# ---- core_sequencer ----
**core_sequencer: selected gate families**

Scale bar: 20 um.
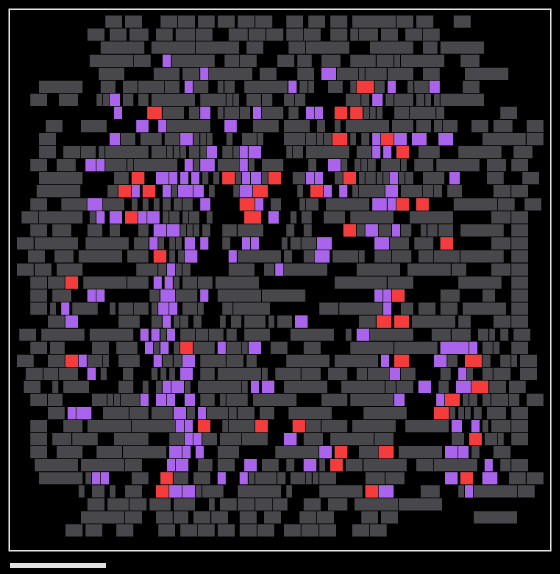

[config.mk]
export PLATFORM = sky130hd
export DESIGN_NAME = core_sequencer
export DESIGN_NICKNAME = d
export VERILOG_FILES = /design/src/rtl/core_pkg.sv /design/src/rtl/core_next_pc.sv /design/src/rtl/core_sequencer.sv
export SDC_FILE = /design/constraint.sdc
export NUM_CORES = 1
export LEC_CHECK = 0
export CORE_MARGIN = 1
export CORE_UTILIZATION = 51
export DETAILED_ROUTE_END_ITERATION = 12
export GPL_ROUTABILITY_DRIVEN = 0
export PLACE_DENSITY_LB_ADDON = 0.3
export REMOVE_ABC_BUFFERS = 1
export SLEW_MARGIN = 5
export SYNTH_ARGS = -nofsm -noshare
export SYNTH_HDL_FRONTEND = slang
export SYNTH_HIERARCHICAL = 1
export SYNTH_SLANG_ARGS = --single-unit
[constraint.sdc]
create_clock -name clk -period 5.71 [get_ports clk]
set_clock_uncertainty 0.15 [all_clocks]
set_input_delay 1.4275 -clock clk [delete_from_list [all_inputs] [get_ports clk]]
set_output_delay 1.4275 -clock clk [all_outputs]
set_load 0.02 [all_outputs]
[src/rtl/core_pkg.sv]
// Shared definitions for the RV32I multi-cycle core: FSM state encoding,
// trap cause codes and the architectural reset vector.
package core_pkg;

    typedef enum logic [2:0] {
        ST_FETCH   = 3'd0,
        ST_DECODE  = 3'd1,
        ST_EXECUTE = 3'd2,
        ST_MEM     = 3'd3,
        ST_WB      = 3'd4,
        ST_TRAP    = 3'd7
    } state_t;

    typedef enum logic [1:0] {
        CAUSE_NONE    = 2'd0,
        CAUSE_ILLEGAL = 2'd1,
        CAUSE_IMEM_TO = 2'd2,
        CAUSE_DMEM_TO = 2'd3
    } cause_t;

    localparam logic [31:0] RV_RESET_VECTOR = 32'h0000_0000;

endpackage

[src/rtl/core_next_pc.sv]
// Combinational next-PC selection for RV32I control transfers.
// Shared with the pipelined core, so it holds no state of its own.
module core_next_pc (
    input  logic [31:0] i_pc,
    input  logic [31:0] i_imm,
    input  logic [31:0] i_alu_result,
    input  logic        i_jump,
    input  logic        i_jalr,
    input  logic        i_branch,
    input  logic        i_branch_taken,
    output logic [31:0] o_next_pc,
    output logic [31:0] o_pc_plus4
);

    logic [31:0] w_pc_rel;

    assign o_pc_plus4 = i_pc + 32'd4;
    assign w_pc_rel   = i_pc + i_imm;

    always_comb begin
        o_next_pc = o_pc_plus4;
        if (i_jalr)
            o_next_pc = i_alu_result & ~32'd1;
        else if (i_jump)
            o_next_pc = w_pc_rel;
        else if (i_branch && i_branch_taken)
            o_next_pc = w_pc_rel;
    end

endmodule

[src/rtl/core_sequencer.sv]
// Multi-cycle fetch/decode/execute/mem/writeback sequencer for the RV32I core.
// state   | meaning
// FETCH   | imem_req high until imem_ack (ir_load on ack) or timeout
// DECODE  | check instr_legal
// EXECUTE | alu_en, capture branch_taken/alu_result
// MEM     | dmem_req high until dmem_ack or timeout
// WB      | reg_we, PC update
// TRAP    | terminal until rst
module core_sequencer
    import core_pkg::*;
#(
    parameter logic [31:0] RESET_PC    = RV_RESET_VECTOR,
    parameter int          BUS_TIMEOUT = 16,
    parameter int          TO_W        = $clog2(BUS_TIMEOUT) + 1
) (
    input  logic        clk,
    input  logic        rst,
    output logic        imem_req,
    input  logic        imem_ack,
    output logic        ir_load,
    input  logic        instr_legal,
    input  logic        jump,
    input  logic        jalr,
    input  logic        branch,
    input  logic        branch_taken,
    input  logic        data_r,
    input  logic        data_w,
    input  logic        reg_w,
    input  logic [31:0] imm,
    input  logic [31:0] alu_result,
    output logic        dmem_req,
    output logic        dmem_we,
    input  logic        dmem_ack,
    output logic        reg_we,
    output logic        alu_en,
    output logic [31:0] pc,
    output logic [31:0] pc_plus4,
    output logic        trap,
    output logic [1:0]  trap_cause,
    output logic [2:0]  state
);

    localparam logic [TO_W-1:0] TO_LAST = TO_W'(BUS_TIMEOUT - 1);

    state_t          r_state;
    cause_t          r_cause;
    logic            r_trap;
    logic [31:0]     r_pc;
    logic [31:0]     r_alu_result;
    logic            r_br_taken;
    logic [TO_W-1:0] r_to_cnt;

    logic            w_in_exec;
    logic            w_taken;
    logic            w_to_expire;
    logic [31:0]     w_alu_sel;
    logic [31:0]     w_next_pc;
    logic [31:0]     w_pc_plus4;

    // EXECUTE retires straight to FETCH using live ALU values; later states use the captured copies.
    assign w_in_exec   = (r_state == ST_EXECUTE);
    assign w_taken     = w_in_exec ? branch_taken : r_br_taken;
    assign w_alu_sel   = w_in_exec ? alu_result   : r_alu_result;
    assign w_to_expire = (r_to_cnt == TO_LAST);

    core_next_pc u_next_pc (
        .i_pc           (r_pc),
        .i_imm          (imm),
        .i_alu_result   (w_alu_sel),
        .i_jump         (jump),
        .i_jalr         (jalr),
        .i_branch       (branch),
        .i_branch_taken (w_taken),
        .o_next_pc      (w_next_pc),
        .o_pc_plus4     (w_pc_plus4)
    );

    always_ff @(posedge clk or posedge rst) begin
        if (rst) begin
            r_state      <= ST_FETCH;
            r_pc         <= RESET_PC;
            r_trap       <= 1'b0;
            r_cause      <= CAUSE_NONE;
            r_to_cnt     <= '0;
            r_alu_result <= '0;
            r_br_taken   <= 1'b0;
        end else begin
            case (r_state)
                ST_FETCH: begin
                    if (imem_ack) begin
                        r_state <= ST_DECODE;
                    end else if (w_to_expire) begin
                        r_state <= ST_TRAP;
                        r_trap  <= 1'b1;
                        r_cause <= CAUSE_IMEM_TO;
                    end else begin
                        r_to_cnt <= r_to_cnt + TO_W'(1);
                    end
                end
                ST_DECODE: begin
                    if (!instr_legal) begin
                        r_state <= ST_TRAP;
                        r_trap  <= 1'b1;
                        r_cause <= CAUSE_ILLEGAL;
                    end else begin
                        r_state <= ST_EXECUTE;
                    end
                end
                ST_EXECUTE: begin
                    r_alu_result <= alu_result;
                    r_br_taken   <= branch_taken;
                    r_to_cnt     <= '0;
                    if (data_r || data_w) begin
                        r_state <= ST_MEM;
                    end else if (reg_w) begin
                        r_state <= ST_WB;
                    end else begin
                        r_state <= ST_FETCH;
                        r_pc    <= w_next_pc;
                    end
                end
                ST_MEM: begin
                    if (dmem_ack) begin
                        if (data_r) begin
                            r_state <= ST_WB;
                        end else begin
                            r_state  <= ST_FETCH;
                            r_pc     <= w_next_pc;
                            r_to_cnt <= '0;
                        end
                    end else if (w_to_expire) begin
                        r_state <= ST_TRAP;
                        r_trap  <= 1'b1;
                        r_cause <= CAUSE_DMEM_TO;
                    end else begin
                        r_to_cnt <= r_to_cnt + TO_W'(1);
                    end
                end
                ST_WB: begin
                    r_state  <= ST_FETCH;
                    r_pc     <= w_next_pc;
                    r_to_cnt <= '0;
                end
                ST_TRAP: begin
                    r_state <= ST_TRAP;
                end
                default: begin
                    r_state <= ST_TRAP;
                end
            endcase
        end
    end

    // Strobes decode the state register and are forced low while rst is asserted.
    assign imem_req   = !rst && (r_state == ST_FETCH);
    assign ir_load    = imem_req && imem_ack;
    assign dmem_req   = !rst && (r_state == ST_MEM);
    assign dmem_we    = dmem_req && data_w;
    assign alu_en     = !rst && (r_state == ST_EXECUTE);
    assign reg_we     = !rst && (r_state == ST_WB);
    assign pc         = r_pc;
    assign pc_plus4   = w_pc_plus4;
    assign trap       = r_trap;
    assign trap_cause = r_cause;
    assign state      = r_state;

endmodule

# ---- decoder_arbiter_2 ----
===== config.mk =====
export PLATFORM = sky130hd
export DESIGN_NAME = decoder_arbiter_2
export DESIGN_NICKNAME = d
export VERILOG_FILES = /design/src/rtl/arb_pkg.sv /design/src/rtl/decoder_1x2.sv /design/src/rtl/decoder_arbiter_2.sv
export SDC_FILE = /design/constraint.sdc
export NUM_CORES = 1
export LEC_CHECK = 0
export ABC_CLOCK_PERIOD_IN_PS = 1180
export CAP_MARGIN = 20
export CORE_AREA = 2 2 39 41
export CTS_CLUSTER_DIAMETER = 100
export CTS_CLUSTER_SIZE = 8
export DETAILED_ROUTE_END_ITERATION = 10
export DIE_AREA = 0 0 41 43
export MAX_ROUTING_LAYER = met4
export PLACE_DENSITY = 0.65
export SETUP_SLACK_MARGIN = 0.3
export SLEW_MARGIN = 20
export SYNTH_ARGS = -nofsm -noshare
export SYNTH_HDL_FRONTEND = slang
export SYNTH_HIERARCHICAL = 1
export SYNTH_SLANG_ARGS = --single-unit

===== constraint.sdc =====
create_clock -name clk -period 1.18 [get_ports clk]
set_input_delay 0.118 -clock clk [delete_from_list [all_inputs] [get_ports clk]]
set_output_delay 0.118 -clock clk [all_outputs]
set_load 0.005 [all_outputs]

===== src/rtl/arb_pkg.sv =====
// Shared types for the two-requester decoder arbiter: FSM state encoding and
// the tie-break rule used whenever the arbiter picks a new owner.
package arb_pkg;

  typedef enum logic [1:0] {
    IDLE = 2'd0,
    OWN  = 2'd1,
    GAP  = 2'd2
  } arb_state_e;

  // Winner index given both requests and the last owner; only meaningful
  // when at least one request is high. A tie goes to whoever did not own last.
  function automatic logic pick_winner(input logic req0, input logic req1,
                                       input logic last);
    return (req0 && req1) ? ~last : req1;
  endfunction

endpackage


===== src/rtl/decoder_1x2.sv =====
// One-to-two line decoder: turns the owner index into one-hot select lines.
module decoder_1x2 (
  input  logic sel_i,
  output logic y0_o,
  output logic y1_o
);

  assign y0_o = ~sel_i;
  assign y1_o =  sel_i;

endmodule


===== src/rtl/decoder_arbiter_2.sv =====
// Two-requester arbiter with bounded hold under contention and a one-cycle
// break-before-make gap on every handover; grants come from decoding sel.
module decoder_arbiter_2
  import arb_pkg::*;
#(
  parameter int unsigned MAX_HOLD = 8
) (
  input  logic clk,
  input  logic rst_n,
  input  logic req0,
  input  logic req1,
  output logic gnt0,
  output logic gnt1,
  output logic sel,
  output logic busy
);

  localparam int unsigned       HOLD_W   = $clog2(MAX_HOLD + 1);
  localparam logic [HOLD_W-1:0] HOLD_MAX = HOLD_W'(MAX_HOLD);
  localparam logic [HOLD_W-1:0] HOLD_ONE = HOLD_W'(1);

  arb_state_e        state_q, state_d;
  logic              owner_q, owner_d;
  logic              last_q,  last_d;
  logic [HOLD_W-1:0] hold_q,  hold_d;
  logic [1:0]        req;
  logic              y0, y1;

  assign req = {req1, req0};

  // NOTE: every next-state signal takes its current value first, so no path
  // through the case statement leaves one unassigned and no latch appears.
  always_comb begin
    state_d = state_q;
    owner_d = owner_q;
    last_d  = last_q;
    hold_d  = hold_q;
    case (state_q)
      OWN: begin
        if (!req[owner_q] || (req[~owner_q] && hold_q == HOLD_MAX)) begin
          state_d = GAP;
          last_d  = owner_q;
        end else if (hold_q != HOLD_MAX) begin
          hold_d = hold_q + HOLD_ONE;
        end
      end
      default: begin
        // IDLE and GAP arbitrate identically; GAP just never repeats itself.
        if (req0 || req1) begin
          state_d = OWN;
          owner_d = pick_winner(req0, req1, last_q);
          hold_d  = HOLD_ONE;
        end else begin
          state_d = IDLE;
        end
      end
    endcase
  end

  // NOTE: state registers use non-blocking assignments so every flop samples
  // the pre-edge values; the asynchronous clear drops grants without a clock.
  always_ff @(posedge clk or negedge rst_n) begin
    if (!rst_n) begin
      state_q <= IDLE;
      owner_q <= 1'b0;
      last_q  <= 1'b1;
      hold_q  <= '0;
    end else begin
      state_q <= state_d;
      owner_q <= owner_d;
      last_q  <= last_d;
      hold_q  <= hold_d;
    end
  end

  assign sel  = owner_q;
  assign busy = (state_q == OWN);

  decoder_1x2 u_decoder (
    .sel_i (owner_q),
    .y0_o  (y0),
    .y1_o  (y1)
  );

  assign gnt0 = busy & y0;
  assign gnt1 = busy & y1;

  a_grant_onehot: assert property (@(posedge clk) disable iff (!rst_n)
    !(gnt0 && gnt1));
  a_busy_match: assert property (@(posedge clk) disable iff (!rst_n)
    busy == (gnt0 || gnt1));
  a_hold_bound: assert property (@(posedge clk) disable iff (!rst_n)
    hold_q <= HOLD_MAX);

endmodule

# ---- seq_alu ----
## config.mk

```make
export PLATFORM = sky130hd
export DESIGN_NAME = seq_alu
export DESIGN_NICKNAME = d
export VERILOG_FILES = /design/src/rtl/alu_pkg.sv /design/src/rtl/seq_muldiv_core.sv /design/src/rtl/seq_alu.sv
export SDC_FILE = /design/constraint.sdc
export NUM_CORES = 1
export LEC_CHECK = 0
export ABC_CLOCK_PERIOD_IN_PS = 10100
export CORE_UTILIZATION = 39
export CTS_CLUSTER_DIAMETER = 30
export DETAILED_ROUTE_END_ITERATION = 10
export GPL_ROUTABILITY_DRIVEN = 0
export GPL_TIMING_DRIVEN = 1
export SLEW_MARGIN = 0
export SYNTH_ARGS = -nofsm -noshare
export SYNTH_HDL_FRONTEND = slang
export SYNTH_SLANG_ARGS = --single-unit
export TNS_END_PERCENT = 100
```

## constraint.sdc

```tcl
create_clock -name clk -period 10.1 [get_ports clk]
set_input_delay 1.01 -clock clk [delete_from_list [all_inputs] [get_ports clk]]
set_output_delay 1.01 -clock clk [all_outputs]
set_load 0.02 [all_outputs]
```

## src/rtl/alu_pkg.sv

```systemverilog
// Shared types for the sequential ALU: command/state encodings, the
// multiply/divide engine selector and the error-flag convention.
package alu_pkg;

    localparam int CMD_W = 4;

    // Command opcodes; encodings 6..15 are invalid.
    typedef enum logic [CMD_W-1:0] {
        CMD_NOP = 4'd0,
        CMD_ADD = 4'd1,
        CMD_SUB = 4'd2,
        CMD_MUL = 4'd3,
        CMD_DIV = 4'd4,
        CMD_MOD = 4'd5
    } cmd_t;

    // Handshake FSM states.
    typedef enum logic {
        ST_IDLE = 1'b0,
        ST_RUN  = 1'b1
    } state_t;

    // Iterative engine mode: shift-add multiply or restoring divide.
    typedef enum logic {
        MD_MUL = 1'b0,
        MD_DIV = 1'b1
    } md_op_t;

    // Every error class folds onto the single error output bit.
    localparam logic ERR_NONE    = 1'b0;
    localparam logic ERR_INVALID = 1'b1;
    localparam logic ERR_DIV0    = 1'b1;
    localparam logic ERR_OVF     = 1'b1;

    // Selects the engine mode for a raw command (div and mod share the divider).
    function automatic md_op_t md_op_of(input logic [CMD_W-1:0] cmd);
        md_op_t op_v;
        case (cmd)
            CMD_DIV: op_v = MD_DIV;
            CMD_MOD: op_v = MD_DIV;
            default: op_v = MD_MUL;
        endcase
        return op_v;
    endfunction

endpackage

```

## src/rtl/seq_muldiv_core.sv

```systemverilog
// Iterative unsigned multiply / restoring divide engine. One iteration per
// step; a single WIDTH+1-bit adder (plus carry) serves both modes.
// Multiply: acc holds the running high half, quo shifts out B and shifts in
// product low bits. Divide: acc is the partial remainder, quo collects
// quotient bits while shifting out the dividend.
module seq_muldiv_core
    import alu_pkg::*;
#(
    parameter int WIDTH = 16
) (
    input  logic             clk,
    input  logic             rst,
    input  logic             load,
    input  md_op_t           op,
    input  logic             step,
    input  logic [WIDTH-1:0] a,
    input  logic [WIDTH-1:0] b,
    output logic             fin,
    output logic [WIDTH-1:0] acc,
    output logic [WIDTH-1:0] quo
);

    localparam int CNT_W = $clog2(WIDTH) + 1;
    localparam logic [CNT_W-1:0] LAST_CNT = CNT_W'(WIDTH - 1);
    localparam logic [CNT_W-1:0] CNT_ONE  = CNT_W'(1);

    md_op_t           op_r;
    logic [WIDTH-1:0] acc_r;
    logic [WIDTH-1:0] quo_r;
    logic [WIDTH-1:0] opa_r;
    logic [WIDTH-1:0] opb_r;
    logic [CNT_W-1:0] cnt_r;
    logic             fin_r;

    logic [WIDTH:0]   x_s;
    logic [WIDTH:0]   y_s;
    logic             cin_s;
    logic [WIDTH+1:0] sum_s;
    logic [WIDTH-1:0] acc_n_s;
    logic [WIDTH-1:0] quo_n_s;

    // Shared adder operands and next-iteration values for the selected mode.
    always_comb begin
        x_s     = {(WIDTH+1){1'b0}};
        y_s     = {(WIDTH+1){1'b0}};
        cin_s   = 1'b0;
        acc_n_s = acc_r;
        quo_n_s = quo_r;
        case (op_r)
            MD_MUL: begin
                x_s   = {1'b0, acc_r};
                if (quo_r[0]) begin
                    y_s = {1'b0, opa_r};
                end else begin
                    y_s = {(WIDTH+1){1'b0}};
                end
                cin_s = 1'b0;
            end
            MD_DIV: begin
                x_s   = {acc_r, quo_r[WIDTH-1]};
                y_s   = ~{1'b0, opb_r};
                cin_s = 1'b1;
            end
            default: begin
                x_s   = {(WIDTH+1){1'b0}};
                y_s   = {(WIDTH+1){1'b0}};
                cin_s = 1'b0;
            end
        endcase

        sum_s = {1'b0, x_s} + {1'b0, y_s} + {{(WIDTH+1){1'b0}}, cin_s};

        case (op_r)
            MD_MUL: begin
                acc_n_s = sum_s[WIDTH:1];
                quo_n_s = {sum_s[0], quo_r[WIDTH-1:1]};
            end
            MD_DIV: begin
                // Carry out set means the shifted remainder was >= B: keep the difference.
                if (sum_s[WIDTH+1]) begin
                    acc_n_s = sum_s[WIDTH-1:0];
                    quo_n_s = {quo_r[WIDTH-2:0], 1'b1};
                end else begin
                    acc_n_s = x_s[WIDTH-1:0];
                    quo_n_s = {quo_r[WIDTH-2:0], 1'b0};
                end
            end
            default: begin
                acc_n_s = acc_r;
                quo_n_s = quo_r;
            end
        endcase
    end

    // Engine registers: cleared by reset, seeded on load, advanced on step.
    always_ff @(posedge clk) begin
        if (rst) begin
            op_r  <= MD_MUL;
            acc_r <= {WIDTH{1'b0}};
            quo_r <= {WIDTH{1'b0}};
            opa_r <= {WIDTH{1'b0}};
            opb_r <= {WIDTH{1'b0}};
            cnt_r <= {CNT_W{1'b0}};
            fin_r <= 1'b0;
        end else if (load) begin
            op_r  <= op;
            acc_r <= {WIDTH{1'b0}};
            quo_r <= (op == MD_DIV) ? a : b;
            opa_r <= a;
            opb_r <= b;
            cnt_r <= {CNT_W{1'b0}};
            fin_r <= 1'b0;
        end else if (step && !fin_r) begin
            acc_r <= acc_n_s;
            quo_r <= quo_n_s;
            // The counter parks on the last index; fin marks completion.
            if (cnt_r == LAST_CNT) begin
                fin_r <= 1'b1;
            end else begin
                cnt_r <= cnt_r + CNT_ONE;
            end
        end
    end

    assign fin = fin_r;
    assign acc = acc_r;
    assign quo = quo_r;

endmodule

```

## src/rtl/seq_alu.sv

```systemverilog
// Sequential ALU: start/busy/done handshake, single-cycle add/sub, and an
// iterative engine for unsigned mul/div/mod. Result and error are registered
// and change only on the completion edge.
module seq_alu
    import alu_pkg::*;
#(
    parameter int WIDTH = 16
) (
    input  logic               clk,
    input  logic               rst,
    input  logic               start,
    input  logic [3:0]         command,
    input  logic [WIDTH-1:0]   input_a,
    input  logic [WIDTH-1:0]   input_b,
    output logic               busy,
    output logic               done,
    output logic [2*WIDTH-1:0] result,
    output logic               error
);

    state_t             state_r;
    state_t             state_n_s;
    cmd_t               cmd_r;
    logic [WIDTH-1:0]   a_r;
    logic [WIDTH-1:0]   b_r;
    logic               busy_r;
    logic               done_r;
    logic [2*WIDTH-1:0] result_r;
    logic               error_r;

    logic               accept_s;
    logic               complete_s;
    logic               step_s;
    logic [2*WIDTH-1:0] result_n_s;
    logic               error_n_s;
    logic               b_zero_s;
    logic [WIDTH-1:0]   b_eff_s;
    logic [WIDTH-1:0]   addsum_s;
    logic               ovf_s;
    logic               fin_s;
    logic [WIDTH-1:0]   acc_s;
    logic [WIDTH-1:0]   quo_s;

    // Single-cycle add/sub datapath; sub is A + ~B + 1 on the same adder.
    always_comb begin
        if (cmd_r == CMD_SUB) begin
            b_eff_s = ~b_r;
        end else begin
            b_eff_s = b_r;
        end
        addsum_s = a_r + b_eff_s + {{(WIDTH-1){1'b0}}, (cmd_r == CMD_SUB)};
        // Same-sign operands giving an opposite-sign sum is signed overflow.
        ovf_s    = (a_r[WIDTH-1] == b_eff_s[WIDTH-1]) && (addsum_s[WIDTH-1] != a_r[WIDTH-1]);
        b_zero_s = (b_r == {WIDTH{1'b0}});
    end

    // Handshake FSM next state, engine stepping and completion values.
    always_comb begin
        state_n_s  = state_r;
        accept_s   = 1'b0;
        complete_s = 1'b0;
        step_s     = 1'b0;
        result_n_s = result_r;
        error_n_s  = error_r;
        case (state_r)
            ST_IDLE: begin
                if (start) begin
                    accept_s  = 1'b1;
                    state_n_s = ST_RUN;
                end else begin
                    state_n_s = ST_IDLE;
                end
            end
            ST_RUN: begin
                case (cmd_r)
                    CMD_NOP: begin
                        complete_s = 1'b1;
                        result_n_s = {(2*WIDTH){1'b0}};
                        error_n_s  = ERR_NONE;
                    end
                    CMD_ADD, CMD_SUB: begin
                        complete_s = 1'b1;
                        result_n_s = {{WIDTH{1'b0}}, addsum_s};
                        error_n_s  = ovf_s ? ERR_OVF : ERR_NONE;
                    end
                    CMD_MUL: begin
                        step_s     = !fin_s;
                        complete_s = fin_s;
                        result_n_s = fin_s ? {acc_s, quo_s} : result_r;
                        error_n_s  = fin_s ? ERR_NONE : error_r;
                    end
                    CMD_DIV: begin
                        if (b_zero_s) begin
                            complete_s = 1'b1;
                            result_n_s = {{WIDTH{1'b0}}, {WIDTH{1'b1}}};
                            error_n_s  = ERR_DIV0;
                        end else begin
                            step_s     = !fin_s;
                            complete_s = fin_s;
                            result_n_s = fin_s ? {{WIDTH{1'b0}}, quo_s} : result_r;
                            error_n_s  = fin_s ? ERR_NONE : error_r;
                        end
                    end
                    CMD_MOD: begin
                        if (b_zero_s) begin
                            complete_s = 1'b1;
                            result_n_s = {{WIDTH{1'b0}}, a_r};
                            error_n_s  = ERR_DIV0;
                        end else begin
                            step_s     = !fin_s;
                            complete_s = fin_s;
                            result_n_s = fin_s ? {{WIDTH{1'b0}}, acc_s} : result_r;
                            error_n_s  = fin_s ? ERR_NONE : error_r;
                        end
                    end
                    default: begin
                        complete_s = 1'b1;
                        result_n_s = {(2*WIDTH){1'b0}};
                        error_n_s  = ERR_INVALID;
                    end
                endcase
                if (complete_s) begin
                    state_n_s = ST_IDLE;
                end else begin
                    state_n_s = ST_RUN;
                end
            end
            default: begin
                state_n_s = ST_IDLE;
            end
        endcase
    end

    // FSM state register.
    always_ff @(posedge clk) begin
        if (rst) begin
            state_r <= ST_IDLE;
        end else begin
            state_r <= state_n_s;
        end
    end

    // Command and operand capture on accept.
    always_ff @(posedge clk) begin
        if (rst) begin
            cmd_r <= CMD_NOP;
            a_r   <= {WIDTH{1'b0}};
            b_r   <= {WIDTH{1'b0}};
        end else if (accept_s) begin
            cmd_r <= cmd_t'(command);
            a_r   <= input_a;
            b_r   <= input_b;
        end
    end

    // Registered outputs; result/error only move on the completion edge.
    always_ff @(posedge clk) begin
        if (rst) begin
            busy_r   <= 1'b0;
            done_r   <= 1'b0;
            result_r <= {(2*WIDTH){1'b0}};
            error_r  <= 1'b0;
        end else begin
            busy_r <= (state_n_s == ST_RUN);
            done_r <= complete_s;
            if (complete_s) begin
                result_r <= result_n_s;
                error_r  <= error_n_s;
            end
        end
    end

    seq_muldiv_core #(
        .WIDTH (WIDTH)
    ) u_core (
        .clk  (clk),
        .rst  (rst),
        .load (accept_s),
        .op   (md_op_of(command)),
        .step (step_s),
        .a    (input_a),
        .b    (input_b),
        .fin  (fin_s),
        .acc  (acc_s),
        .quo  (quo_s)
    );

    assign busy   = busy_r;
    assign done   = done_r;
    assign result = result_r;
    assign error  = error_r;

endmodule

```

# ---- uart_rx ----
==> src/rtl/uart_rx.sv <==
`default_nettype none
// ============================================================================
// Module   : uart_rx
// Brief    : 8N1 UART receiver driven by a 16x oversampling tick.
// Revision : 1.0 - initial release
// ============================================================================
module uart_rx #(
    parameter int DATA_BITS  = 8,
    parameter int OVERSAMPLE = 16,
    parameter int SB_TICKS   = 16
) (
    input  logic                 clock,
    input  logic                 reset,
    input  logic                 tick,
    input  logic                 rx,
    output logic [DATA_BITS-1:0] data_out,
    output logic                 rx_done,
    output logic                 frame_error
);

    localparam int c_S_MAX = (OVERSAMPLE > SB_TICKS) ? OVERSAMPLE : SB_TICKS;
    localparam int c_S_W   = (c_S_MAX > 2) ? $clog2(c_S_MAX) : 1;
    localparam int c_N_W   = (DATA_BITS > 2) ? $clog2(DATA_BITS) : 1;

    localparam logic [c_S_W-1:0] c_S_MID   = c_S_W'(OVERSAMPLE / 2 - 1);
    localparam logic [c_S_W-1:0] c_S_BIT   = c_S_W'(OVERSAMPLE - 1);
    localparam logic [c_S_W-1:0] c_S_STOP  = c_S_W'(SB_TICKS - 1);
    localparam logic [c_S_W-1:0] c_S_ONE   = c_S_W'(1);
    localparam logic [c_N_W-1:0] c_N_LAST  = c_N_W'(DATA_BITS - 1);
    localparam logic [c_N_W-1:0] c_N_ONE   = c_N_W'(1);

    typedef enum logic [1:0] {
        ST_IDLE  = 2'd0,
        ST_START = 2'd1,
        ST_DATA  = 2'd2,
        ST_STOP  = 2'd3
    } state_t;

    logic                 r_rx_meta_q;
    logic                 r_rx_s_q;
    state_t               r_state_q,       w_state_d;
    logic [c_S_W-1:0]     r_s_q,           w_s_d;
    logic [c_N_W-1:0]     r_n_q,           w_n_d;
    logic [DATA_BITS-1:0] r_b_q,           w_b_d;
    logic [DATA_BITS-1:0] r_data_out_q,    w_data_out_d;
    logic                 r_rx_done_q,     w_rx_done_d;
    logic                 r_frame_error_q, w_frame_error_d;

    // Two-flop synchronizer; resets to the idle (high) line level.
    always_ff @(posedge clock) begin
        if (reset) begin
            r_rx_meta_q <= 1'b1;
            r_rx_s_q    <= 1'b1;
        end else begin
            r_rx_meta_q <= rx;
            r_rx_s_q    <= r_rx_meta_q;
        end
    end

    always_ff @(posedge clock) begin
        if (reset) begin
            r_state_q       <= ST_IDLE;
            r_s_q           <= '0;
            r_n_q           <= '0;
            r_b_q           <= '0;
            r_data_out_q    <= '0;
            r_rx_done_q     <= 1'b0;
            r_frame_error_q <= 1'b0;
        end else begin
            r_state_q       <= w_state_d;
            r_s_q           <= w_s_d;
            r_n_q           <= w_n_d;
            r_b_q           <= w_b_d;
            r_data_out_q    <= w_data_out_d;
            r_rx_done_q     <= w_rx_done_d;
            r_frame_error_q <= w_frame_error_d;
        end
    end

    always_comb begin
        w_state_d       = r_state_q;
        w_s_d           = r_s_q;
        w_n_d           = r_n_q;
        w_b_d           = r_b_q;
        w_data_out_d    = r_data_out_q;
        w_rx_done_d     = 1'b0;
        w_frame_error_d = r_frame_error_q;

        unique case (r_state_q)
            ST_IDLE: begin
                // Start detection does not wait for a tick, so back-to-back
                // frames re-arm on the clock right after the stop tick.
                if (!r_rx_s_q) begin
                    w_state_d = ST_START;
                    w_s_d     = '0;
                end
            end
            ST_START: begin
                if (tick) begin
                    if (r_s_q == c_S_MID) begin
                        if (!r_rx_s_q) begin
                            w_state_d = ST_DATA;
                            w_s_d     = '0;
                            w_n_d     = '0;
                        end else begin
                            w_state_d = ST_IDLE;
                        end
                    end else begin
                        w_s_d = r_s_q + c_S_ONE;
                    end
                end
            end
            ST_DATA: begin
                if (tick) begin
                    if (r_s_q == c_S_BIT) begin
                        w_s_d = '0;
                        w_b_d = {r_rx_s_q, r_b_q[DATA_BITS-1:1]};
                        if (r_n_q == c_N_LAST) begin
                            w_state_d = ST_STOP;
                        end else begin
                            w_n_d = r_n_q + c_N_ONE;
                        end
                    end else begin
                        w_s_d = r_s_q + c_S_ONE;
                    end
                end
            end
            ST_STOP: begin
                if (tick) begin
                    if (r_s_q == c_S_STOP) begin
                        w_data_out_d    = r_b_q;
                        w_frame_error_d = ~r_rx_s_q;
                        w_rx_done_d     = 1'b1;
                        w_state_d       = ST_IDLE;
                    end else begin
                        w_s_d = r_s_q + c_S_ONE;
                    end
                end
            end
            default: begin
                w_state_d = ST_IDLE;
            end
        endcase
    end

    assign data_out    = r_data_out_q;
    assign rx_done     = r_rx_done_q;
    assign frame_error = r_frame_error_q;

endmodule
`default_nettype wire

==> config.mk <==
export PLATFORM = sky130hd
export DESIGN_NAME = uart_rx
export DESIGN_NICKNAME = d
export VERILOG_FILES = /design/src/rtl/uart_rx.sv
export SDC_FILE = /design/constraint.sdc
export NUM_CORES = 1
export LEC_CHECK = 0
export CAP_MARGIN = 25
export CORE_MARGIN = 1.5
export CORE_UTILIZATION = 36
export DETAILED_ROUTE_END_ITERATION = 10
export PLACE_DENSITY = 0.67
export SLEW_MARGIN = 25
export SYNTH_ARGS = -nofsm -noshare
export SYNTH_HDL_FRONTEND = slang
export SYNTH_SLANG_ARGS = --single-unit
==> constraint.sdc <==
create_clock -name clock -period 1.6 [get_ports clock]
set_input_delay 0.24 -clock clock [delete_from_list [all_inputs] [get_ports clock]]
set_output_delay 0.24 -clock clock [all_outputs]
set_load 0.005 [all_outputs]
**uart_rx: routed metal, one colour a layer**

Only two layers are drawn.
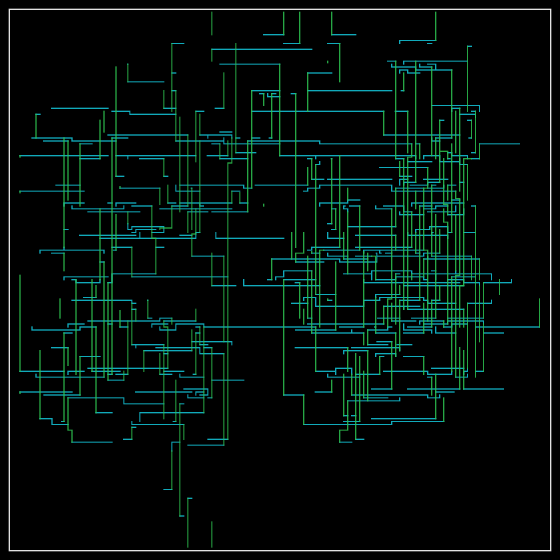
- green: metal 2 (wire length 1,160 um)
- cyan: metal 1 (wire length 1,150 um)
wire length after detailed routing: 2420 um
post-detailed-route wirelength per cell: 12.1 um

==> flow_metrics.env, uart_rx <==
# yosys + openroad results
export IMPL_drt_vias_per_instance=4.98
export IMPL_design_final_nets=159
export IMPL_place_port_buffers=13
export IMPL_run_status="completed"
export IMPL_synth_cell_type_count=32
export IMPL_die_h_um=62.2
export IMPL_crit_type="reg2reg"
export IMPL_io_pins=14
export IMPL_num_nonclk_inverters=3
export IMPL_maximum_number_of_pins_on_one_net_before_global_route_repair=32
export IMPL_synthArstFlopShare=0
export IMPL_critical_path_max_stage_delay_ns=0.33
export IMPL_critPathLaunchType="register"
export IMPL_utilization_after_layout=0.498
export IMPL_layout_clock_cell_area_share=0.0512
export IMPL_cts_h_tree_depth=2
export IMPL_worstPathRequired_ns=1.82
export IMPL_share_of_cell_area_taken_by_muxes_after_synthesis=0.168
export IMPL_synth_largest_area_cell="dfxtp_1"
export IMPL_post_place_cells=189
export IMPL_clock_sink_count=29
export IMPL_placed_cell_area_mm2=0.00151
export IMPL_top_area_cell_class="combinational gates"
==> uart_rx: layer usage <==
| metal | routed length (um) | GRT usage |
|---|---|---|
| met1 | 1150 | 0.166 |
| met2 | 1160 | 0.238 |
| met3 | 65 | 0.0435 |
| met4 | 48 | 0.0667 |
| met5 | 0 | 0 |
==> uart_rx: worst paths after layout <==
check                           slack, ns  depth (start not counted)                     to                   start
worst max register to register       0.09                          6  r_n_q[0]$_SDFFE_PP0P_   r_n_q[0]$_SDFFE_PP0P_
worst max-delay path                 0.09                          6  r_n_q[0]$_SDFFE_PP0P_   r_n_q[0]$_SDFFE_PP0P_
worst min-delay path                 0.42                          1    r_rx_s_q$_SDFF_PP1_  r_rx_meta_q$_SDFF_PP1_
worst min register to register       0.42                          1    r_rx_s_q$_SDFF_PP1_  r_rx_meta_q$_SDFF_PP1_
==> uart_rx: state kept, by name, summed over array words and instances (netlist names), named ones only <==
signal       flops
rx_done          1
r_state_q        1
r_rx_meta_q      1
r_s_q            4
frame_error      1
r_rx_s_q         1
r_b_q            8
data_out         8
r_n_q            3
==> uart_rx: power breakdown <==
part | switching [mW] | internal [mW]
Combinational | 0.0272 | 0.0250
Clock | 0.247 | 0.373
Sequential | 0.00801 | 0.726
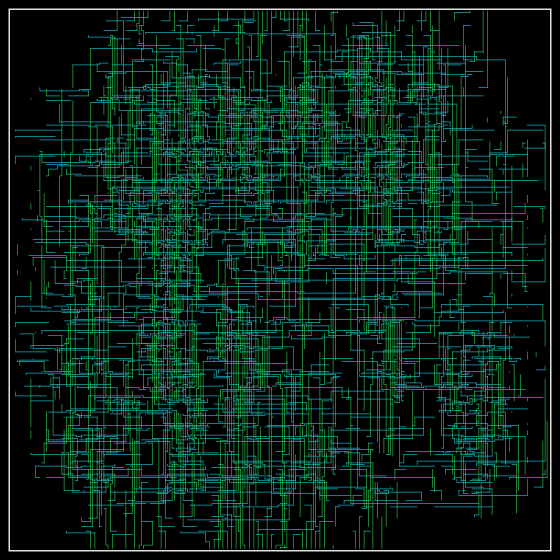
**Above:** core_sequencer (routed metal, one colour a layer).
Only two layers are drawn.
- green: metal 2 (wire length 8,680 um)
- cyan: metal 1 (wire length 7,940 um)
via count of the routed design: 6,116
post-detailed-route wirelength per cell: 19.4 um
total global routing track utilization: 0.304
wire length after detailed routing: 18,800 um

## Picture notes: 'selected gate families' of core_sequencer
- purple: aoi and oai cells (cells 156; most used a21oi_1)
- red: non-inverting ao/oa cells (cells 45; most used a21o_1)
top logic cell by instance count in the layout: clkdlybuf4s50_1
combinational fraction of the cell area: 0.508
final instance count without filler cells: 971

==> flow_metrics.env, core_sequencer <==
# yosys + openroad results
export IMPL_run_status="completed"
export IMPL_fp_util=0.521
export IMPL_pg_clk_mw=0.595
export IMPL_cts_resized=0
export IMPL_cp_num_buf_inv=1
export IMPL_critical_path_max_stage_delay_ns=0.99
export IMPL_floorplan_die_area_mm2=0.0127
export IMPL_grt_antenna_before_repair=0
export IMPL_yosys_warnings=6
export IMPL_crit_type="reg2out"
export IMPL_endpoint="pc_plus4[21]"
export IMPL_top_layer_used="met4"
export IMPL_whs_ns=0.337
export IMPL_num_antenna_cells=0
export IMPL_die_h_um=113
export IMPL_drt_pass1_iter_count=5
export IMPL_syn2layout_area_growth_pct=30.2
export IMPL_largestPowerGroup="clock"
export IMPL_setup_violations_final=0
export IMPL_cts_post_setup_buffers_inserted=0
export IMPL_worst_path_stages=5
export IMPL_cts_hold_buf=0
export IMPL_stage_log_warnings=26
export IMPL_hold_depth=1
export IMPL_worstPathArrival_ns=3.36
export IMPL_seq_power_share=0.352
export IMPL_fin_area_mm2=0.00812
export IMPL_drt_vias_per_instance=6.30
export IMPL_power_share_combinational=0.281
export IMPL_number_of_global_route_vias_before_repair=6012
export IMPL_critPathLaunch="pc[8]$_DFFE_PP0P_"
export IMPL_cts_h_tree_depth=3
export IMPL_worstPathRequired_ns=4.13
export IMPL_cpMaxStageDelayCell="nor4_1"
export IMPL_power_density_mw_per_mm2=200
export IMPL_route_antenna_remaining_nets=0
export IMPL_met3_length_um=1520
export IMPL_critPathTopFamily="simple AND/OR/NAND/NOR gates"
export IMPL_rsz0062_at_grt="false"
export IMPL_achievable_frequency_mhz=202
==> core_sequencer: worst reg2reg max path: cells and delay by family (launching register included) <==
kind | cells | cell delay [ns]
simple gates | 6 | 1.40
compound gates | 2 | 0.78
flops | 1 | 0.62
mux | 2 | 0.55
buf+inv | 1 | 0.42
==> core_sequencer: area by class of cell <==
cell class,count,area [um^2]
multi-input cells,556,4130
fillers,994,3840
flip-flops and latches,75,1880
repair buffers,156,1550
clock buffers,9,225
well taps,147,184
clock inverters,7,81.3
inverters,21,78.8
==> core_sequencer: stage by stage <==
step	util	setup slack, ns
6_report	0.679	0.768
5_1_grt	0.679	0.680
4_1_cts	0.679	0.819
3_5_place_dp	0.653	0.777
3_3_place_gp	0.653	0.853
2_1_floorplan	-	0.374
==> core_sequencer: layer usage <==
metal,vias to the layer above,global-route usage
met3,61,0.0432
li1,2812,-
met5,-,0
met2,340,0.495
met4,0,0.143
met1,2903,0.399
==> core_sequencer: sequential cells by signal, indices dropped and copies added (netlist names) <==
signal	count
state	3
r_alu_result	31
r_to_cnt	5
trap	1
r_br_taken	1
trap_cause	2
pc	32
**decoder_arbiter_2: register map, names as in the netlist**

Scale bar: 10 um.
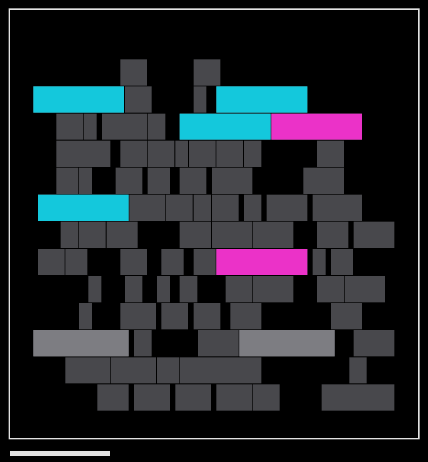
- cyan: `hold_q` (flops 4)
- magenta: `state_q` (flops 2)
flop share of the area: 0.246
sequential cell area: 203 um^2
power drawn by the sequential cells: 0.492 mW
utilization after layout: 0.595

==> flow_metrics.env, decoder_arbiter_2 <==
# yosys + openroad results
export IMPL_proportion_of_netlist_area_held_by_the_largest_area_contributor=0.348
export IMPL_cts_root_buffer="clkbuf_4"
export IMPL_yosys_area_share_adder=0.0498
export IMPL_cts_path_max_buffers=2
export IMPL_setup_violations_final=8
export IMPL_totalNegativeSetupSlack_ns=-0.557
export IMPL_violations="negative setup slack"
export IMPL_slew_limit_headroom=0.731
export IMPL_run_status="complete, but fails checks"
export IMPL_drt_vias_per_instance=5.43
export IMPL_critPathLaunchType="register"
export IMPL_layout_non_clock_buffers=25
export IMPL_finalWorstSetupSlack_ns=-0.139
export IMPL_timing_critical_path_fanout_max=5
export IMPL_grtUsageMet1=0.211
export IMPL_top_area_cell_class="combinational gates"
export IMPL_placed_cell_area_um2=691
export IMPL_comb_power_mw=1.23
export IMPL_ys_top_cells_by_area="dfrtp_1, a21oi_1, dfstp_2"
export IMPL_floorplan_die_area_mm2=0.00176
export IMPL_cells_along_the_critical_path="buf_12 > mux2i_4 > or4_1 > nand3_1"
export IMPL_cts_h_tree_depth=1
export IMPL_switching_share_of_power=0.348
export IMPL_worst_pin_slew_ns=0.403
-- decoder_arbiter_2: what timing repair did --
| item | in CTS | in global routing |
|---|---|---|
| setup endpoints to repair | 12 | 12 |
| pin swaps | 6 | 3 |
| setup buffers | 4 | 1 |
| gates resized | 23 | 11 |
| cloned | 0 | 0 |
| endpoints found under the hold margin | 0 | 0 |
-- decoder_arbiter_2: worst reg2reg max path, cell delays in order (launching register included) --
cell     delay (ns)
dfrtp_2        0.44
buf_12         0.14
mux2i_4        0.18
or4_1          0.41
nand3_1        0.08
-- decoder_arbiter_2: worst paths after layout --
check                                         end  depth (start not counted)                from
hold reg to reg                last_q$_DFFE_PN1P_                          2  last_q$_DFFE_PN1P_
setup / recovery            hold_q[3]$_DFFE_PN0P_                          4     sel$_DFFE_PN0P_
hold / removal             state_q[1]$_DFFE_PN0P_                          1               rst_n
max in group asynchronous      last_q$_DFFE_PN1P_                          1               rst_n
min in group clk                  sel$_DFFE_PN0P_                          2                req0
setup reg to reg            hold_q[3]$_DFFE_PN0P_                          4     sel$_DFFE_PN0P_
**seq_alu: routed metal, one colour a layer**

Only two layers are drawn.
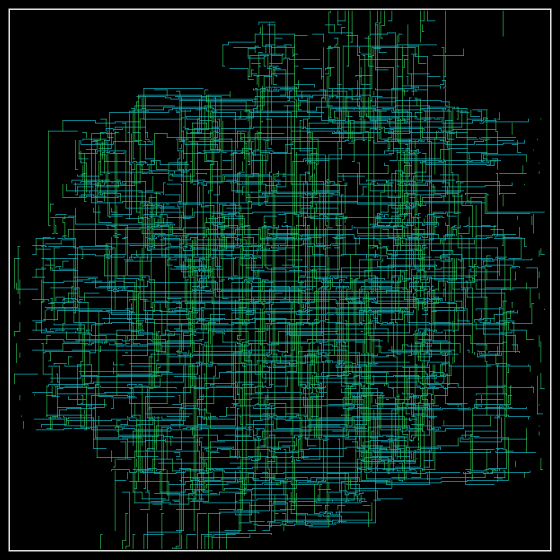
- green: metal 2 (wire length 9,530 um)
- cyan: metal 1 (wire length 10,800 um)
post-detailed-route wirelength per cell: 18.7 um
total global routing track utilization: 0.233
wire length after detailed routing: 22,200 um
via count of the routed design: 6,943

==> flow_metrics.env, seq_alu <==
# yosys + openroad results
export IMPL_run_status="complete, but fails checks"
export IMPL_violations="design-rule violations"
export IMPL_insertion_delay_ns=0.36
export IMPL_power_density_mw_per_mm2=124
export IMPL_drt_drc_violations_left=14
export IMPL_filler_cell_count=1815
export IMPL_io_pins=74
export IMPL_power_clock_fraction=0.339
export IMPL_syn_cell_area_mm2=0.00724
export IMPL_worstPathArrival_ns=4.85
export IMPL_power_share_combinational=0.195
export IMPL_critPathTopFamily="AND-OR/OR-AND gates"
export IMPL_worst_r2r_path_depth=11
export IMPL_finalWorstSetupSlack_ns=5.53
export IMPL_seq_power_share=0.466
export IMPL_synth_cell_type_count=62
export IMPL_achievable_frequency_mhz=219
export IMPL_critPathLaunchType="register"
export IMPL_grt_antenna_before_repair=0
export IMPL_crit_type="reg2reg"
export IMPL_drt_pass1_iter_count=8
export IMPL_die_h_um=138
export IMPL_path_clk_slew_ns=0.07
export IMPL_nFlopsAndLatches=110
export IMPL_slew_limit_headroom=0.324
export IMPL_num_antenna_cells=0
export IMPL_cts_post_setup_buffers_inserted=0
export IMPL_n_multi_input_combinational_cell=727
export IMPL_grt_overflow_total=0
export IMPL_worst_pin_slew_ns=1.01
export IMPL_ys_chip_area_mm2=0.00724
export IMPL_final_clkbuf_count=11
[seq_alu: layer usage]
metal | part of all wire | global-route usage | vias to the layer above
li1 | - | - | 3438
met1 | 0.49 | 0.339 | 3270
met2 | 0.43 | 0.353 | 207
met3 | 0.062 | 0.0364 | 28
met4 | 0.021 | 0.0727 | 0
met5 | 0 | 0 | -
[seq_alu: cell usage after synthesis, drive strengths merged (2+ instances only)]
cell	instances	area [um^2]
xnor2	28	245
inv	19	71.3
nor2b	4	25.0
a41oi	2	17.5
nand4	3	18.8
dfxtp	110	2200
nand2b	5	31.3
a31oi	12	81.3
a21o	15	113
a211oi	40	305
o21bai	2	15.0
buf	23	104
xor2	13	114
ha	34	425
o211ai	7	52.6
o221ai	8	70.1
nand3	39	195
a221oi	9	78.8
a21oi	106	534
nor2	71	269
o22ai	4	25.0
clkbuf	42	158
a21boi	3	26.3
nor3	12	65.1
nor3b	3	22.5
a31o	7	61.3
mux2i	52	521
and3	9	56.3
o31ai	3	22.5
a2111oi	2	17.5
nand2	119	447
nor4	4	25.0
o2111ai	4	35.0
a211o	2	17.5
or2	4	25.0
o21a	7	52.6
mux2	15	169
o21ai	49	249
and2	2	12.5
fa	3	60.1
a22oi	14	105

==> notes/layouts.md <==
Pictures saved along the way, in no particular order.

Ports around the boundary.
Pins as bars across the die edge, other pins in grey.
Plate I
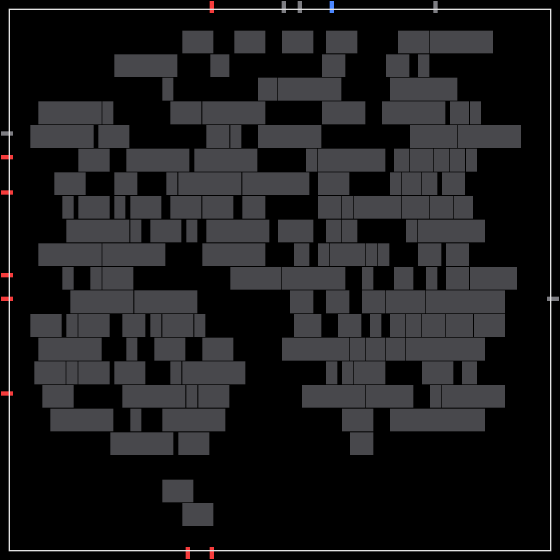
Plate II
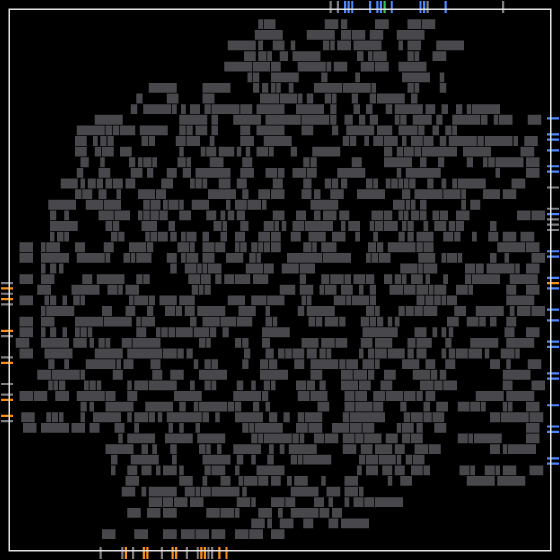
Plate III
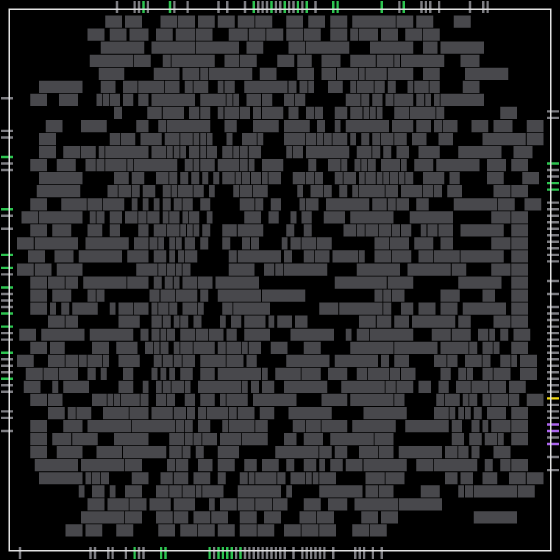
- most pins: Plate III
- fewest pins: Plate I
- Plate II = seq_alu
- Plate III = core_sequencer
- Plate I = uart_rx


# ---- core_region_readout_arb ----
**core_region_readout_arb: the clock network**

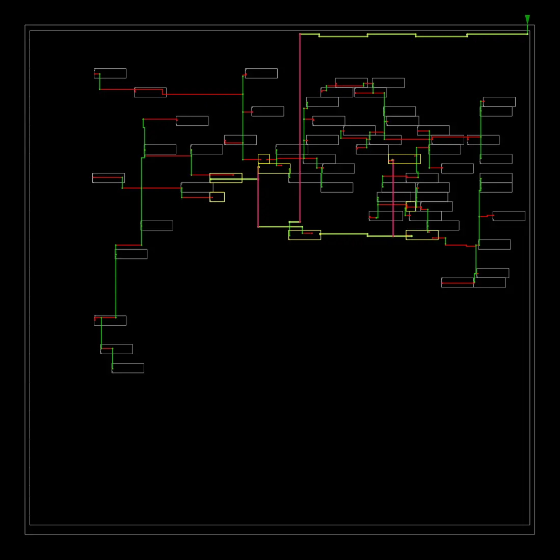

**src/rtl/core_region_readout_arb.sv**
```systemverilog
// rtl/core_region_readout_arb.sv - N-region trigger readout arbiter (fixed/RR), word limit, optional HitOr counters (CORE_REGION_HITOR_CNT_EN)
module core_region_readout_arb #(
    parameter int NREG      = 16,
    parameter int DATA_W    = 16,
    parameter int TID_W     = 5,
    parameter int MAX_WORDS = 32,
    parameter int CNT_W     = 16,
    localparam int AW = (NREG > 1) ? $clog2(NREG) : 1,
    localparam int CW = $clog2(MAX_WORDS + 1)
) (
    input  logic                   Clk,
    input  logic                   Reset_b,
    input  logic                   Start,
    input  logic [TID_W-1:0]       TrigIdReq,
    input  logic                   RrMode,
    input  logic [NREG-1:0]        RegReq,
    input  logic [NREG*DATA_W-1:0] RegData,
    output logic [NREG-1:0]        RegAck,
    input  logic                   Read,
    output logic [DATA_W-1:0]      DataOut,
    output logic [AW-1:0]          RegAddrOut,
    output logic [TID_W-1:0]       TagOut,
    output logic                   Valid,
    output logic                   Busy,
    output logic                   Done,
    output logic                   Overflow,
    input  logic [NREG-1:0]        HitOr,
    input  logic [AW-1:0]          CntSel,
    input  logic                   CntClr,
    output logic [CNT_W-1:0]       CntOut
);

    typedef enum logic [2:0] {
        S_IDLE,
        S_SCAN,
        S_GRANT,
        S_ACKWAIT,
        S_FINISH
    } state_t;

    state_t            state;
    state_t            state_nxt;
    logic              start_load;
    logic              grant_load;
    logic              ack_fire;

    logic [AW-1:0]     rr_ptr;
    logic [CW-1:0]     word_cnt;
    logic [CW-1:0]     word_cnt_inc;
    logic              ovf_flag;
    logic              at_limit;

    logic [DATA_W-1:0] reg_word [NREG];
    logic [AW-1:0]     scan_ptr;
    logic [AW-1:0]     win_idx;
    logic [AW-1:0]     cand_idx;
    logic              win_found;
    int                cand;
    logic [NREG-1:0]   ack_onehot;

    for (genvar g = 0; g < NREG; g++) begin : g_word
        assign reg_word[g] = RegData[g*DATA_W +: DATA_W];
    end

    // Search starts at the RR pointer (or 0 in fixed mode) and wraps past NREG-1.
    always_comb begin
        scan_ptr  = RrMode ? rr_ptr : '0;
        win_found = 1'b0;
        win_idx   = '0;
        cand      = 0;
        cand_idx  = '0;
        for (int i = 0; i < NREG; i++) begin
            cand = int'(scan_ptr) + i;
            if (cand >= NREG) begin
                cand = cand - NREG;
            end
            cand_idx = AW'(cand);
            if (!win_found && RegReq[cand_idx]) begin
                win_found = 1'b1;
                win_idx   = cand_idx;
            end
        end
    end

    always_comb begin
        ack_onehot = '0;
        for (int i = 0; i < NREG; i++) begin
            ack_onehot[i] = (RegAddrOut == AW'(i));
        end
    end

    assign word_cnt_inc = word_cnt + CW'(1);
    assign at_limit     = (word_cnt_inc == CW'(MAX_WORDS));

    always_ff @(posedge Clk or negedge Reset_b) begin
        if (!Reset_b) begin
            state <= S_IDLE;
        end else begin
            state <= state_nxt;
        end
    end

    always_comb begin
        state_nxt  = state;
        start_load = 1'b0;
        grant_load = 1'b0;
        ack_fire   = 1'b0;
        case (state)
            S_IDLE: begin
                if (Start) begin
                    start_load = 1'b1;
                    state_nxt  = S_SCAN;
                end
            end
            S_SCAN: begin
                if (win_found) begin
                    grant_load = 1'b1;
                    state_nxt  = S_GRANT;
                end else begin
                    state_nxt  = S_FINISH;
                end
            end
            S_GRANT: begin
                if (Read) begin
                    ack_fire  = 1'b1;
                    state_nxt = at_limit ? S_FINISH : S_ACKWAIT;
                end
            end
            S_ACKWAIT: state_nxt = S_SCAN;
            S_FINISH:  state_nxt = S_IDLE;
            default:   state_nxt = S_IDLE;
        endcase
    end

    // RegAck is registered, so it is high during ACKWAIT (or FINISH on the last word).
    always_ff @(posedge Clk or negedge Reset_b) begin
        if (!Reset_b) begin
            TagOut     <= '0;
            DataOut    <= '0;
            RegAddrOut <= '0;
            Valid      <= 1'b0;
            RegAck     <= '0;
            rr_ptr     <= '0;
            word_cnt   <= '0;
            ovf_flag   <= 1'b0;
        end else begin
            RegAck <= '0;
            if (start_load) begin
                TagOut   <= TrigIdReq;
                word_cnt <= '0;
                ovf_flag <= 1'b0;
            end
            if (grant_load) begin
                DataOut    <= reg_word[win_idx];
                RegAddrOut <= win_idx;
                Valid      <= 1'b1;
            end
            if (ack_fire) begin
                Valid    <= 1'b0;
                RegAck   <= ack_onehot;
                word_cnt <= word_cnt_inc;
                if (at_limit) begin
                    ovf_flag <= 1'b1;
                end
                if (RrMode) begin
                    rr_ptr <= (RegAddrOut == AW'(NREG - 1)) ? '0 : RegAddrOut + AW'(1);
                end
            end
        end
    end

    assign Busy     = (state != S_IDLE);
    assign Done     = (state == S_FINISH);
    assign Overflow = (state == S_FINISH) && ovf_flag;

`ifdef CORE_REGION_HITOR_CNT_EN
    logic [NREG-1:0]  hitor_q;
    logic [CNT_W-1:0] hit_cnt [NREG];
    logic [CNT_W-1:0] cnt_out_q;

    always_ff @(posedge Clk or negedge Reset_b) begin
        if (!Reset_b) begin
            hitor_q <= '0;
            for (int i = 0; i < NREG; i++) begin
                hit_cnt[i] <= '0;
            end
        end else begin
            hitor_q <= HitOr;
            for (int i = 0; i < NREG; i++) begin
                // Clear wins over a coincident edge.
                if (CntClr) begin
                    hit_cnt[i] <= '0;
                end else if (HitOr[i] && !hitor_q[i] && (hit_cnt[i] != '1)) begin
                    hit_cnt[i] <= hit_cnt[i] + CNT_W'(1);
                end
            end
        end
    end

    always_ff @(posedge Clk or negedge Reset_b) begin
        if (!Reset_b) begin
            cnt_out_q <= '0;
        end else if (32'(CntSel) < NREG) begin
            cnt_out_q <= hit_cnt[CntSel];
        end else begin
            cnt_out_q <= '0;
        end
    end

    assign CntOut = cnt_out_q;
`else
    logic unused_cnt_inputs;
    assign unused_cnt_inputs = ^{HitOr, CntSel, CntClr};
    assign CntOut = '0;
`endif

endmodule

```
**config.mk**
```make
export PLATFORM = sky130hd
export DESIGN_NAME = core_region_readout_arb
export DESIGN_NICKNAME = d
export VERILOG_FILES = /design/src/rtl/core_region_readout_arb.sv
export SDC_FILE = /design/constraint.sdc
export NUM_CORES = 1
export LEC_CHECK = 0
export CAP_MARGIN = 5
export CORE_UTILIZATION = 39
export DETAILED_ROUTE_END_ITERATION = 7
export PLACE_DENSITY = 0.79
export SKIP_CTS_REPAIR_TIMING = 1
export SLEW_MARGIN = 0
export SYNTH_ARGS = -nofsm -noshare
export SYNTH_HDL_FRONTEND = slang
export SYNTH_SLANG_ARGS = --single-unit
```
**constraint.sdc**
```tcl
create_clock -name Clk -period 4.3 [get_ports Clk]
set_input_delay 0.43 -clock Clk [delete_from_list [all_inputs] [get_ports Clk]]
set_output_delay 0.43 -clock Clk [all_outputs]
set_load 0.02 [all_outputs]
```
# ---- mem_arbiter ----
**src/rtl/arb_pkg.sv**
```systemverilog
// Shared types and defaults for the table-memory arbiter.
//   arb_state_e   : access sequencer states
//   DEF_NUM_REQ   : default number of requesters
//   DEF_MAX_LOCK  : default number of locked beats before a forced release
package arb_pkg;

  typedef enum logic [1:0] {
    ARB_IDLE,
    ARB_ISSUE,
    ARB_WAIT,
    ARB_DONE
  } arb_state_e;

  localparam int DEF_NUM_REQ  = 4;
  localparam int DEF_MAX_LOCK = 16;

endpackage

```
**src/rtl/rr_picker.sv**
```systemverilog
// Combinational round-robin pick.
// The request vector is scanned starting at ptr and wrapping upward. The
// first set bit wins.
//   req   : request vector
//   ptr   : index with the highest priority this cycle
//   gnt   : one-hot winner, zero when nothing is requested
//   valid : a winner exists
module rr_picker #(
  parameter int N  = 4,
  parameter int PW = (N > 1) ? $clog2(N) : 1
) (
  input  logic [N-1:0]  req,
  input  logic [PW-1:0] ptr,
  output logic [N-1:0]  gnt,
  output logic          valid
);

  logic [PW-1:0] idx;

  // NOTE: every variable written here gets a default before any branch,
  // otherwise a path that skips the assignment infers a latch.
  always_comb begin
    gnt   = '0;
    valid = 1'b0;
    idx   = '0;
    for (int i = 0; i < N; i++) begin
      idx = PW'((int'(ptr) + i) % N);
      if (!valid && req[idx]) begin
        gnt[idx] = 1'b1;
        valid    = 1'b1;
      end
    end
  end

endmodule

```
**src/rtl/mem_arbiter.sv**
```systemverilog
// Round-robin arbiter for the single flow-table memory port.
// Only one access is outstanding at a time. The memory read latency is
// fixed. A requester may lock the grant for multi-beat sequences, and a
// starvation guard limits how long that lock can be held.
//   clk, rst                       : clock, synchronous active-low reset
//   req_i/lock_i/we_i              : per-requester request, lock, write flag
//   addr_i/width_i/wdata_i         : per-requester access fields
//   gnt_o                          : one-hot current owner
//   ack_o                          : one-cycle completion pulse
//   rdata_o                        : read data, held until the next read ack
//   busy_o                         : sequencer is not idle
//   mem_ce_o/we_o/addr_o/width_o/data_o, mem_data_i : memory port
module mem_arbiter
  import arb_pkg::*;
#(
  parameter int NUM_REQ  = DEF_NUM_REQ,
  parameter int ADDR_W   = 32,
  parameter int DATA_W   = 32,
  parameter int MEM_LAT  = 1,
  parameter int MAX_LOCK = DEF_MAX_LOCK
) (
  input  logic                            clk,
  input  logic                            rst,
  input  logic [NUM_REQ-1:0]              req_i,
  input  logic [NUM_REQ-1:0]              lock_i,
  input  logic [NUM_REQ-1:0]              we_i,
  input  logic [NUM_REQ-1:0][ADDR_W-1:0]  addr_i,
  input  logic [NUM_REQ-1:0][3:0]         width_i,
  input  logic [NUM_REQ-1:0][DATA_W-1:0]  wdata_i,
  output logic [NUM_REQ-1:0]              gnt_o,
  output logic [NUM_REQ-1:0]              ack_o,
  output logic [DATA_W-1:0]               rdata_o,
  output logic                            busy_o,
  output logic                            mem_ce_o,
  output logic                            mem_we_o,
  output logic [ADDR_W-1:0]               mem_addr_o,
  output logic [3:0]                      mem_width_o,
  output logic [DATA_W-1:0]               mem_data_o,
  input  logic [DATA_W-1:0]               mem_data_i
);

  localparam int PW = (NUM_REQ > 1) ? $clog2(NUM_REQ) : 1;
  localparam int BW = $clog2(MAX_LOCK + 1);
  localparam int LW = (MEM_LAT > 1) ? $clog2(MEM_LAT) : 1;

  arb_state_e          state, state_n;
  logic [PW-1:0]       ptr_q, owner_q, owner_nxt, pick_ptr, win_idx;
  logic                locked_q;
  logic [BW-1:0]       beats_q;
  logic [LW-1:0]       lat_q;
  logic [NUM_REQ-1:0]  gnt_q, pick_req, pick_gnt;
  logic                pick_valid, wait_done, owner_drop;
  logic                we_q;
  logic [ADDR_W-1:0]   addr_q;
  logic [3:0]          width_q;
  logic [DATA_W-1:0]   wdata_q, rdata_q;

  assign owner_nxt  = (owner_q == PW'(NUM_REQ - 1)) ? '0 : owner_q + PW'(1);
  assign owner_drop = locked_q && !req_i[owner_q];
  assign wait_done  = (int'(lat_q) >= MEM_LAT - 1);

  // While locked, only the owner competes. If the owner has dropped its
  // request, the lock ends in this IDLE cycle and the scan starts past it.
  always_comb begin
    pick_req = req_i;
    pick_ptr = ptr_q;
    if (locked_q) begin
      if (req_i[owner_q]) begin
        pick_req          = '0;
        pick_req[owner_q] = 1'b1;
      end else begin
        pick_ptr = owner_nxt;
      end
    end
  end

  rr_picker #(.N(NUM_REQ), .PW(PW)) u_pick (
    .req   (pick_req),
    .ptr   (pick_ptr),
    .gnt   (pick_gnt),
    .valid (pick_valid)
  );

  always_comb begin
    win_idx = '0;
    for (int i = 0; i < NUM_REQ; i++) begin
      if (pick_gnt[i]) win_idx = PW'(i);
    end
  end

  always_comb begin
    state_n = state;
    unique case (state)
      ARB_IDLE:  if (pick_valid) state_n = ARB_ISSUE;
      ARB_ISSUE: state_n = (we_q || MEM_LAT == 0) ? ARB_DONE : ARB_WAIT;
      ARB_WAIT:  if (wait_done) state_n = ARB_DONE;
      ARB_DONE:  state_n = ARB_IDLE;
      default:   state_n = ARB_IDLE;
    endcase
  end

  // NOTE: sequential state uses non-blocking assignments so every register
  // samples the values from before the edge, independent of statement order.
  always_ff @(posedge clk) begin
    if (!rst) begin
      // The latched fields drive the memory port directly. They are cleared
      // here so that every output reads zero during reset.
      state    <= ARB_IDLE;
      ptr_q    <= '0;
      owner_q  <= '0;
      locked_q <= 1'b0;
      beats_q  <= '0;
      lat_q    <= '0;
      gnt_q    <= '0;
      we_q     <= 1'b0;
      addr_q   <= '0;
      width_q  <= '0;
      wdata_q  <= '0;
      rdata_q  <= '0;
    end else begin
      state <= state_n;
      unique case (state)
        ARB_IDLE: begin
          if (owner_drop) begin
            locked_q <= 1'b0;
            beats_q  <= '0;
            ptr_q    <= owner_nxt;
            gnt_q    <= '0;
          end
          if (pick_valid) begin
            gnt_q   <= pick_gnt;
            owner_q <= win_idx;
            we_q    <= we_i[win_idx];
            addr_q  <= addr_i[win_idx];
            width_q <= width_i[win_idx];
            wdata_q <= wdata_i[win_idx];
          end
        end
        ARB_ISSUE: begin
          lat_q <= '0;
          if (MEM_LAT == 0 && !we_q) rdata_q <= mem_data_i;
        end
        ARB_WAIT: begin
          if (wait_done) rdata_q <= mem_data_i;
          else           lat_q   <= lat_q + LW'(1);
        end
        ARB_DONE: begin
          if (lock_i[owner_q] && beats_q < BW'(MAX_LOCK)) begin
            locked_q <= 1'b1;
            beats_q  <= beats_q + BW'(1);
          end else begin
            locked_q <= 1'b0;
            beats_q  <= '0;
            ptr_q    <= owner_nxt;
            gnt_q    <= '0;
          end
        end
        default: ;
      endcase
    end
  end

  assign gnt_o       = gnt_q;
  assign ack_o       = (state == ARB_DONE) ? gnt_q : '0;
  assign rdata_o     = rdata_q;
  assign busy_o      = (state != ARB_IDLE);
  assign mem_ce_o    = (state == ARB_ISSUE);
  assign mem_we_o    = (state == ARB_ISSUE) && we_q;
  assign mem_addr_o  = addr_q;
  assign mem_width_o = width_q;
  assign mem_data_o  = wdata_q;

  // The owner must hold its request from the grant through the ack cycle.
  req_held_a: assert property (@(posedge clk) disable iff (!rst)
    (state != ARB_IDLE) |-> req_i[owner_q]);

  gnt_onehot_a: assert property (@(posedge clk) disable iff (!rst)
    $onehot0(gnt_q));

endmodule

```
**config.mk**
```make
export PLATFORM = sky130hd
export DESIGN_NAME = mem_arbiter
export DESIGN_NICKNAME = d
export VERILOG_FILES = /design/src/rtl/arb_pkg.sv /design/src/rtl/rr_picker.sv /design/src/rtl/mem_arbiter.sv
export SDC_FILE = /design/constraint.sdc
export NUM_CORES = 1
export LEC_CHECK = 0
export CORE_AREA = 2 2 168 170
export CTS_CLUSTER_DIAMETER = 80
export DETAILED_ROUTE_END_ITERATION = 10
export DIE_AREA = 0 0 170 172
export DONT_BUFFER_PORTS = 1
export PLACE_DENSITY = 0.41
export SYNTH_ARGS = -nofsm -noshare
export SYNTH_HDL_FRONTEND = slang
export SYNTH_SLANG_ARGS = --single-unit
```
**constraint.sdc**
```tcl
create_clock -name clk -period 9.7 [get_ports clk]
set_input_delay 1.455 -clock clk [delete_from_list [all_inputs] [get_ports clk]]
set_output_delay 1.455 -clock clk [all_outputs]
set_load 0.02 [all_outputs]
```
# ---- spmm_mem_arbiter ----
File: src/rtl/spmm_mem_arbiter.sv
// Round-robin arbiter sharing one memory read port among N_REQ block schedulers.
// Splits each block request into bus-word beats and routes in-order responses back by tag.
//
// state  | meaning
// -------+--------------------------------------------------------------
// IDLE   | pick next valid requester from rr_ptr, latch its request
// ISSUE  | issue beats of the latched request until the last handshake
module spmm_mem_arbiter #(
  parameter int N_REQ           = 3,
  parameter int DATA_SIZE       = 32,
  parameter int BUS_WIDTH       = 128,
  parameter int MAX_OUTSTANDING = 4
) (
  input  logic                   clk_i,
  input  logic                   rst_ni,
  input  logic                   clear_i,
  input  logic [N_REQ-1:0]       req_valid_i,
  output logic [N_REQ-1:0]       req_ready_o,
  input  logic [N_REQ*48-1:0]    req_data_i,
  output logic                   mem_req_o,
  output logic [31:0]            mem_add_o,
  input  logic                   mem_gnt_i,
  input  logic                   mem_r_valid_i,
  input  logic [BUS_WIDTH-1:0]   mem_r_data_i,
  output logic [N_REQ-1:0]       rsp_valid_o,
  output logic [BUS_WIDTH-1:0]   rsp_data_o,
  output logic                   rsp_last_o,
  output logic                   busy_o
);

  localparam int BUS_BYTES  = BUS_WIDTH / 8;
  localparam int ELEM_BYTES = DATA_SIZE / 8;
  localparam int OFF_W      = $clog2(BUS_BYTES);
  localparam int OWN_W      = (N_REQ > 1) ? $clog2(N_REQ) : 1;
  localparam int PTR_W      = (MAX_OUTSTANDING > 1) ? $clog2(MAX_OUTSTANDING) : 1;
  localparam int CNT_W      = $clog2(MAX_OUTSTANDING + 1);
  localparam logic [31:0] ADDR_MASK = 32'(BUS_BYTES - 1);

  typedef enum logic {S_IDLE, S_ISSUE} state_e;

  state_e             state_q, state_d;
  logic [OWN_W-1:0]   rr_ptr_q, rr_ptr_d;
  logic [OWN_W-1:0]   owner_q, owner_d;
  logic [31:0]        beat_q, beat_d;
  logic [31:0]        beats_q, beats_d;
  logic [31:0]        addr_q, addr_d;
  logic [CNT_W-1:0]   cnt_q, cnt_d;
  logic [PTR_W-1:0]   wr_ptr_q, wr_ptr_d;
  logic [PTR_W-1:0]   rd_ptr_q, rd_ptr_d;
  logic [OWN_W-1:0]   tag_owner_q [MAX_OUTSTANDING];
  logic [OWN_W-1:0]   tag_owner_d [MAX_OUTSTANDING];
  logic [MAX_OUTSTANDING-1:0] tag_last_q, tag_last_d;

  logic [47:0]        req_arr [N_REQ];
  logic               sel_found;
  logic [OWN_W-1:0]   sel_idx;
  int                 idx;
  logic [47:0]        sel_data;
  logic [15:0]        sel_len;
  logic [31:0]        sel_addr;
  logic [31:0]        sel_beats;
  logic               can_issue, grant, push, pop, last_beat;

  function automatic logic [OWN_W-1:0] rr_next(input logic [OWN_W-1:0] o);
    return (o == OWN_W'(N_REQ - 1)) ? '0 : o + 1'b1;
  endfunction

  function automatic logic [PTR_W-1:0] ptr_next(input logic [PTR_W-1:0] p);
    return (p == PTR_W'(MAX_OUTSTANDING - 1)) ? '0 : p + 1'b1;
  endfunction

  always_comb begin
    sel_found = 1'b0;
    sel_idx   = '0;
    idx       = 0;
    for (int i = 0; i < N_REQ; i++) req_arr[i] = req_data_i[i*48 +: 48];
    for (int i = 0; i < N_REQ; i++) begin
      idx = int'(rr_ptr_q) + i;
      if (idx >= N_REQ) idx = idx - N_REQ;
      if (!sel_found && req_valid_i[OWN_W'(idx)]) begin
        sel_found = 1'b1;
        sel_idx   = OWN_W'(idx);
      end
    end
  end

  assign sel_data  = req_arr[sel_idx];
  assign sel_len   = sel_data[47:32];
  assign sel_addr  = sel_data[31:0] & ~ADDR_MASK;
  // Byte count fits easily in 32 bits; round up to whole bus words.
  assign sel_beats = (32'(sel_len) * 32'(ELEM_BYTES) + ADDR_MASK) >> OFF_W;

  assign can_issue = (state_q == S_ISSUE) && (cnt_q < CNT_W'(MAX_OUTSTANDING));
  assign grant     = can_issue && mem_gnt_i;
  assign pop       = mem_r_valid_i && (cnt_q != '0);
  assign last_beat = (beat_q == beats_q - 32'd1);
  assign push      = grant;

  always_comb begin
    state_d     = state_q;
    rr_ptr_d    = rr_ptr_q;
    owner_d     = owner_q;
    beat_d      = beat_q;
    beats_d     = beats_q;
    addr_d      = addr_q;
    wr_ptr_d    = wr_ptr_q;
    rd_ptr_d    = rd_ptr_q;
    tag_owner_d = tag_owner_q;
    tag_last_d  = tag_last_q;
    cnt_d       = cnt_q;
    req_ready_o = '0;

    unique case (state_q)
      S_IDLE: begin
        if (sel_found) begin
          owner_d = sel_idx;
          if (sel_len == 16'd0) begin
            req_ready_o[sel_idx] = 1'b1;
            rr_ptr_d             = rr_next(sel_idx);
          end else begin
            beats_d = sel_beats;
            beat_d  = '0;
            addr_d  = sel_addr;
            state_d = S_ISSUE;
          end
        end
      end
      S_ISSUE: begin
        if (grant) begin
          beat_d = beat_q + 32'd1;
          addr_d = addr_q + 32'(BUS_BYTES);
          if (last_beat) begin
            req_ready_o[owner_q] = 1'b1;
            rr_ptr_d             = rr_next(owner_q);
            state_d              = S_IDLE;
          end
        end
      end
      default: state_d = S_IDLE;
    endcase

    if (push) begin
      tag_owner_d[wr_ptr_q] = owner_q;
      tag_last_d[wr_ptr_q]  = last_beat;
      wr_ptr_d              = ptr_next(wr_ptr_q);
    end
    if (pop) rd_ptr_d = ptr_next(rd_ptr_q);

    unique case ({push, pop})
      2'b10:   cnt_d = cnt_q + CNT_W'(1);
      2'b01:   cnt_d = cnt_q - CNT_W'(1);
      default: cnt_d = cnt_q;
    endcase
  end

  always_ff @(posedge clk_i) begin
    if (!rst_ni || clear_i) begin
      state_q    <= S_IDLE;
      rr_ptr_q   <= '0;
      owner_q    <= '0;
      beat_q     <= '0;
      beats_q    <= '0;
      addr_q     <= '0;
      cnt_q      <= '0;
      wr_ptr_q   <= '0;
      rd_ptr_q   <= '0;
      tag_last_q <= '0;
      for (int i = 0; i < MAX_OUTSTANDING; i++) tag_owner_q[i] <= '0;
    end else begin
      state_q     <= state_d;
      rr_ptr_q    <= rr_ptr_d;
      owner_q     <= owner_d;
      beat_q      <= beat_d;
      beats_q     <= beats_d;
      addr_q      <= addr_d;
      cnt_q       <= cnt_d;
      wr_ptr_q    <= wr_ptr_d;
      rd_ptr_q    <= rd_ptr_d;
      tag_last_q  <= tag_last_d;
      tag_owner_q <= tag_owner_d;
    end
  end

  assign mem_req_o  = can_issue;
  assign mem_add_o  = addr_q;
  assign busy_o     = (state_q == S_ISSUE) || (cnt_q != '0);

  // A response with no tag in flight is dropped rather than misrouted.
  always_comb begin
    rsp_valid_o = '0;
    if (pop) rsp_valid_o[tag_owner_q[rd_ptr_q]] = 1'b1;
  end
  assign rsp_data_o = pop ? mem_r_data_i : '0;
  assign rsp_last_o = pop && tag_last_q[rd_ptr_q];

endmodule

File: config.mk
export PLATFORM = sky130hd
export DESIGN_NAME = spmm_mem_arbiter
export DESIGN_NICKNAME = d
export VERILOG_FILES = /design/src/rtl/spmm_mem_arbiter.sv
export SDC_FILE = /design/constraint.sdc
export NUM_CORES = 1
export LEC_CHECK = 0
export CAP_MARGIN = 30
export CORE_AREA = 10 10 166 168
export CTS_CLUSTER_SIZE = 28
export DETAILED_ROUTE_END_ITERATION = 16
export DIE_AREA = 0 0 176 178
export PLACE_DENSITY = 0.75
export SYNTH_ARGS = -nofsm -noshare
export SYNTH_HDL_FRONTEND = slang
export SYNTH_SLANG_ARGS = --single-unit
File: constraint.sdc
create_clock -name clk_i -period 4.4 [get_ports clk_i]
set_input_delay 0.88 -clock clk_i [delete_from_list [all_inputs] [get_ports clk_i]]
set_output_delay 0.88 -clock clk_i [all_outputs]
set_load 0.02 [all_outputs]
# ---- laser_search_ctrl ----
## config.mk

```make
export PLATFORM = sky130hd
export DESIGN_NAME = laser_search_ctrl
export DESIGN_NICKNAME = d
export VERILOG_FILES = /design/src/rtl/laser_search_ctrl.sv
export SDC_FILE = /design/constraint.sdc
export NUM_CORES = 1
export LEC_CHECK = 0
export ABC_AREA = 1
export CORE_UTILIZATION = 29
export CTS_CLUSTER_DIAMETER = 100
export DETAILED_ROUTE_END_ITERATION = 7
export PLACE_DENSITY_LB_ADDON = 0.25
export SETUP_SLACK_MARGIN = 0.5
export SLEW_MARGIN = 25
export SYNTH_ARGS = -nofsm -noshare
export SYNTH_HDL_FRONTEND = slang
export SYNTH_SLANG_ARGS = --single-unit
```

## constraint.sdc

```tcl
create_clock -name CLK -period 5.28 [get_ports CLK]
set_clock_uncertainty 0.2 [all_clocks]
set_input_delay 0.792 -clock CLK [delete_from_list [all_inputs] [get_ports CLK]]
set_output_delay 0.792 -clock CLK [all_outputs]
set_load 0.01 [all_outputs]
```

## src/rtl/laser_search_ctrl.sv

```systemverilog
// laser_search_ctrl: sequencer for the LASER two-circle coverage search.
// It loads the point RAM, then alternates full 256-candidate raster scans for
// circle 1 (even passes) and circle 2 (odd passes) through an external req/ack
// coverage evaluator. It keeps the best union count seen so far and publishes
// both centres with a one-cycle DONE strobe.
module laser_search_ctrl #(
    parameter int NPTS     = 40,
    parameter int MAX_PASS = 6
) (
    input  logic       CLK,
    input  logic       RST,
    output logic       pt_we,
    output logic [5:0] pt_addr,
    output logic       ev_req,
    output logic [3:0] ev_cx,
    output logic [3:0] ev_cy,
    output logic [3:0] ev_fx,
    output logic [3:0] ev_fy,
    input  logic       ev_ack,
    input  logic [5:0] ev_cnt,
    output logic [3:0] C1X,
    output logic [3:0] C1Y,
    output logic [3:0] C2X,
    output logic [3:0] C2Y,
    output logic       DONE
);

    typedef enum logic [2:0] {
        S_IDLE,
        S_LOAD,
        S_SCAN,
        S_COMMIT,
        S_OUT
    } state_t;

    state_t     state_reg, state_next;

    logic [5:0] load_cnt_reg;
    logic [3:0] cand_x_reg, cand_y_reg;
    logic       req_reg;
    logic [5:0] run_best_reg;
    logic [3:0] run_x_reg, run_y_reg;
    logic [5:0] best_cnt_reg;
    logic [3:0] pass_reg;
    logic [3:0] c1x_reg, c1y_reg, c2x_reg, c2y_reg;

    // Derived control terms shared by next-state and datapath logic
    logic [3:0] pass_inc;
    logic       improved;
    logic       terminate;
    logic       accept;
    logic       last_cand;
    logic       enter_load;
    logic       enter_scan;
    logic [3:0] scan_pass;
    logic [5:0] scan_best;

    assign pass_inc   = pass_reg + 4'd1;
    assign improved   = run_best_reg > best_cnt_reg;
    assign terminate  = ((pass_inc >= 4'd2) && !improved) || (pass_inc == 4'(MAX_PASS));
    // An ack only counts while a request is outstanding
    assign accept     = (state_reg == S_SCAN) && req_reg && ev_ack;
    assign last_cand  = (cand_x_reg == 4'd15) && (cand_y_reg == 4'd15);
    assign enter_load = (state_next == S_LOAD) && (state_reg != S_LOAD);
    assign enter_scan = (state_next == S_SCAN) && (state_reg != S_SCAN);
    // Values a new pass starts from; coming out of COMMIT they are the ones being committed now
    assign scan_pass  = (state_reg == S_COMMIT) ? pass_inc : pass_reg;
    assign scan_best  = (state_reg == S_COMMIT) ? run_best_reg : best_cnt_reg;

    // State register
    always_ff @(posedge CLK or posedge RST) begin
        if (RST) begin
            state_reg <= S_IDLE;
        end else begin
            state_reg <= state_next;
        end
    end

    // Next-state decode
    always_comb begin
        state_next = state_reg;
        case (state_reg)
            S_IDLE:   state_next = S_LOAD;
            S_LOAD:   if (load_cnt_reg == 6'(NPTS - 1)) state_next = S_SCAN;
            S_SCAN:   if (accept && last_cand) state_next = S_COMMIT;
            S_COMMIT: state_next = terminate ? S_OUT : S_SCAN;
            S_OUT:    state_next = S_LOAD;
            default:  state_next = S_IDLE;
        endcase
    end

    // Datapath: load counter, candidate raster, handshake, running best and committed centres
    always_ff @(posedge CLK or posedge RST) begin
        if (RST) begin
            load_cnt_reg <= '0;
            cand_x_reg   <= '0;
            cand_y_reg   <= '0;
            req_reg      <= 1'b0;
            run_best_reg <= '0;
            run_x_reg    <= '0;
            run_y_reg    <= '0;
            best_cnt_reg <= '0;
            pass_reg     <= '0;
            c1x_reg      <= '0;
            c1y_reg      <= '0;
            c2x_reg      <= '0;
            c2y_reg      <= '0;
        end else begin
            load_cnt_reg <= (state_reg == S_LOAD) ? load_cnt_reg + 6'd1 : 6'd0;

            if (enter_load) begin
                c1x_reg      <= '0;
                c1y_reg      <= '0;
                c2x_reg      <= '0;
                c2y_reg      <= '0;
                best_cnt_reg <= '0;
                pass_reg     <= '0;
            end

            if (enter_scan) begin
                req_reg      <= 1'b1;
                cand_x_reg   <= '0;
                cand_y_reg   <= '0;
                run_best_reg <= scan_best;
                run_x_reg    <= scan_pass[0] ? c2x_reg : c1x_reg;
                run_y_reg    <= scan_pass[0] ? c2y_reg : c1y_reg;
            end else if (state_reg == S_SCAN) begin
                if (accept) begin
                    // Drop the request for one cycle and step to the next raster position
                    req_reg    <= 1'b0;
                    cand_x_reg <= cand_x_reg + 4'd1;
                    if (cand_x_reg == 4'd15) begin
                        cand_y_reg <= cand_y_reg + 4'd1;
                    end
                    // Strict improvement only, so ties keep the earlier position
                    if (ev_cnt > run_best_reg) begin
                        run_best_reg <= ev_cnt;
                        run_x_reg    <= cand_x_reg;
                        run_y_reg    <= cand_y_reg;
                    end
                end else if (!req_reg) begin
                    req_reg <= 1'b1;
                end
            end

            if (state_reg == S_COMMIT) begin
                if (pass_reg[0]) begin
                    c2x_reg <= run_x_reg;
                    c2y_reg <= run_y_reg;
                end else begin
                    c1x_reg <= run_x_reg;
                    c1y_reg <= run_y_reg;
                end
                best_cnt_reg <= run_best_reg;
                pass_reg     <= pass_inc;
            end
        end
    end

    // Output decode
    always_comb begin
        pt_we   = (state_reg == S_LOAD);
        pt_addr = (state_reg == S_LOAD) ? load_cnt_reg : 6'd0;
        DONE    = (state_reg == S_OUT);
        ev_req  = req_reg;
        ev_cx   = cand_x_reg;
        ev_cy   = cand_y_reg;
        ev_fx   = pass_reg[0] ? c1x_reg : c2x_reg;
        ev_fy   = pass_reg[0] ? c1y_reg : c2y_reg;
        C1X     = c1x_reg;
        C1Y     = c1y_reg;
        C2X     = c2x_reg;
        C2Y     = c2y_reg;
    end

endmodule

```

**spmm_mem_arbiter: the clock network**

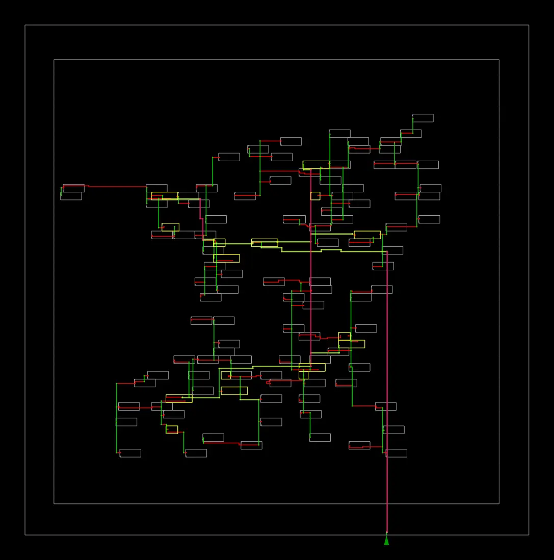
clk sinks: 99
clk_buf instances: 9

**spmm_mem_arbiter: ports around the boundary**

Pins as bars across the die edge, other pins in grey.
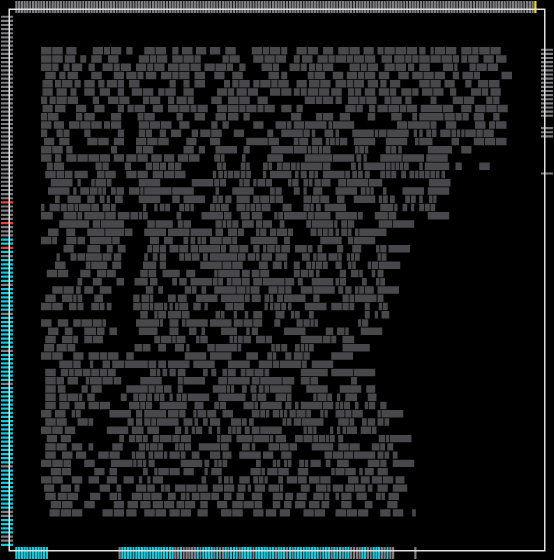
- yellow: `mem_gnt_i` (pins 1; direction input; edge top)
- cyan: `req_data_i` (pins 144; direction input; edge 80 bottom, 64 left)
- red: `req_ready_o` (pins 3; direction output; edge left)
- all pins by edge: 187 top, 129 left, 112 bottom, 21 right
Die Span X: 176 um
count of input and output buffers: 432
die height: 178 um

==> flow_metrics.env, spmm_mem_arbiter <==
# yosys + openroad results
export IMPL_tapCellCount=324
export IMPL_gr_max_usage_layer="met2"
export IMPL_cts_path_max_buffers=2
export IMPL_coreArea_mm2=0.0241
export IMPL_fp_row_count=57
export IMPL_grtUsageTotal=0.246
export IMPL_grt_pass1_wl_um=60100
export IMPL_layout_non_clock_buffers=490
export IMPL_setup_violations_final=0
export IMPL_critPathLaunchType="primary input"
export IMPL_critical_path_endpoint_type="primary output"
export IMPL_top_area_cell_class="combinational gates"
export IMPL_yosys_area_share_adder=0.0196
export IMPL_run_status="completed"
export IMPL_slew_viol_final=0
export IMPL_tritoncts_num_buffers=9
export IMPL_comb_power_mw=0.844
export IMPL_dpl_hpwl_um=33400
export IMPL_grtUsageMet1=0.318
export IMPL_postSynthCellCount=1089
export IMPL_final_setup_skew_ns=0.0127
export IMPL_ys_chip_area_mm2=0.00803
export IMPL_n_multi_input_combinational_cell=873
export IMPL_r2r_startpoint="rr_ptr_q[0]$_SDFFE_PP0P_"
export IMPL_maximum_number_of_pins_on_one_net_before_global_route_repair=69
export IMPL_io_pins=449
spmm_mem_arbiter: worst max-delay path, cell delays in order:
cell             delay (ns)
clkdlybuf4s50_1        0.52
or3b_4                 0.43
o31ai_4                0.09
nor2_4                 0.09
a221o_2                0.40
nor4_4                 0.31
nand4_1                0.13
buf_4                  0.18
o22ai_2                0.19
buf_6                  0.15
spmm_mem_arbiter: cells in the mapped netlist (10+ instances only):
master / n
o31ai_1: 14
inv_1: 22
and3_1: 12
nand2_1: 126
ha_1: 11
a221o_1: 10
and2_1: 138
a31oi_1: 34
dfxtp_1: 99
xnor2_1: 16
a22oi_1: 26
nor3_1: 27
buf_2: 12
o21ai_0: 48
nand4_1: 19
xor2_1: 14
nor4_1: 14
o22ai_1: 13
nor2_1: 57
a21oi_1: 81
clkbuf_1: 69
nand3_1: 46
spmm_mem_arbiter: logic make-up (layout without fill, tap and decap cells):
kind of cell    Yosys count  in the layout
simple gates            489            489
compound gates          331            331
buf+inv                 120            528
flops                    99             99
xor+xnor                 30             30
fa+ha+maj                12             12
mux                       7              7
other cells               1              4
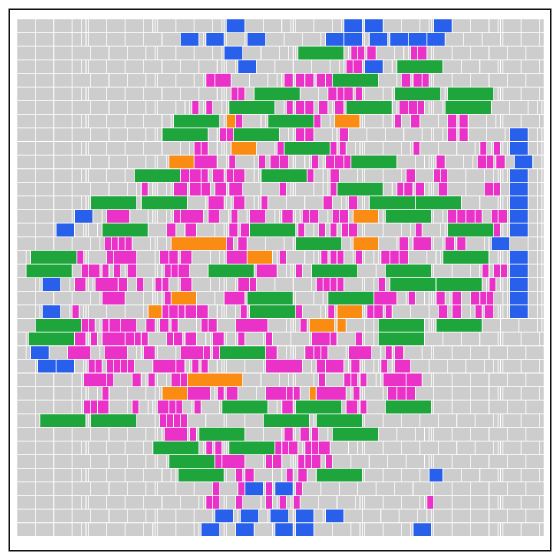
**Above:** laser_search_ctrl (cell classes on the final placement).
Fill, decap, tap and diode cells in grey.
- magenta: combinational and other logic (cells 335; share of their area 44%)
- orange: clock drivers and dummy loads (cells 16; share of their area 5.6%)
- blue: remaining buffers and delay cells (cells 50; share of their area 13%)
- green: sequential cells (cells 58; share of their area 37%)
placeable core region: 0.0109 mm^2
flop share of the area: 0.356
utilization after layout: 0.375

==> flow_metrics.env, laser_search_ctrl <==
# yosys + openroad results
export IMPL_top_area_cell_class="combinational gates"
export IMPL_pg_clk_mw=0.458
export IMPL_syn2layout_area_growth_pct=25.4
export IMPL_grtUsageTotal=0.144
export IMPL_floorplan_die_area_mm2=0.0116
export IMPL_yosys_area_share_adder=0.0693
export IMPL_worst_pin_slew_ns=0.756
export IMPL_timing_final_crit_share=0.605
export IMPL_post_place_cells=583
export IMPL_wire_per_inst_um=12.9
export IMPL_route_antenna_remaining_nets=0
export IMPL_layout_area_comb_mm2=0.00148
export IMPL_stage_log_warnings=27
export IMPL_gr_max_usage_layer="met2"
export IMPL_fin_area_mm2=0.00408
export IMPL_power_share_combinational=0.207
export IMPL_setup_violations_final=0
export IMPL_clock_sink_count=58
export IMPL_grtUsageMet3=0.0327
export IMPL_postSynthAreaPerCell_um2=8.03
export IMPL_wl_met1_um=3790
export IMPL_final_layout_size_suffix_gt1_frac=0.0784
export IMPL_drt_vias_per_instance=4.58
export IMPL_grt_pass1_wl_um=12800
export IMPL_run_status="completed"
export IMPL_ir_drop_uv=146
export IMPL_comb_power_mw=0.255
-- laser_search_ctrl: worst max-delay path, cell delays in order, from the launching register on --
cell	delay (ns)
dfrtp_1	0.44
nor2_1	0.26
inv_1	0.36
nor2_1	0.24
clkdlybuf4s50_1	0.56
-- laser_search_ctrl: per-stage QoR --
step                hold WS (ns)  worst slack (ns)   util  total power, mW
finish                     0.260              2.09  0.375             1.23
global placement           0.243              2.03  0.354            0.781
detailed placement         0.251              1.97  0.354            0.784
CTS                        0.265              2.02  0.375             1.25
floorplan                  0.223              2.86      -            0.700
global route               0.300              1.95  0.375             1.31
-- laser_search_ctrl: synth_stat cells (all sizes together) --
cell / n / area share
a31oi: 1 / 0.0019
inv: 69 / 0.080
buf: 5 / 0.012
and3: 1 / 0.0019
nand4: 15 / 0.029
ha: 18 / 0.069
nand3: 47 / 0.078
o221ai: 1 / 0.0027
o22ai: 7 / 0.013
or2: 2 / 0.0039
nor3: 4 / 0.011
xor2: 5 / 0.013
mux2i: 1 / 0.0031
nand3b: 2 / 0.0046
dfrtp: 58 / 0.45
nor2: 19 / 0.030
nand2: 95 / 0.12
o21ai: 39 / 0.060
clkbuf: 7 / 0.0081
mux2: 1 / 0.0035
a21oi: 8 / 0.012
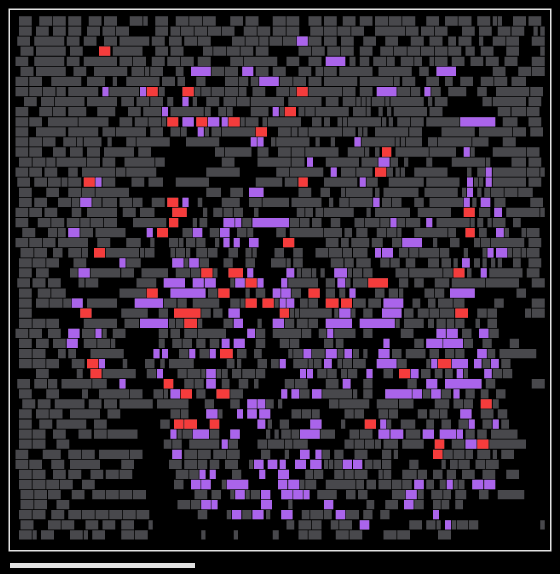
**Above:** core_region_readout_arb (selected gate families).
Scale bar: 50 um.
- red: non-inverting ao/oa cells (cells 54; most used a31o_1)
- purple: aoi and oai cells (cells 205; most used a21oi_1)
final instance count without filler cells: 1,680
top logic cell by instance count in the layout: clkdlybuf4s50_1
combinational fraction of the cell area: 0.461

## Picture notes: 'the clock network' of core_region_readout_arb
clk sinks: 56
number of buffers inserted during clock tree synthesis: 5
Clk. pwr: 0.436 mW
clock skew after layout: 0.0127 ns

==> flow_metrics.env, core_region_readout_arb <==
# yosys + openroad results
export IMPL_proportion_of_netlist_area_held_by_the_largest_area_contributor=0.174
export IMPL_maxCapViolCount=0
export IMPL_area_fraction_in_and_or_nand_and_nor_cells=0.196
export IMPL_path_clk_slew_ns=0.08
export IMPL_cts_tree="yes"
export IMPL_worstPathArrival_ns=4.78
export IMPL_setup_violations_final=16
export IMPL_run_status="complete, but fails checks"
export IMPL_postSynthAreaPerCell_um2=9.07
export IMPL_cells_along_the_critical_path="buf_12 > buf_6 > o21a_4 > nor4_1 > a222oi_1 > buf_4 > a221oi_2 > a311oi_4 > or4_1 > a32o_1 > a22o_1 > a21oi_4 > buf_4 > clkbuf_16 > buf_4 > mux2i_1 > and3_1 > a221oi_1 > a31o_1"
export IMPL_synthArstFlopShare=1.00
export IMPL_yosys_warnings=0
export IMPL_maximum_number_of_pins_on_one_net_before_global_route_repair=57
export IMPL_rsz0062_at_grt="true"
export IMPL_top_logic_cells_by_instance_count_in_the_layout="clkdlybuf4s50_1, buf_4, mux2i_1, nand2_1, dfrtp_1"
export IMPL_postSynthCellCount=889
export IMPL_n_multi_input_combinational_cell=742
export IMPL_utilization_after_layout=0.682
export IMPL_finalWorstSetupSlack_ns=-0.237
export IMPL_violations="negative setup slack"
export IMPL_yosys_area_share_adder=0.00931
export IMPL_critical_path_endpoint_type="register"
-- core_region_readout_arb: flip-flops by register name, summed over array words and instances, names as in the netlist --
name	count
DataOut	16
RegAck	16
RegAddrOut	4
TagOut	5
Valid	1
ovf_flag	1
rr_ptr	4
state	3
word_cnt	6
-- core_region_readout_arb: per-layer routing --
metal,vias to the layer above,track usage,part of all wire
met5,-,0,0
met4,0,0.245,0.077
met3,132,0.0542,0.086
met2,647,0.598,0.48
met1,4806,0.414,0.36
li1,4497,-,-
-- core_region_readout_arb: cells by family (layout without fill, tap and decap cells) --
logic type      count (synthesis)  in the layout
compound gates                259            259
xor+xnor                        7              7
fa+ha+maj                       6              6
buf+inv                       106            605
flops                          56             56
mux                           170            170
other cells                     1             23
simple gates                  284            284
-- core_region_readout_arb: stage by stage --
step | power, mW | TNS (ns) | area (um^2)
final | 12.6 | -2.95 | 13800
after global routing | 13.2 | -4.74 | 13800
after CTS | 11.1 | -4.36 | 13200
after detailed placement | 10.6 | -5.34 | 13000
after global placement | 10.5 | -5.24 | 13000
after floorplan | 7.02 | -2.22 | 8210
**mem_arbiter: routed metal, one colour a layer**

Only two layers are drawn.
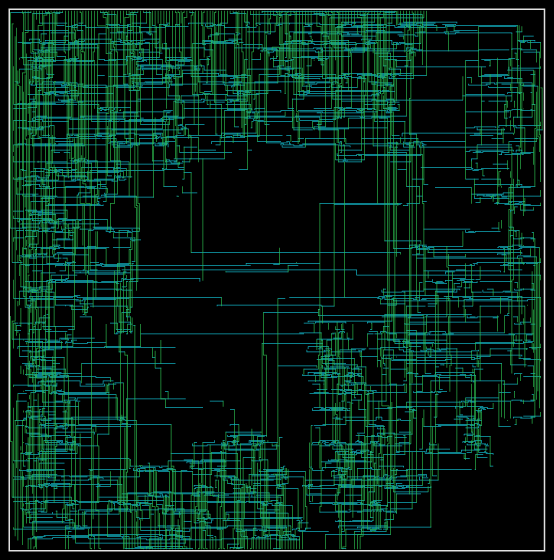
- green: metal 2 (wire length 15,100 um)
- cyan: metal 1 (wire length 12,200 um)
via count of the routed design: 6,763
wire length after detailed routing: 30,100 um
post-detailed-route wirelength per cell: 25.9 um
total global routing track utilization: 0.193

**mem_arbiter: the clock network**

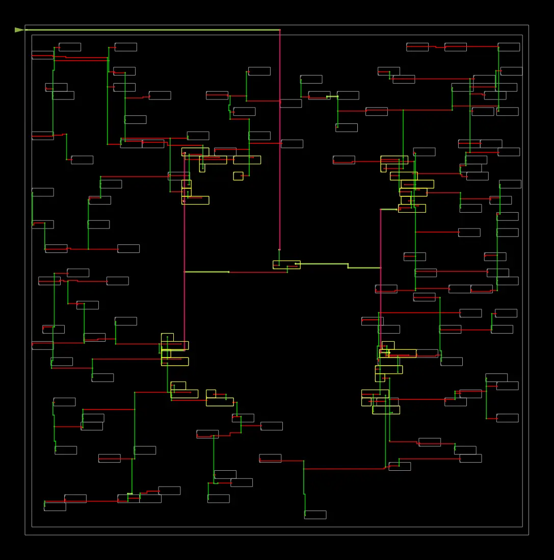
clk sinks: 117
Clk. pwr: 0.651 mW
number of buffers inserted during clock tree synthesis: 17
clock skew after layout: 0.0183 ns

==> flow_metrics.env, mem_arbiter <==
# yosys + openroad results
export IMPL_cts_h_tree_depth=4
export IMPL_critical_path_endpoint_type="register"
export IMPL_post_place_cells=1127
export IMPL_ys_sh_xor=0
export IMPL_grt_pass1_wl_um=42400
export IMPL_area_fraction_in_and_or_nand_and_nor_cells=0.143
export IMPL_power_static_leakage_nw=2.81
export IMPL_seq_power_share=0.343
export IMPL_run_status="completed"
export IMPL_maxCapViolCount=0
export IMPL_gpl_final_weighted_congestion=0.788
export IMPL_top_logic_cells_by_instance_count_in_the_layout="mux2i_1, dfxtp_1, o21ai_0, a21boi_0"
export IMPL_grtUsageMet3=0.0558
export IMPL_detail_route_iter0_violations=378
export IMPL_io_pins=429
export IMPL_yosys_area_share_adder=0.0246
export IMPL_top_layer_used="met5"
## mem_arbiter: per-stage QoR
stage | hold WS, ns | utilization
5_1_grt | 0.561 | 0.305
6_report | 0.501 | 0.305
3_5_place_dp | 0.488 | 0.284
3_3_place_gp | 0.490 | 0.284
4_1_cts | 0.505 | 0.305
2_1_floorplan | 0.465 | -
## mem_arbiter: state kept, by name, summed over array words and instances (netlist names)
register / flops
beats_q: 5
mem_addr_o: 32
mem_width_o: 4
gnt_o: 4
locked_q: 1
owner_q: 2
we_q: 1
state: 2
ptr_q: 2
rdata_o: 32
mem_data_o: 32
## mem_arbiter: layout make-up
type                            instances  area (um^2)  share of cell area
Clock buffer                           18          439              0.0524
Inverter                               10         40.0             0.00478
Clock inverter                         14          141              0.0169
Antenna cell                            4         10.0             0.00119
Tap cell                              346          433              0.0516
Sequential cell                       117         2340               0.279
Multi-Input combinational cell        645         4910               0.586
Timing Repair Buffer                    9         67.6             0.00806
## mem_arbiter: worst max-delay path, delay by kind of cell
family / cells / cell delay [ns]
and+or+nand+nor: 2 / 0.83
muxes: 1 / 0.28
buffers and inverters: 1 / 0.73
adders and majority gates: 1 / 0.41
AOI/OAI and AO/OA: 5 / 2.25

## Gallery

Register map, names as in the netlist.
Scale bar: 50 um.
image #1
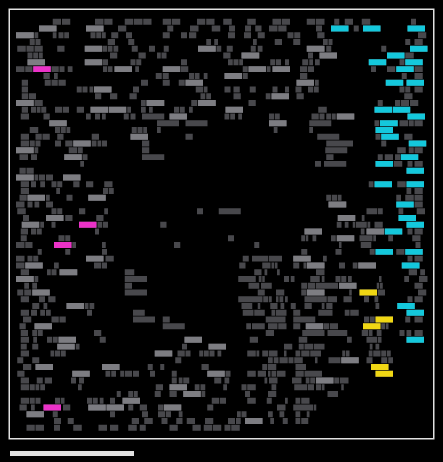
image #2
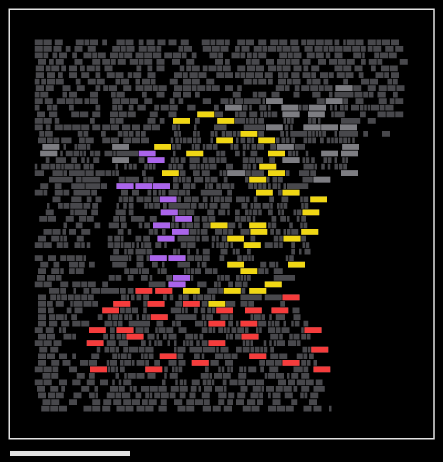
image #3
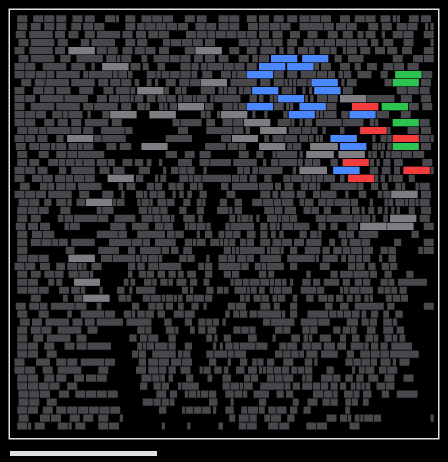
Image #2 is spmm_mem_arbiter.
Image #3 is core_region_readout_arb.
Image #1 is mem_arbiter.
- fewest sequential cells: image #3
- most sequential cells: image #1

Key to image #2:
- red: `mem_add_o` (flops 28)
- purple: `beats_q` (flops 15)
- yellow: `beat_q` (flops 32; where middle)
- not coloured: 24



==> screenshots <==
Selected gate families.
(a)
Scale bar: 50 um.
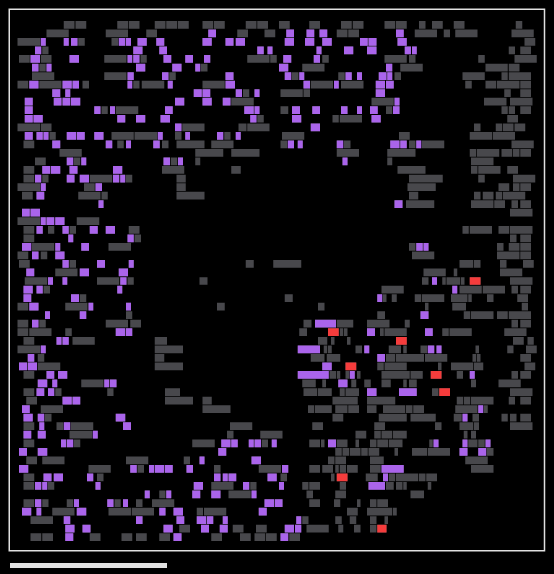
(b)
Scale bar: 50 um.
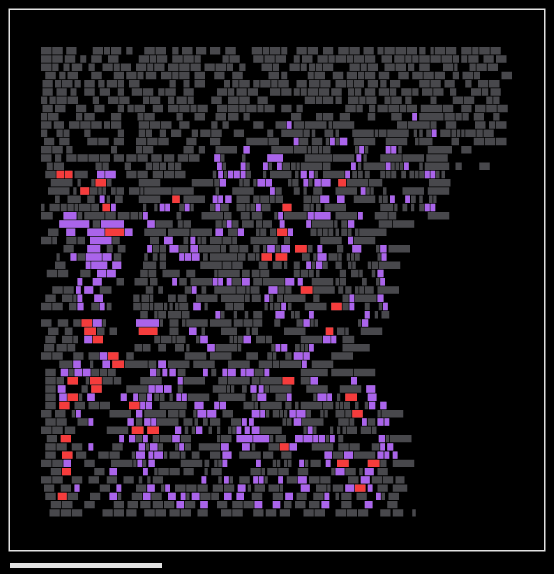
(c)
Scale bar: 10 um.
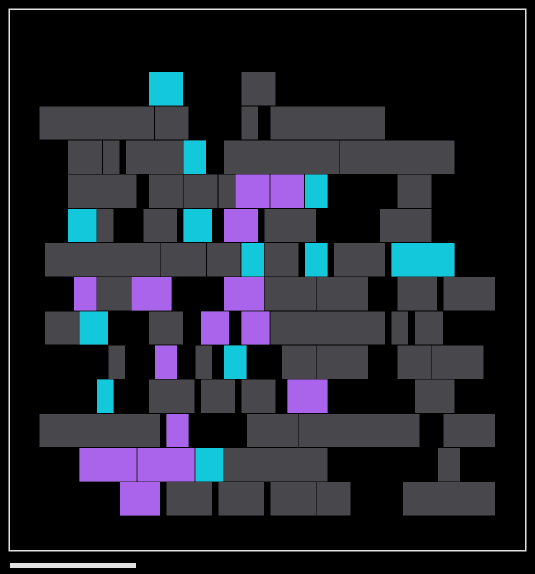
(d)
Scale bar: 20 um.
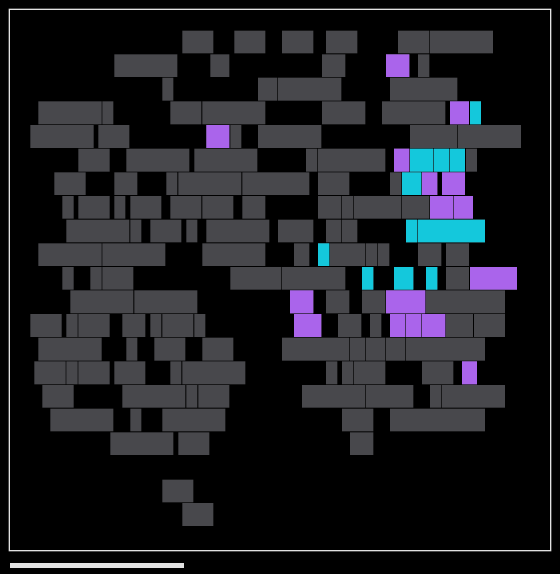
(e)
Scale bar: 50 um.
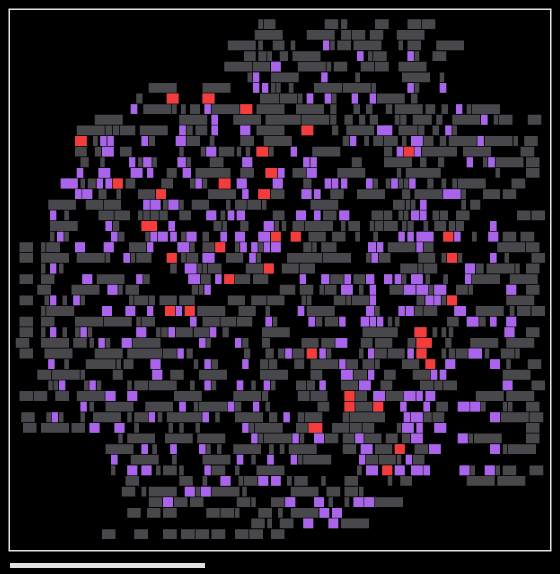
(f)
Scale bar: 20 um.
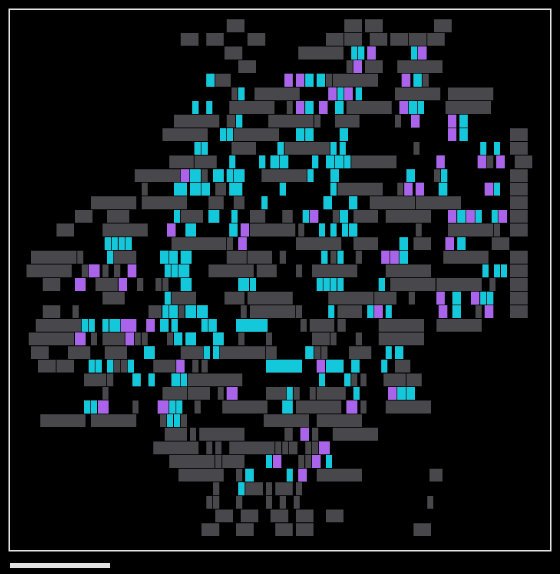
Of these, smallest die: (c)
Of these, fewest cells: (c)
- decoder_arbiter_2 = (c)
- mem_arbiter = (a)
- spmm_mem_arbiter = (b)
- uart_rx = (d)
- seq_alu = (e)
- laser_search_ctrl = (f)


==> notes/layouts.md <==
Pictures saved along the way, in no particular order.

Register map, names as in the netlist.
shot_01.png
Scale bar: 50 um.
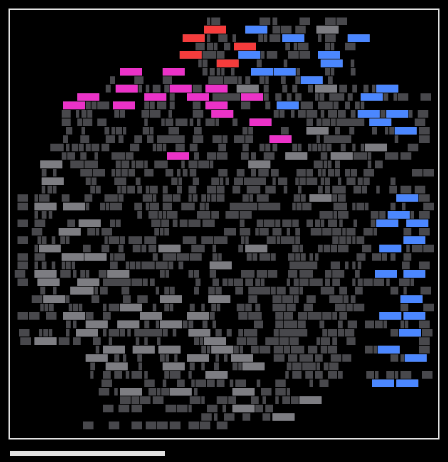
shot_02.png
Scale bar: 20 um.
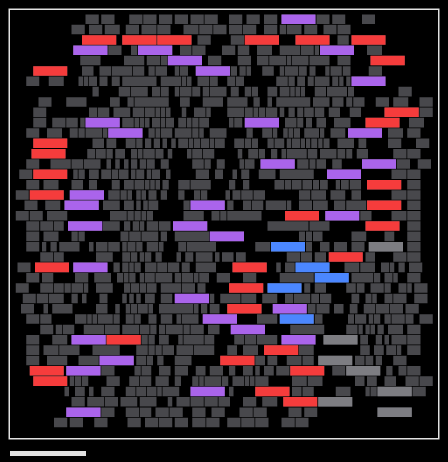
shot_03.png
Scale bar: 20 um.
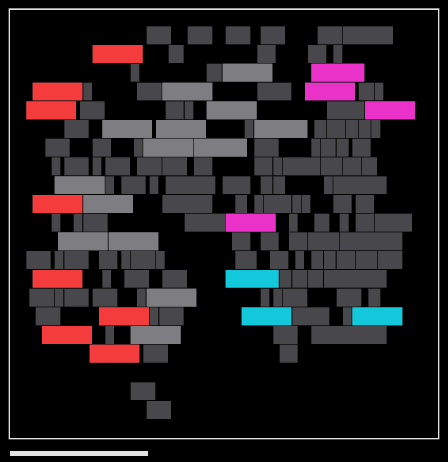
The one with the most sequential cells is shot_01.png.
The one with the smallest die is shot_03.png.
For core_sequencer, see shot_02.png.
For uart_rx, see shot_03.png.
For seq_alu, see shot_01.png.

Key to shot_03.png:
- red: `data_out` (flops 8)
- magenta: `r_s_q` (flops 4; where top right)
- cyan: `r_n_q` (flops 3)
- not coloured: 14

Power is estimated from default activity; no workload was simulated.
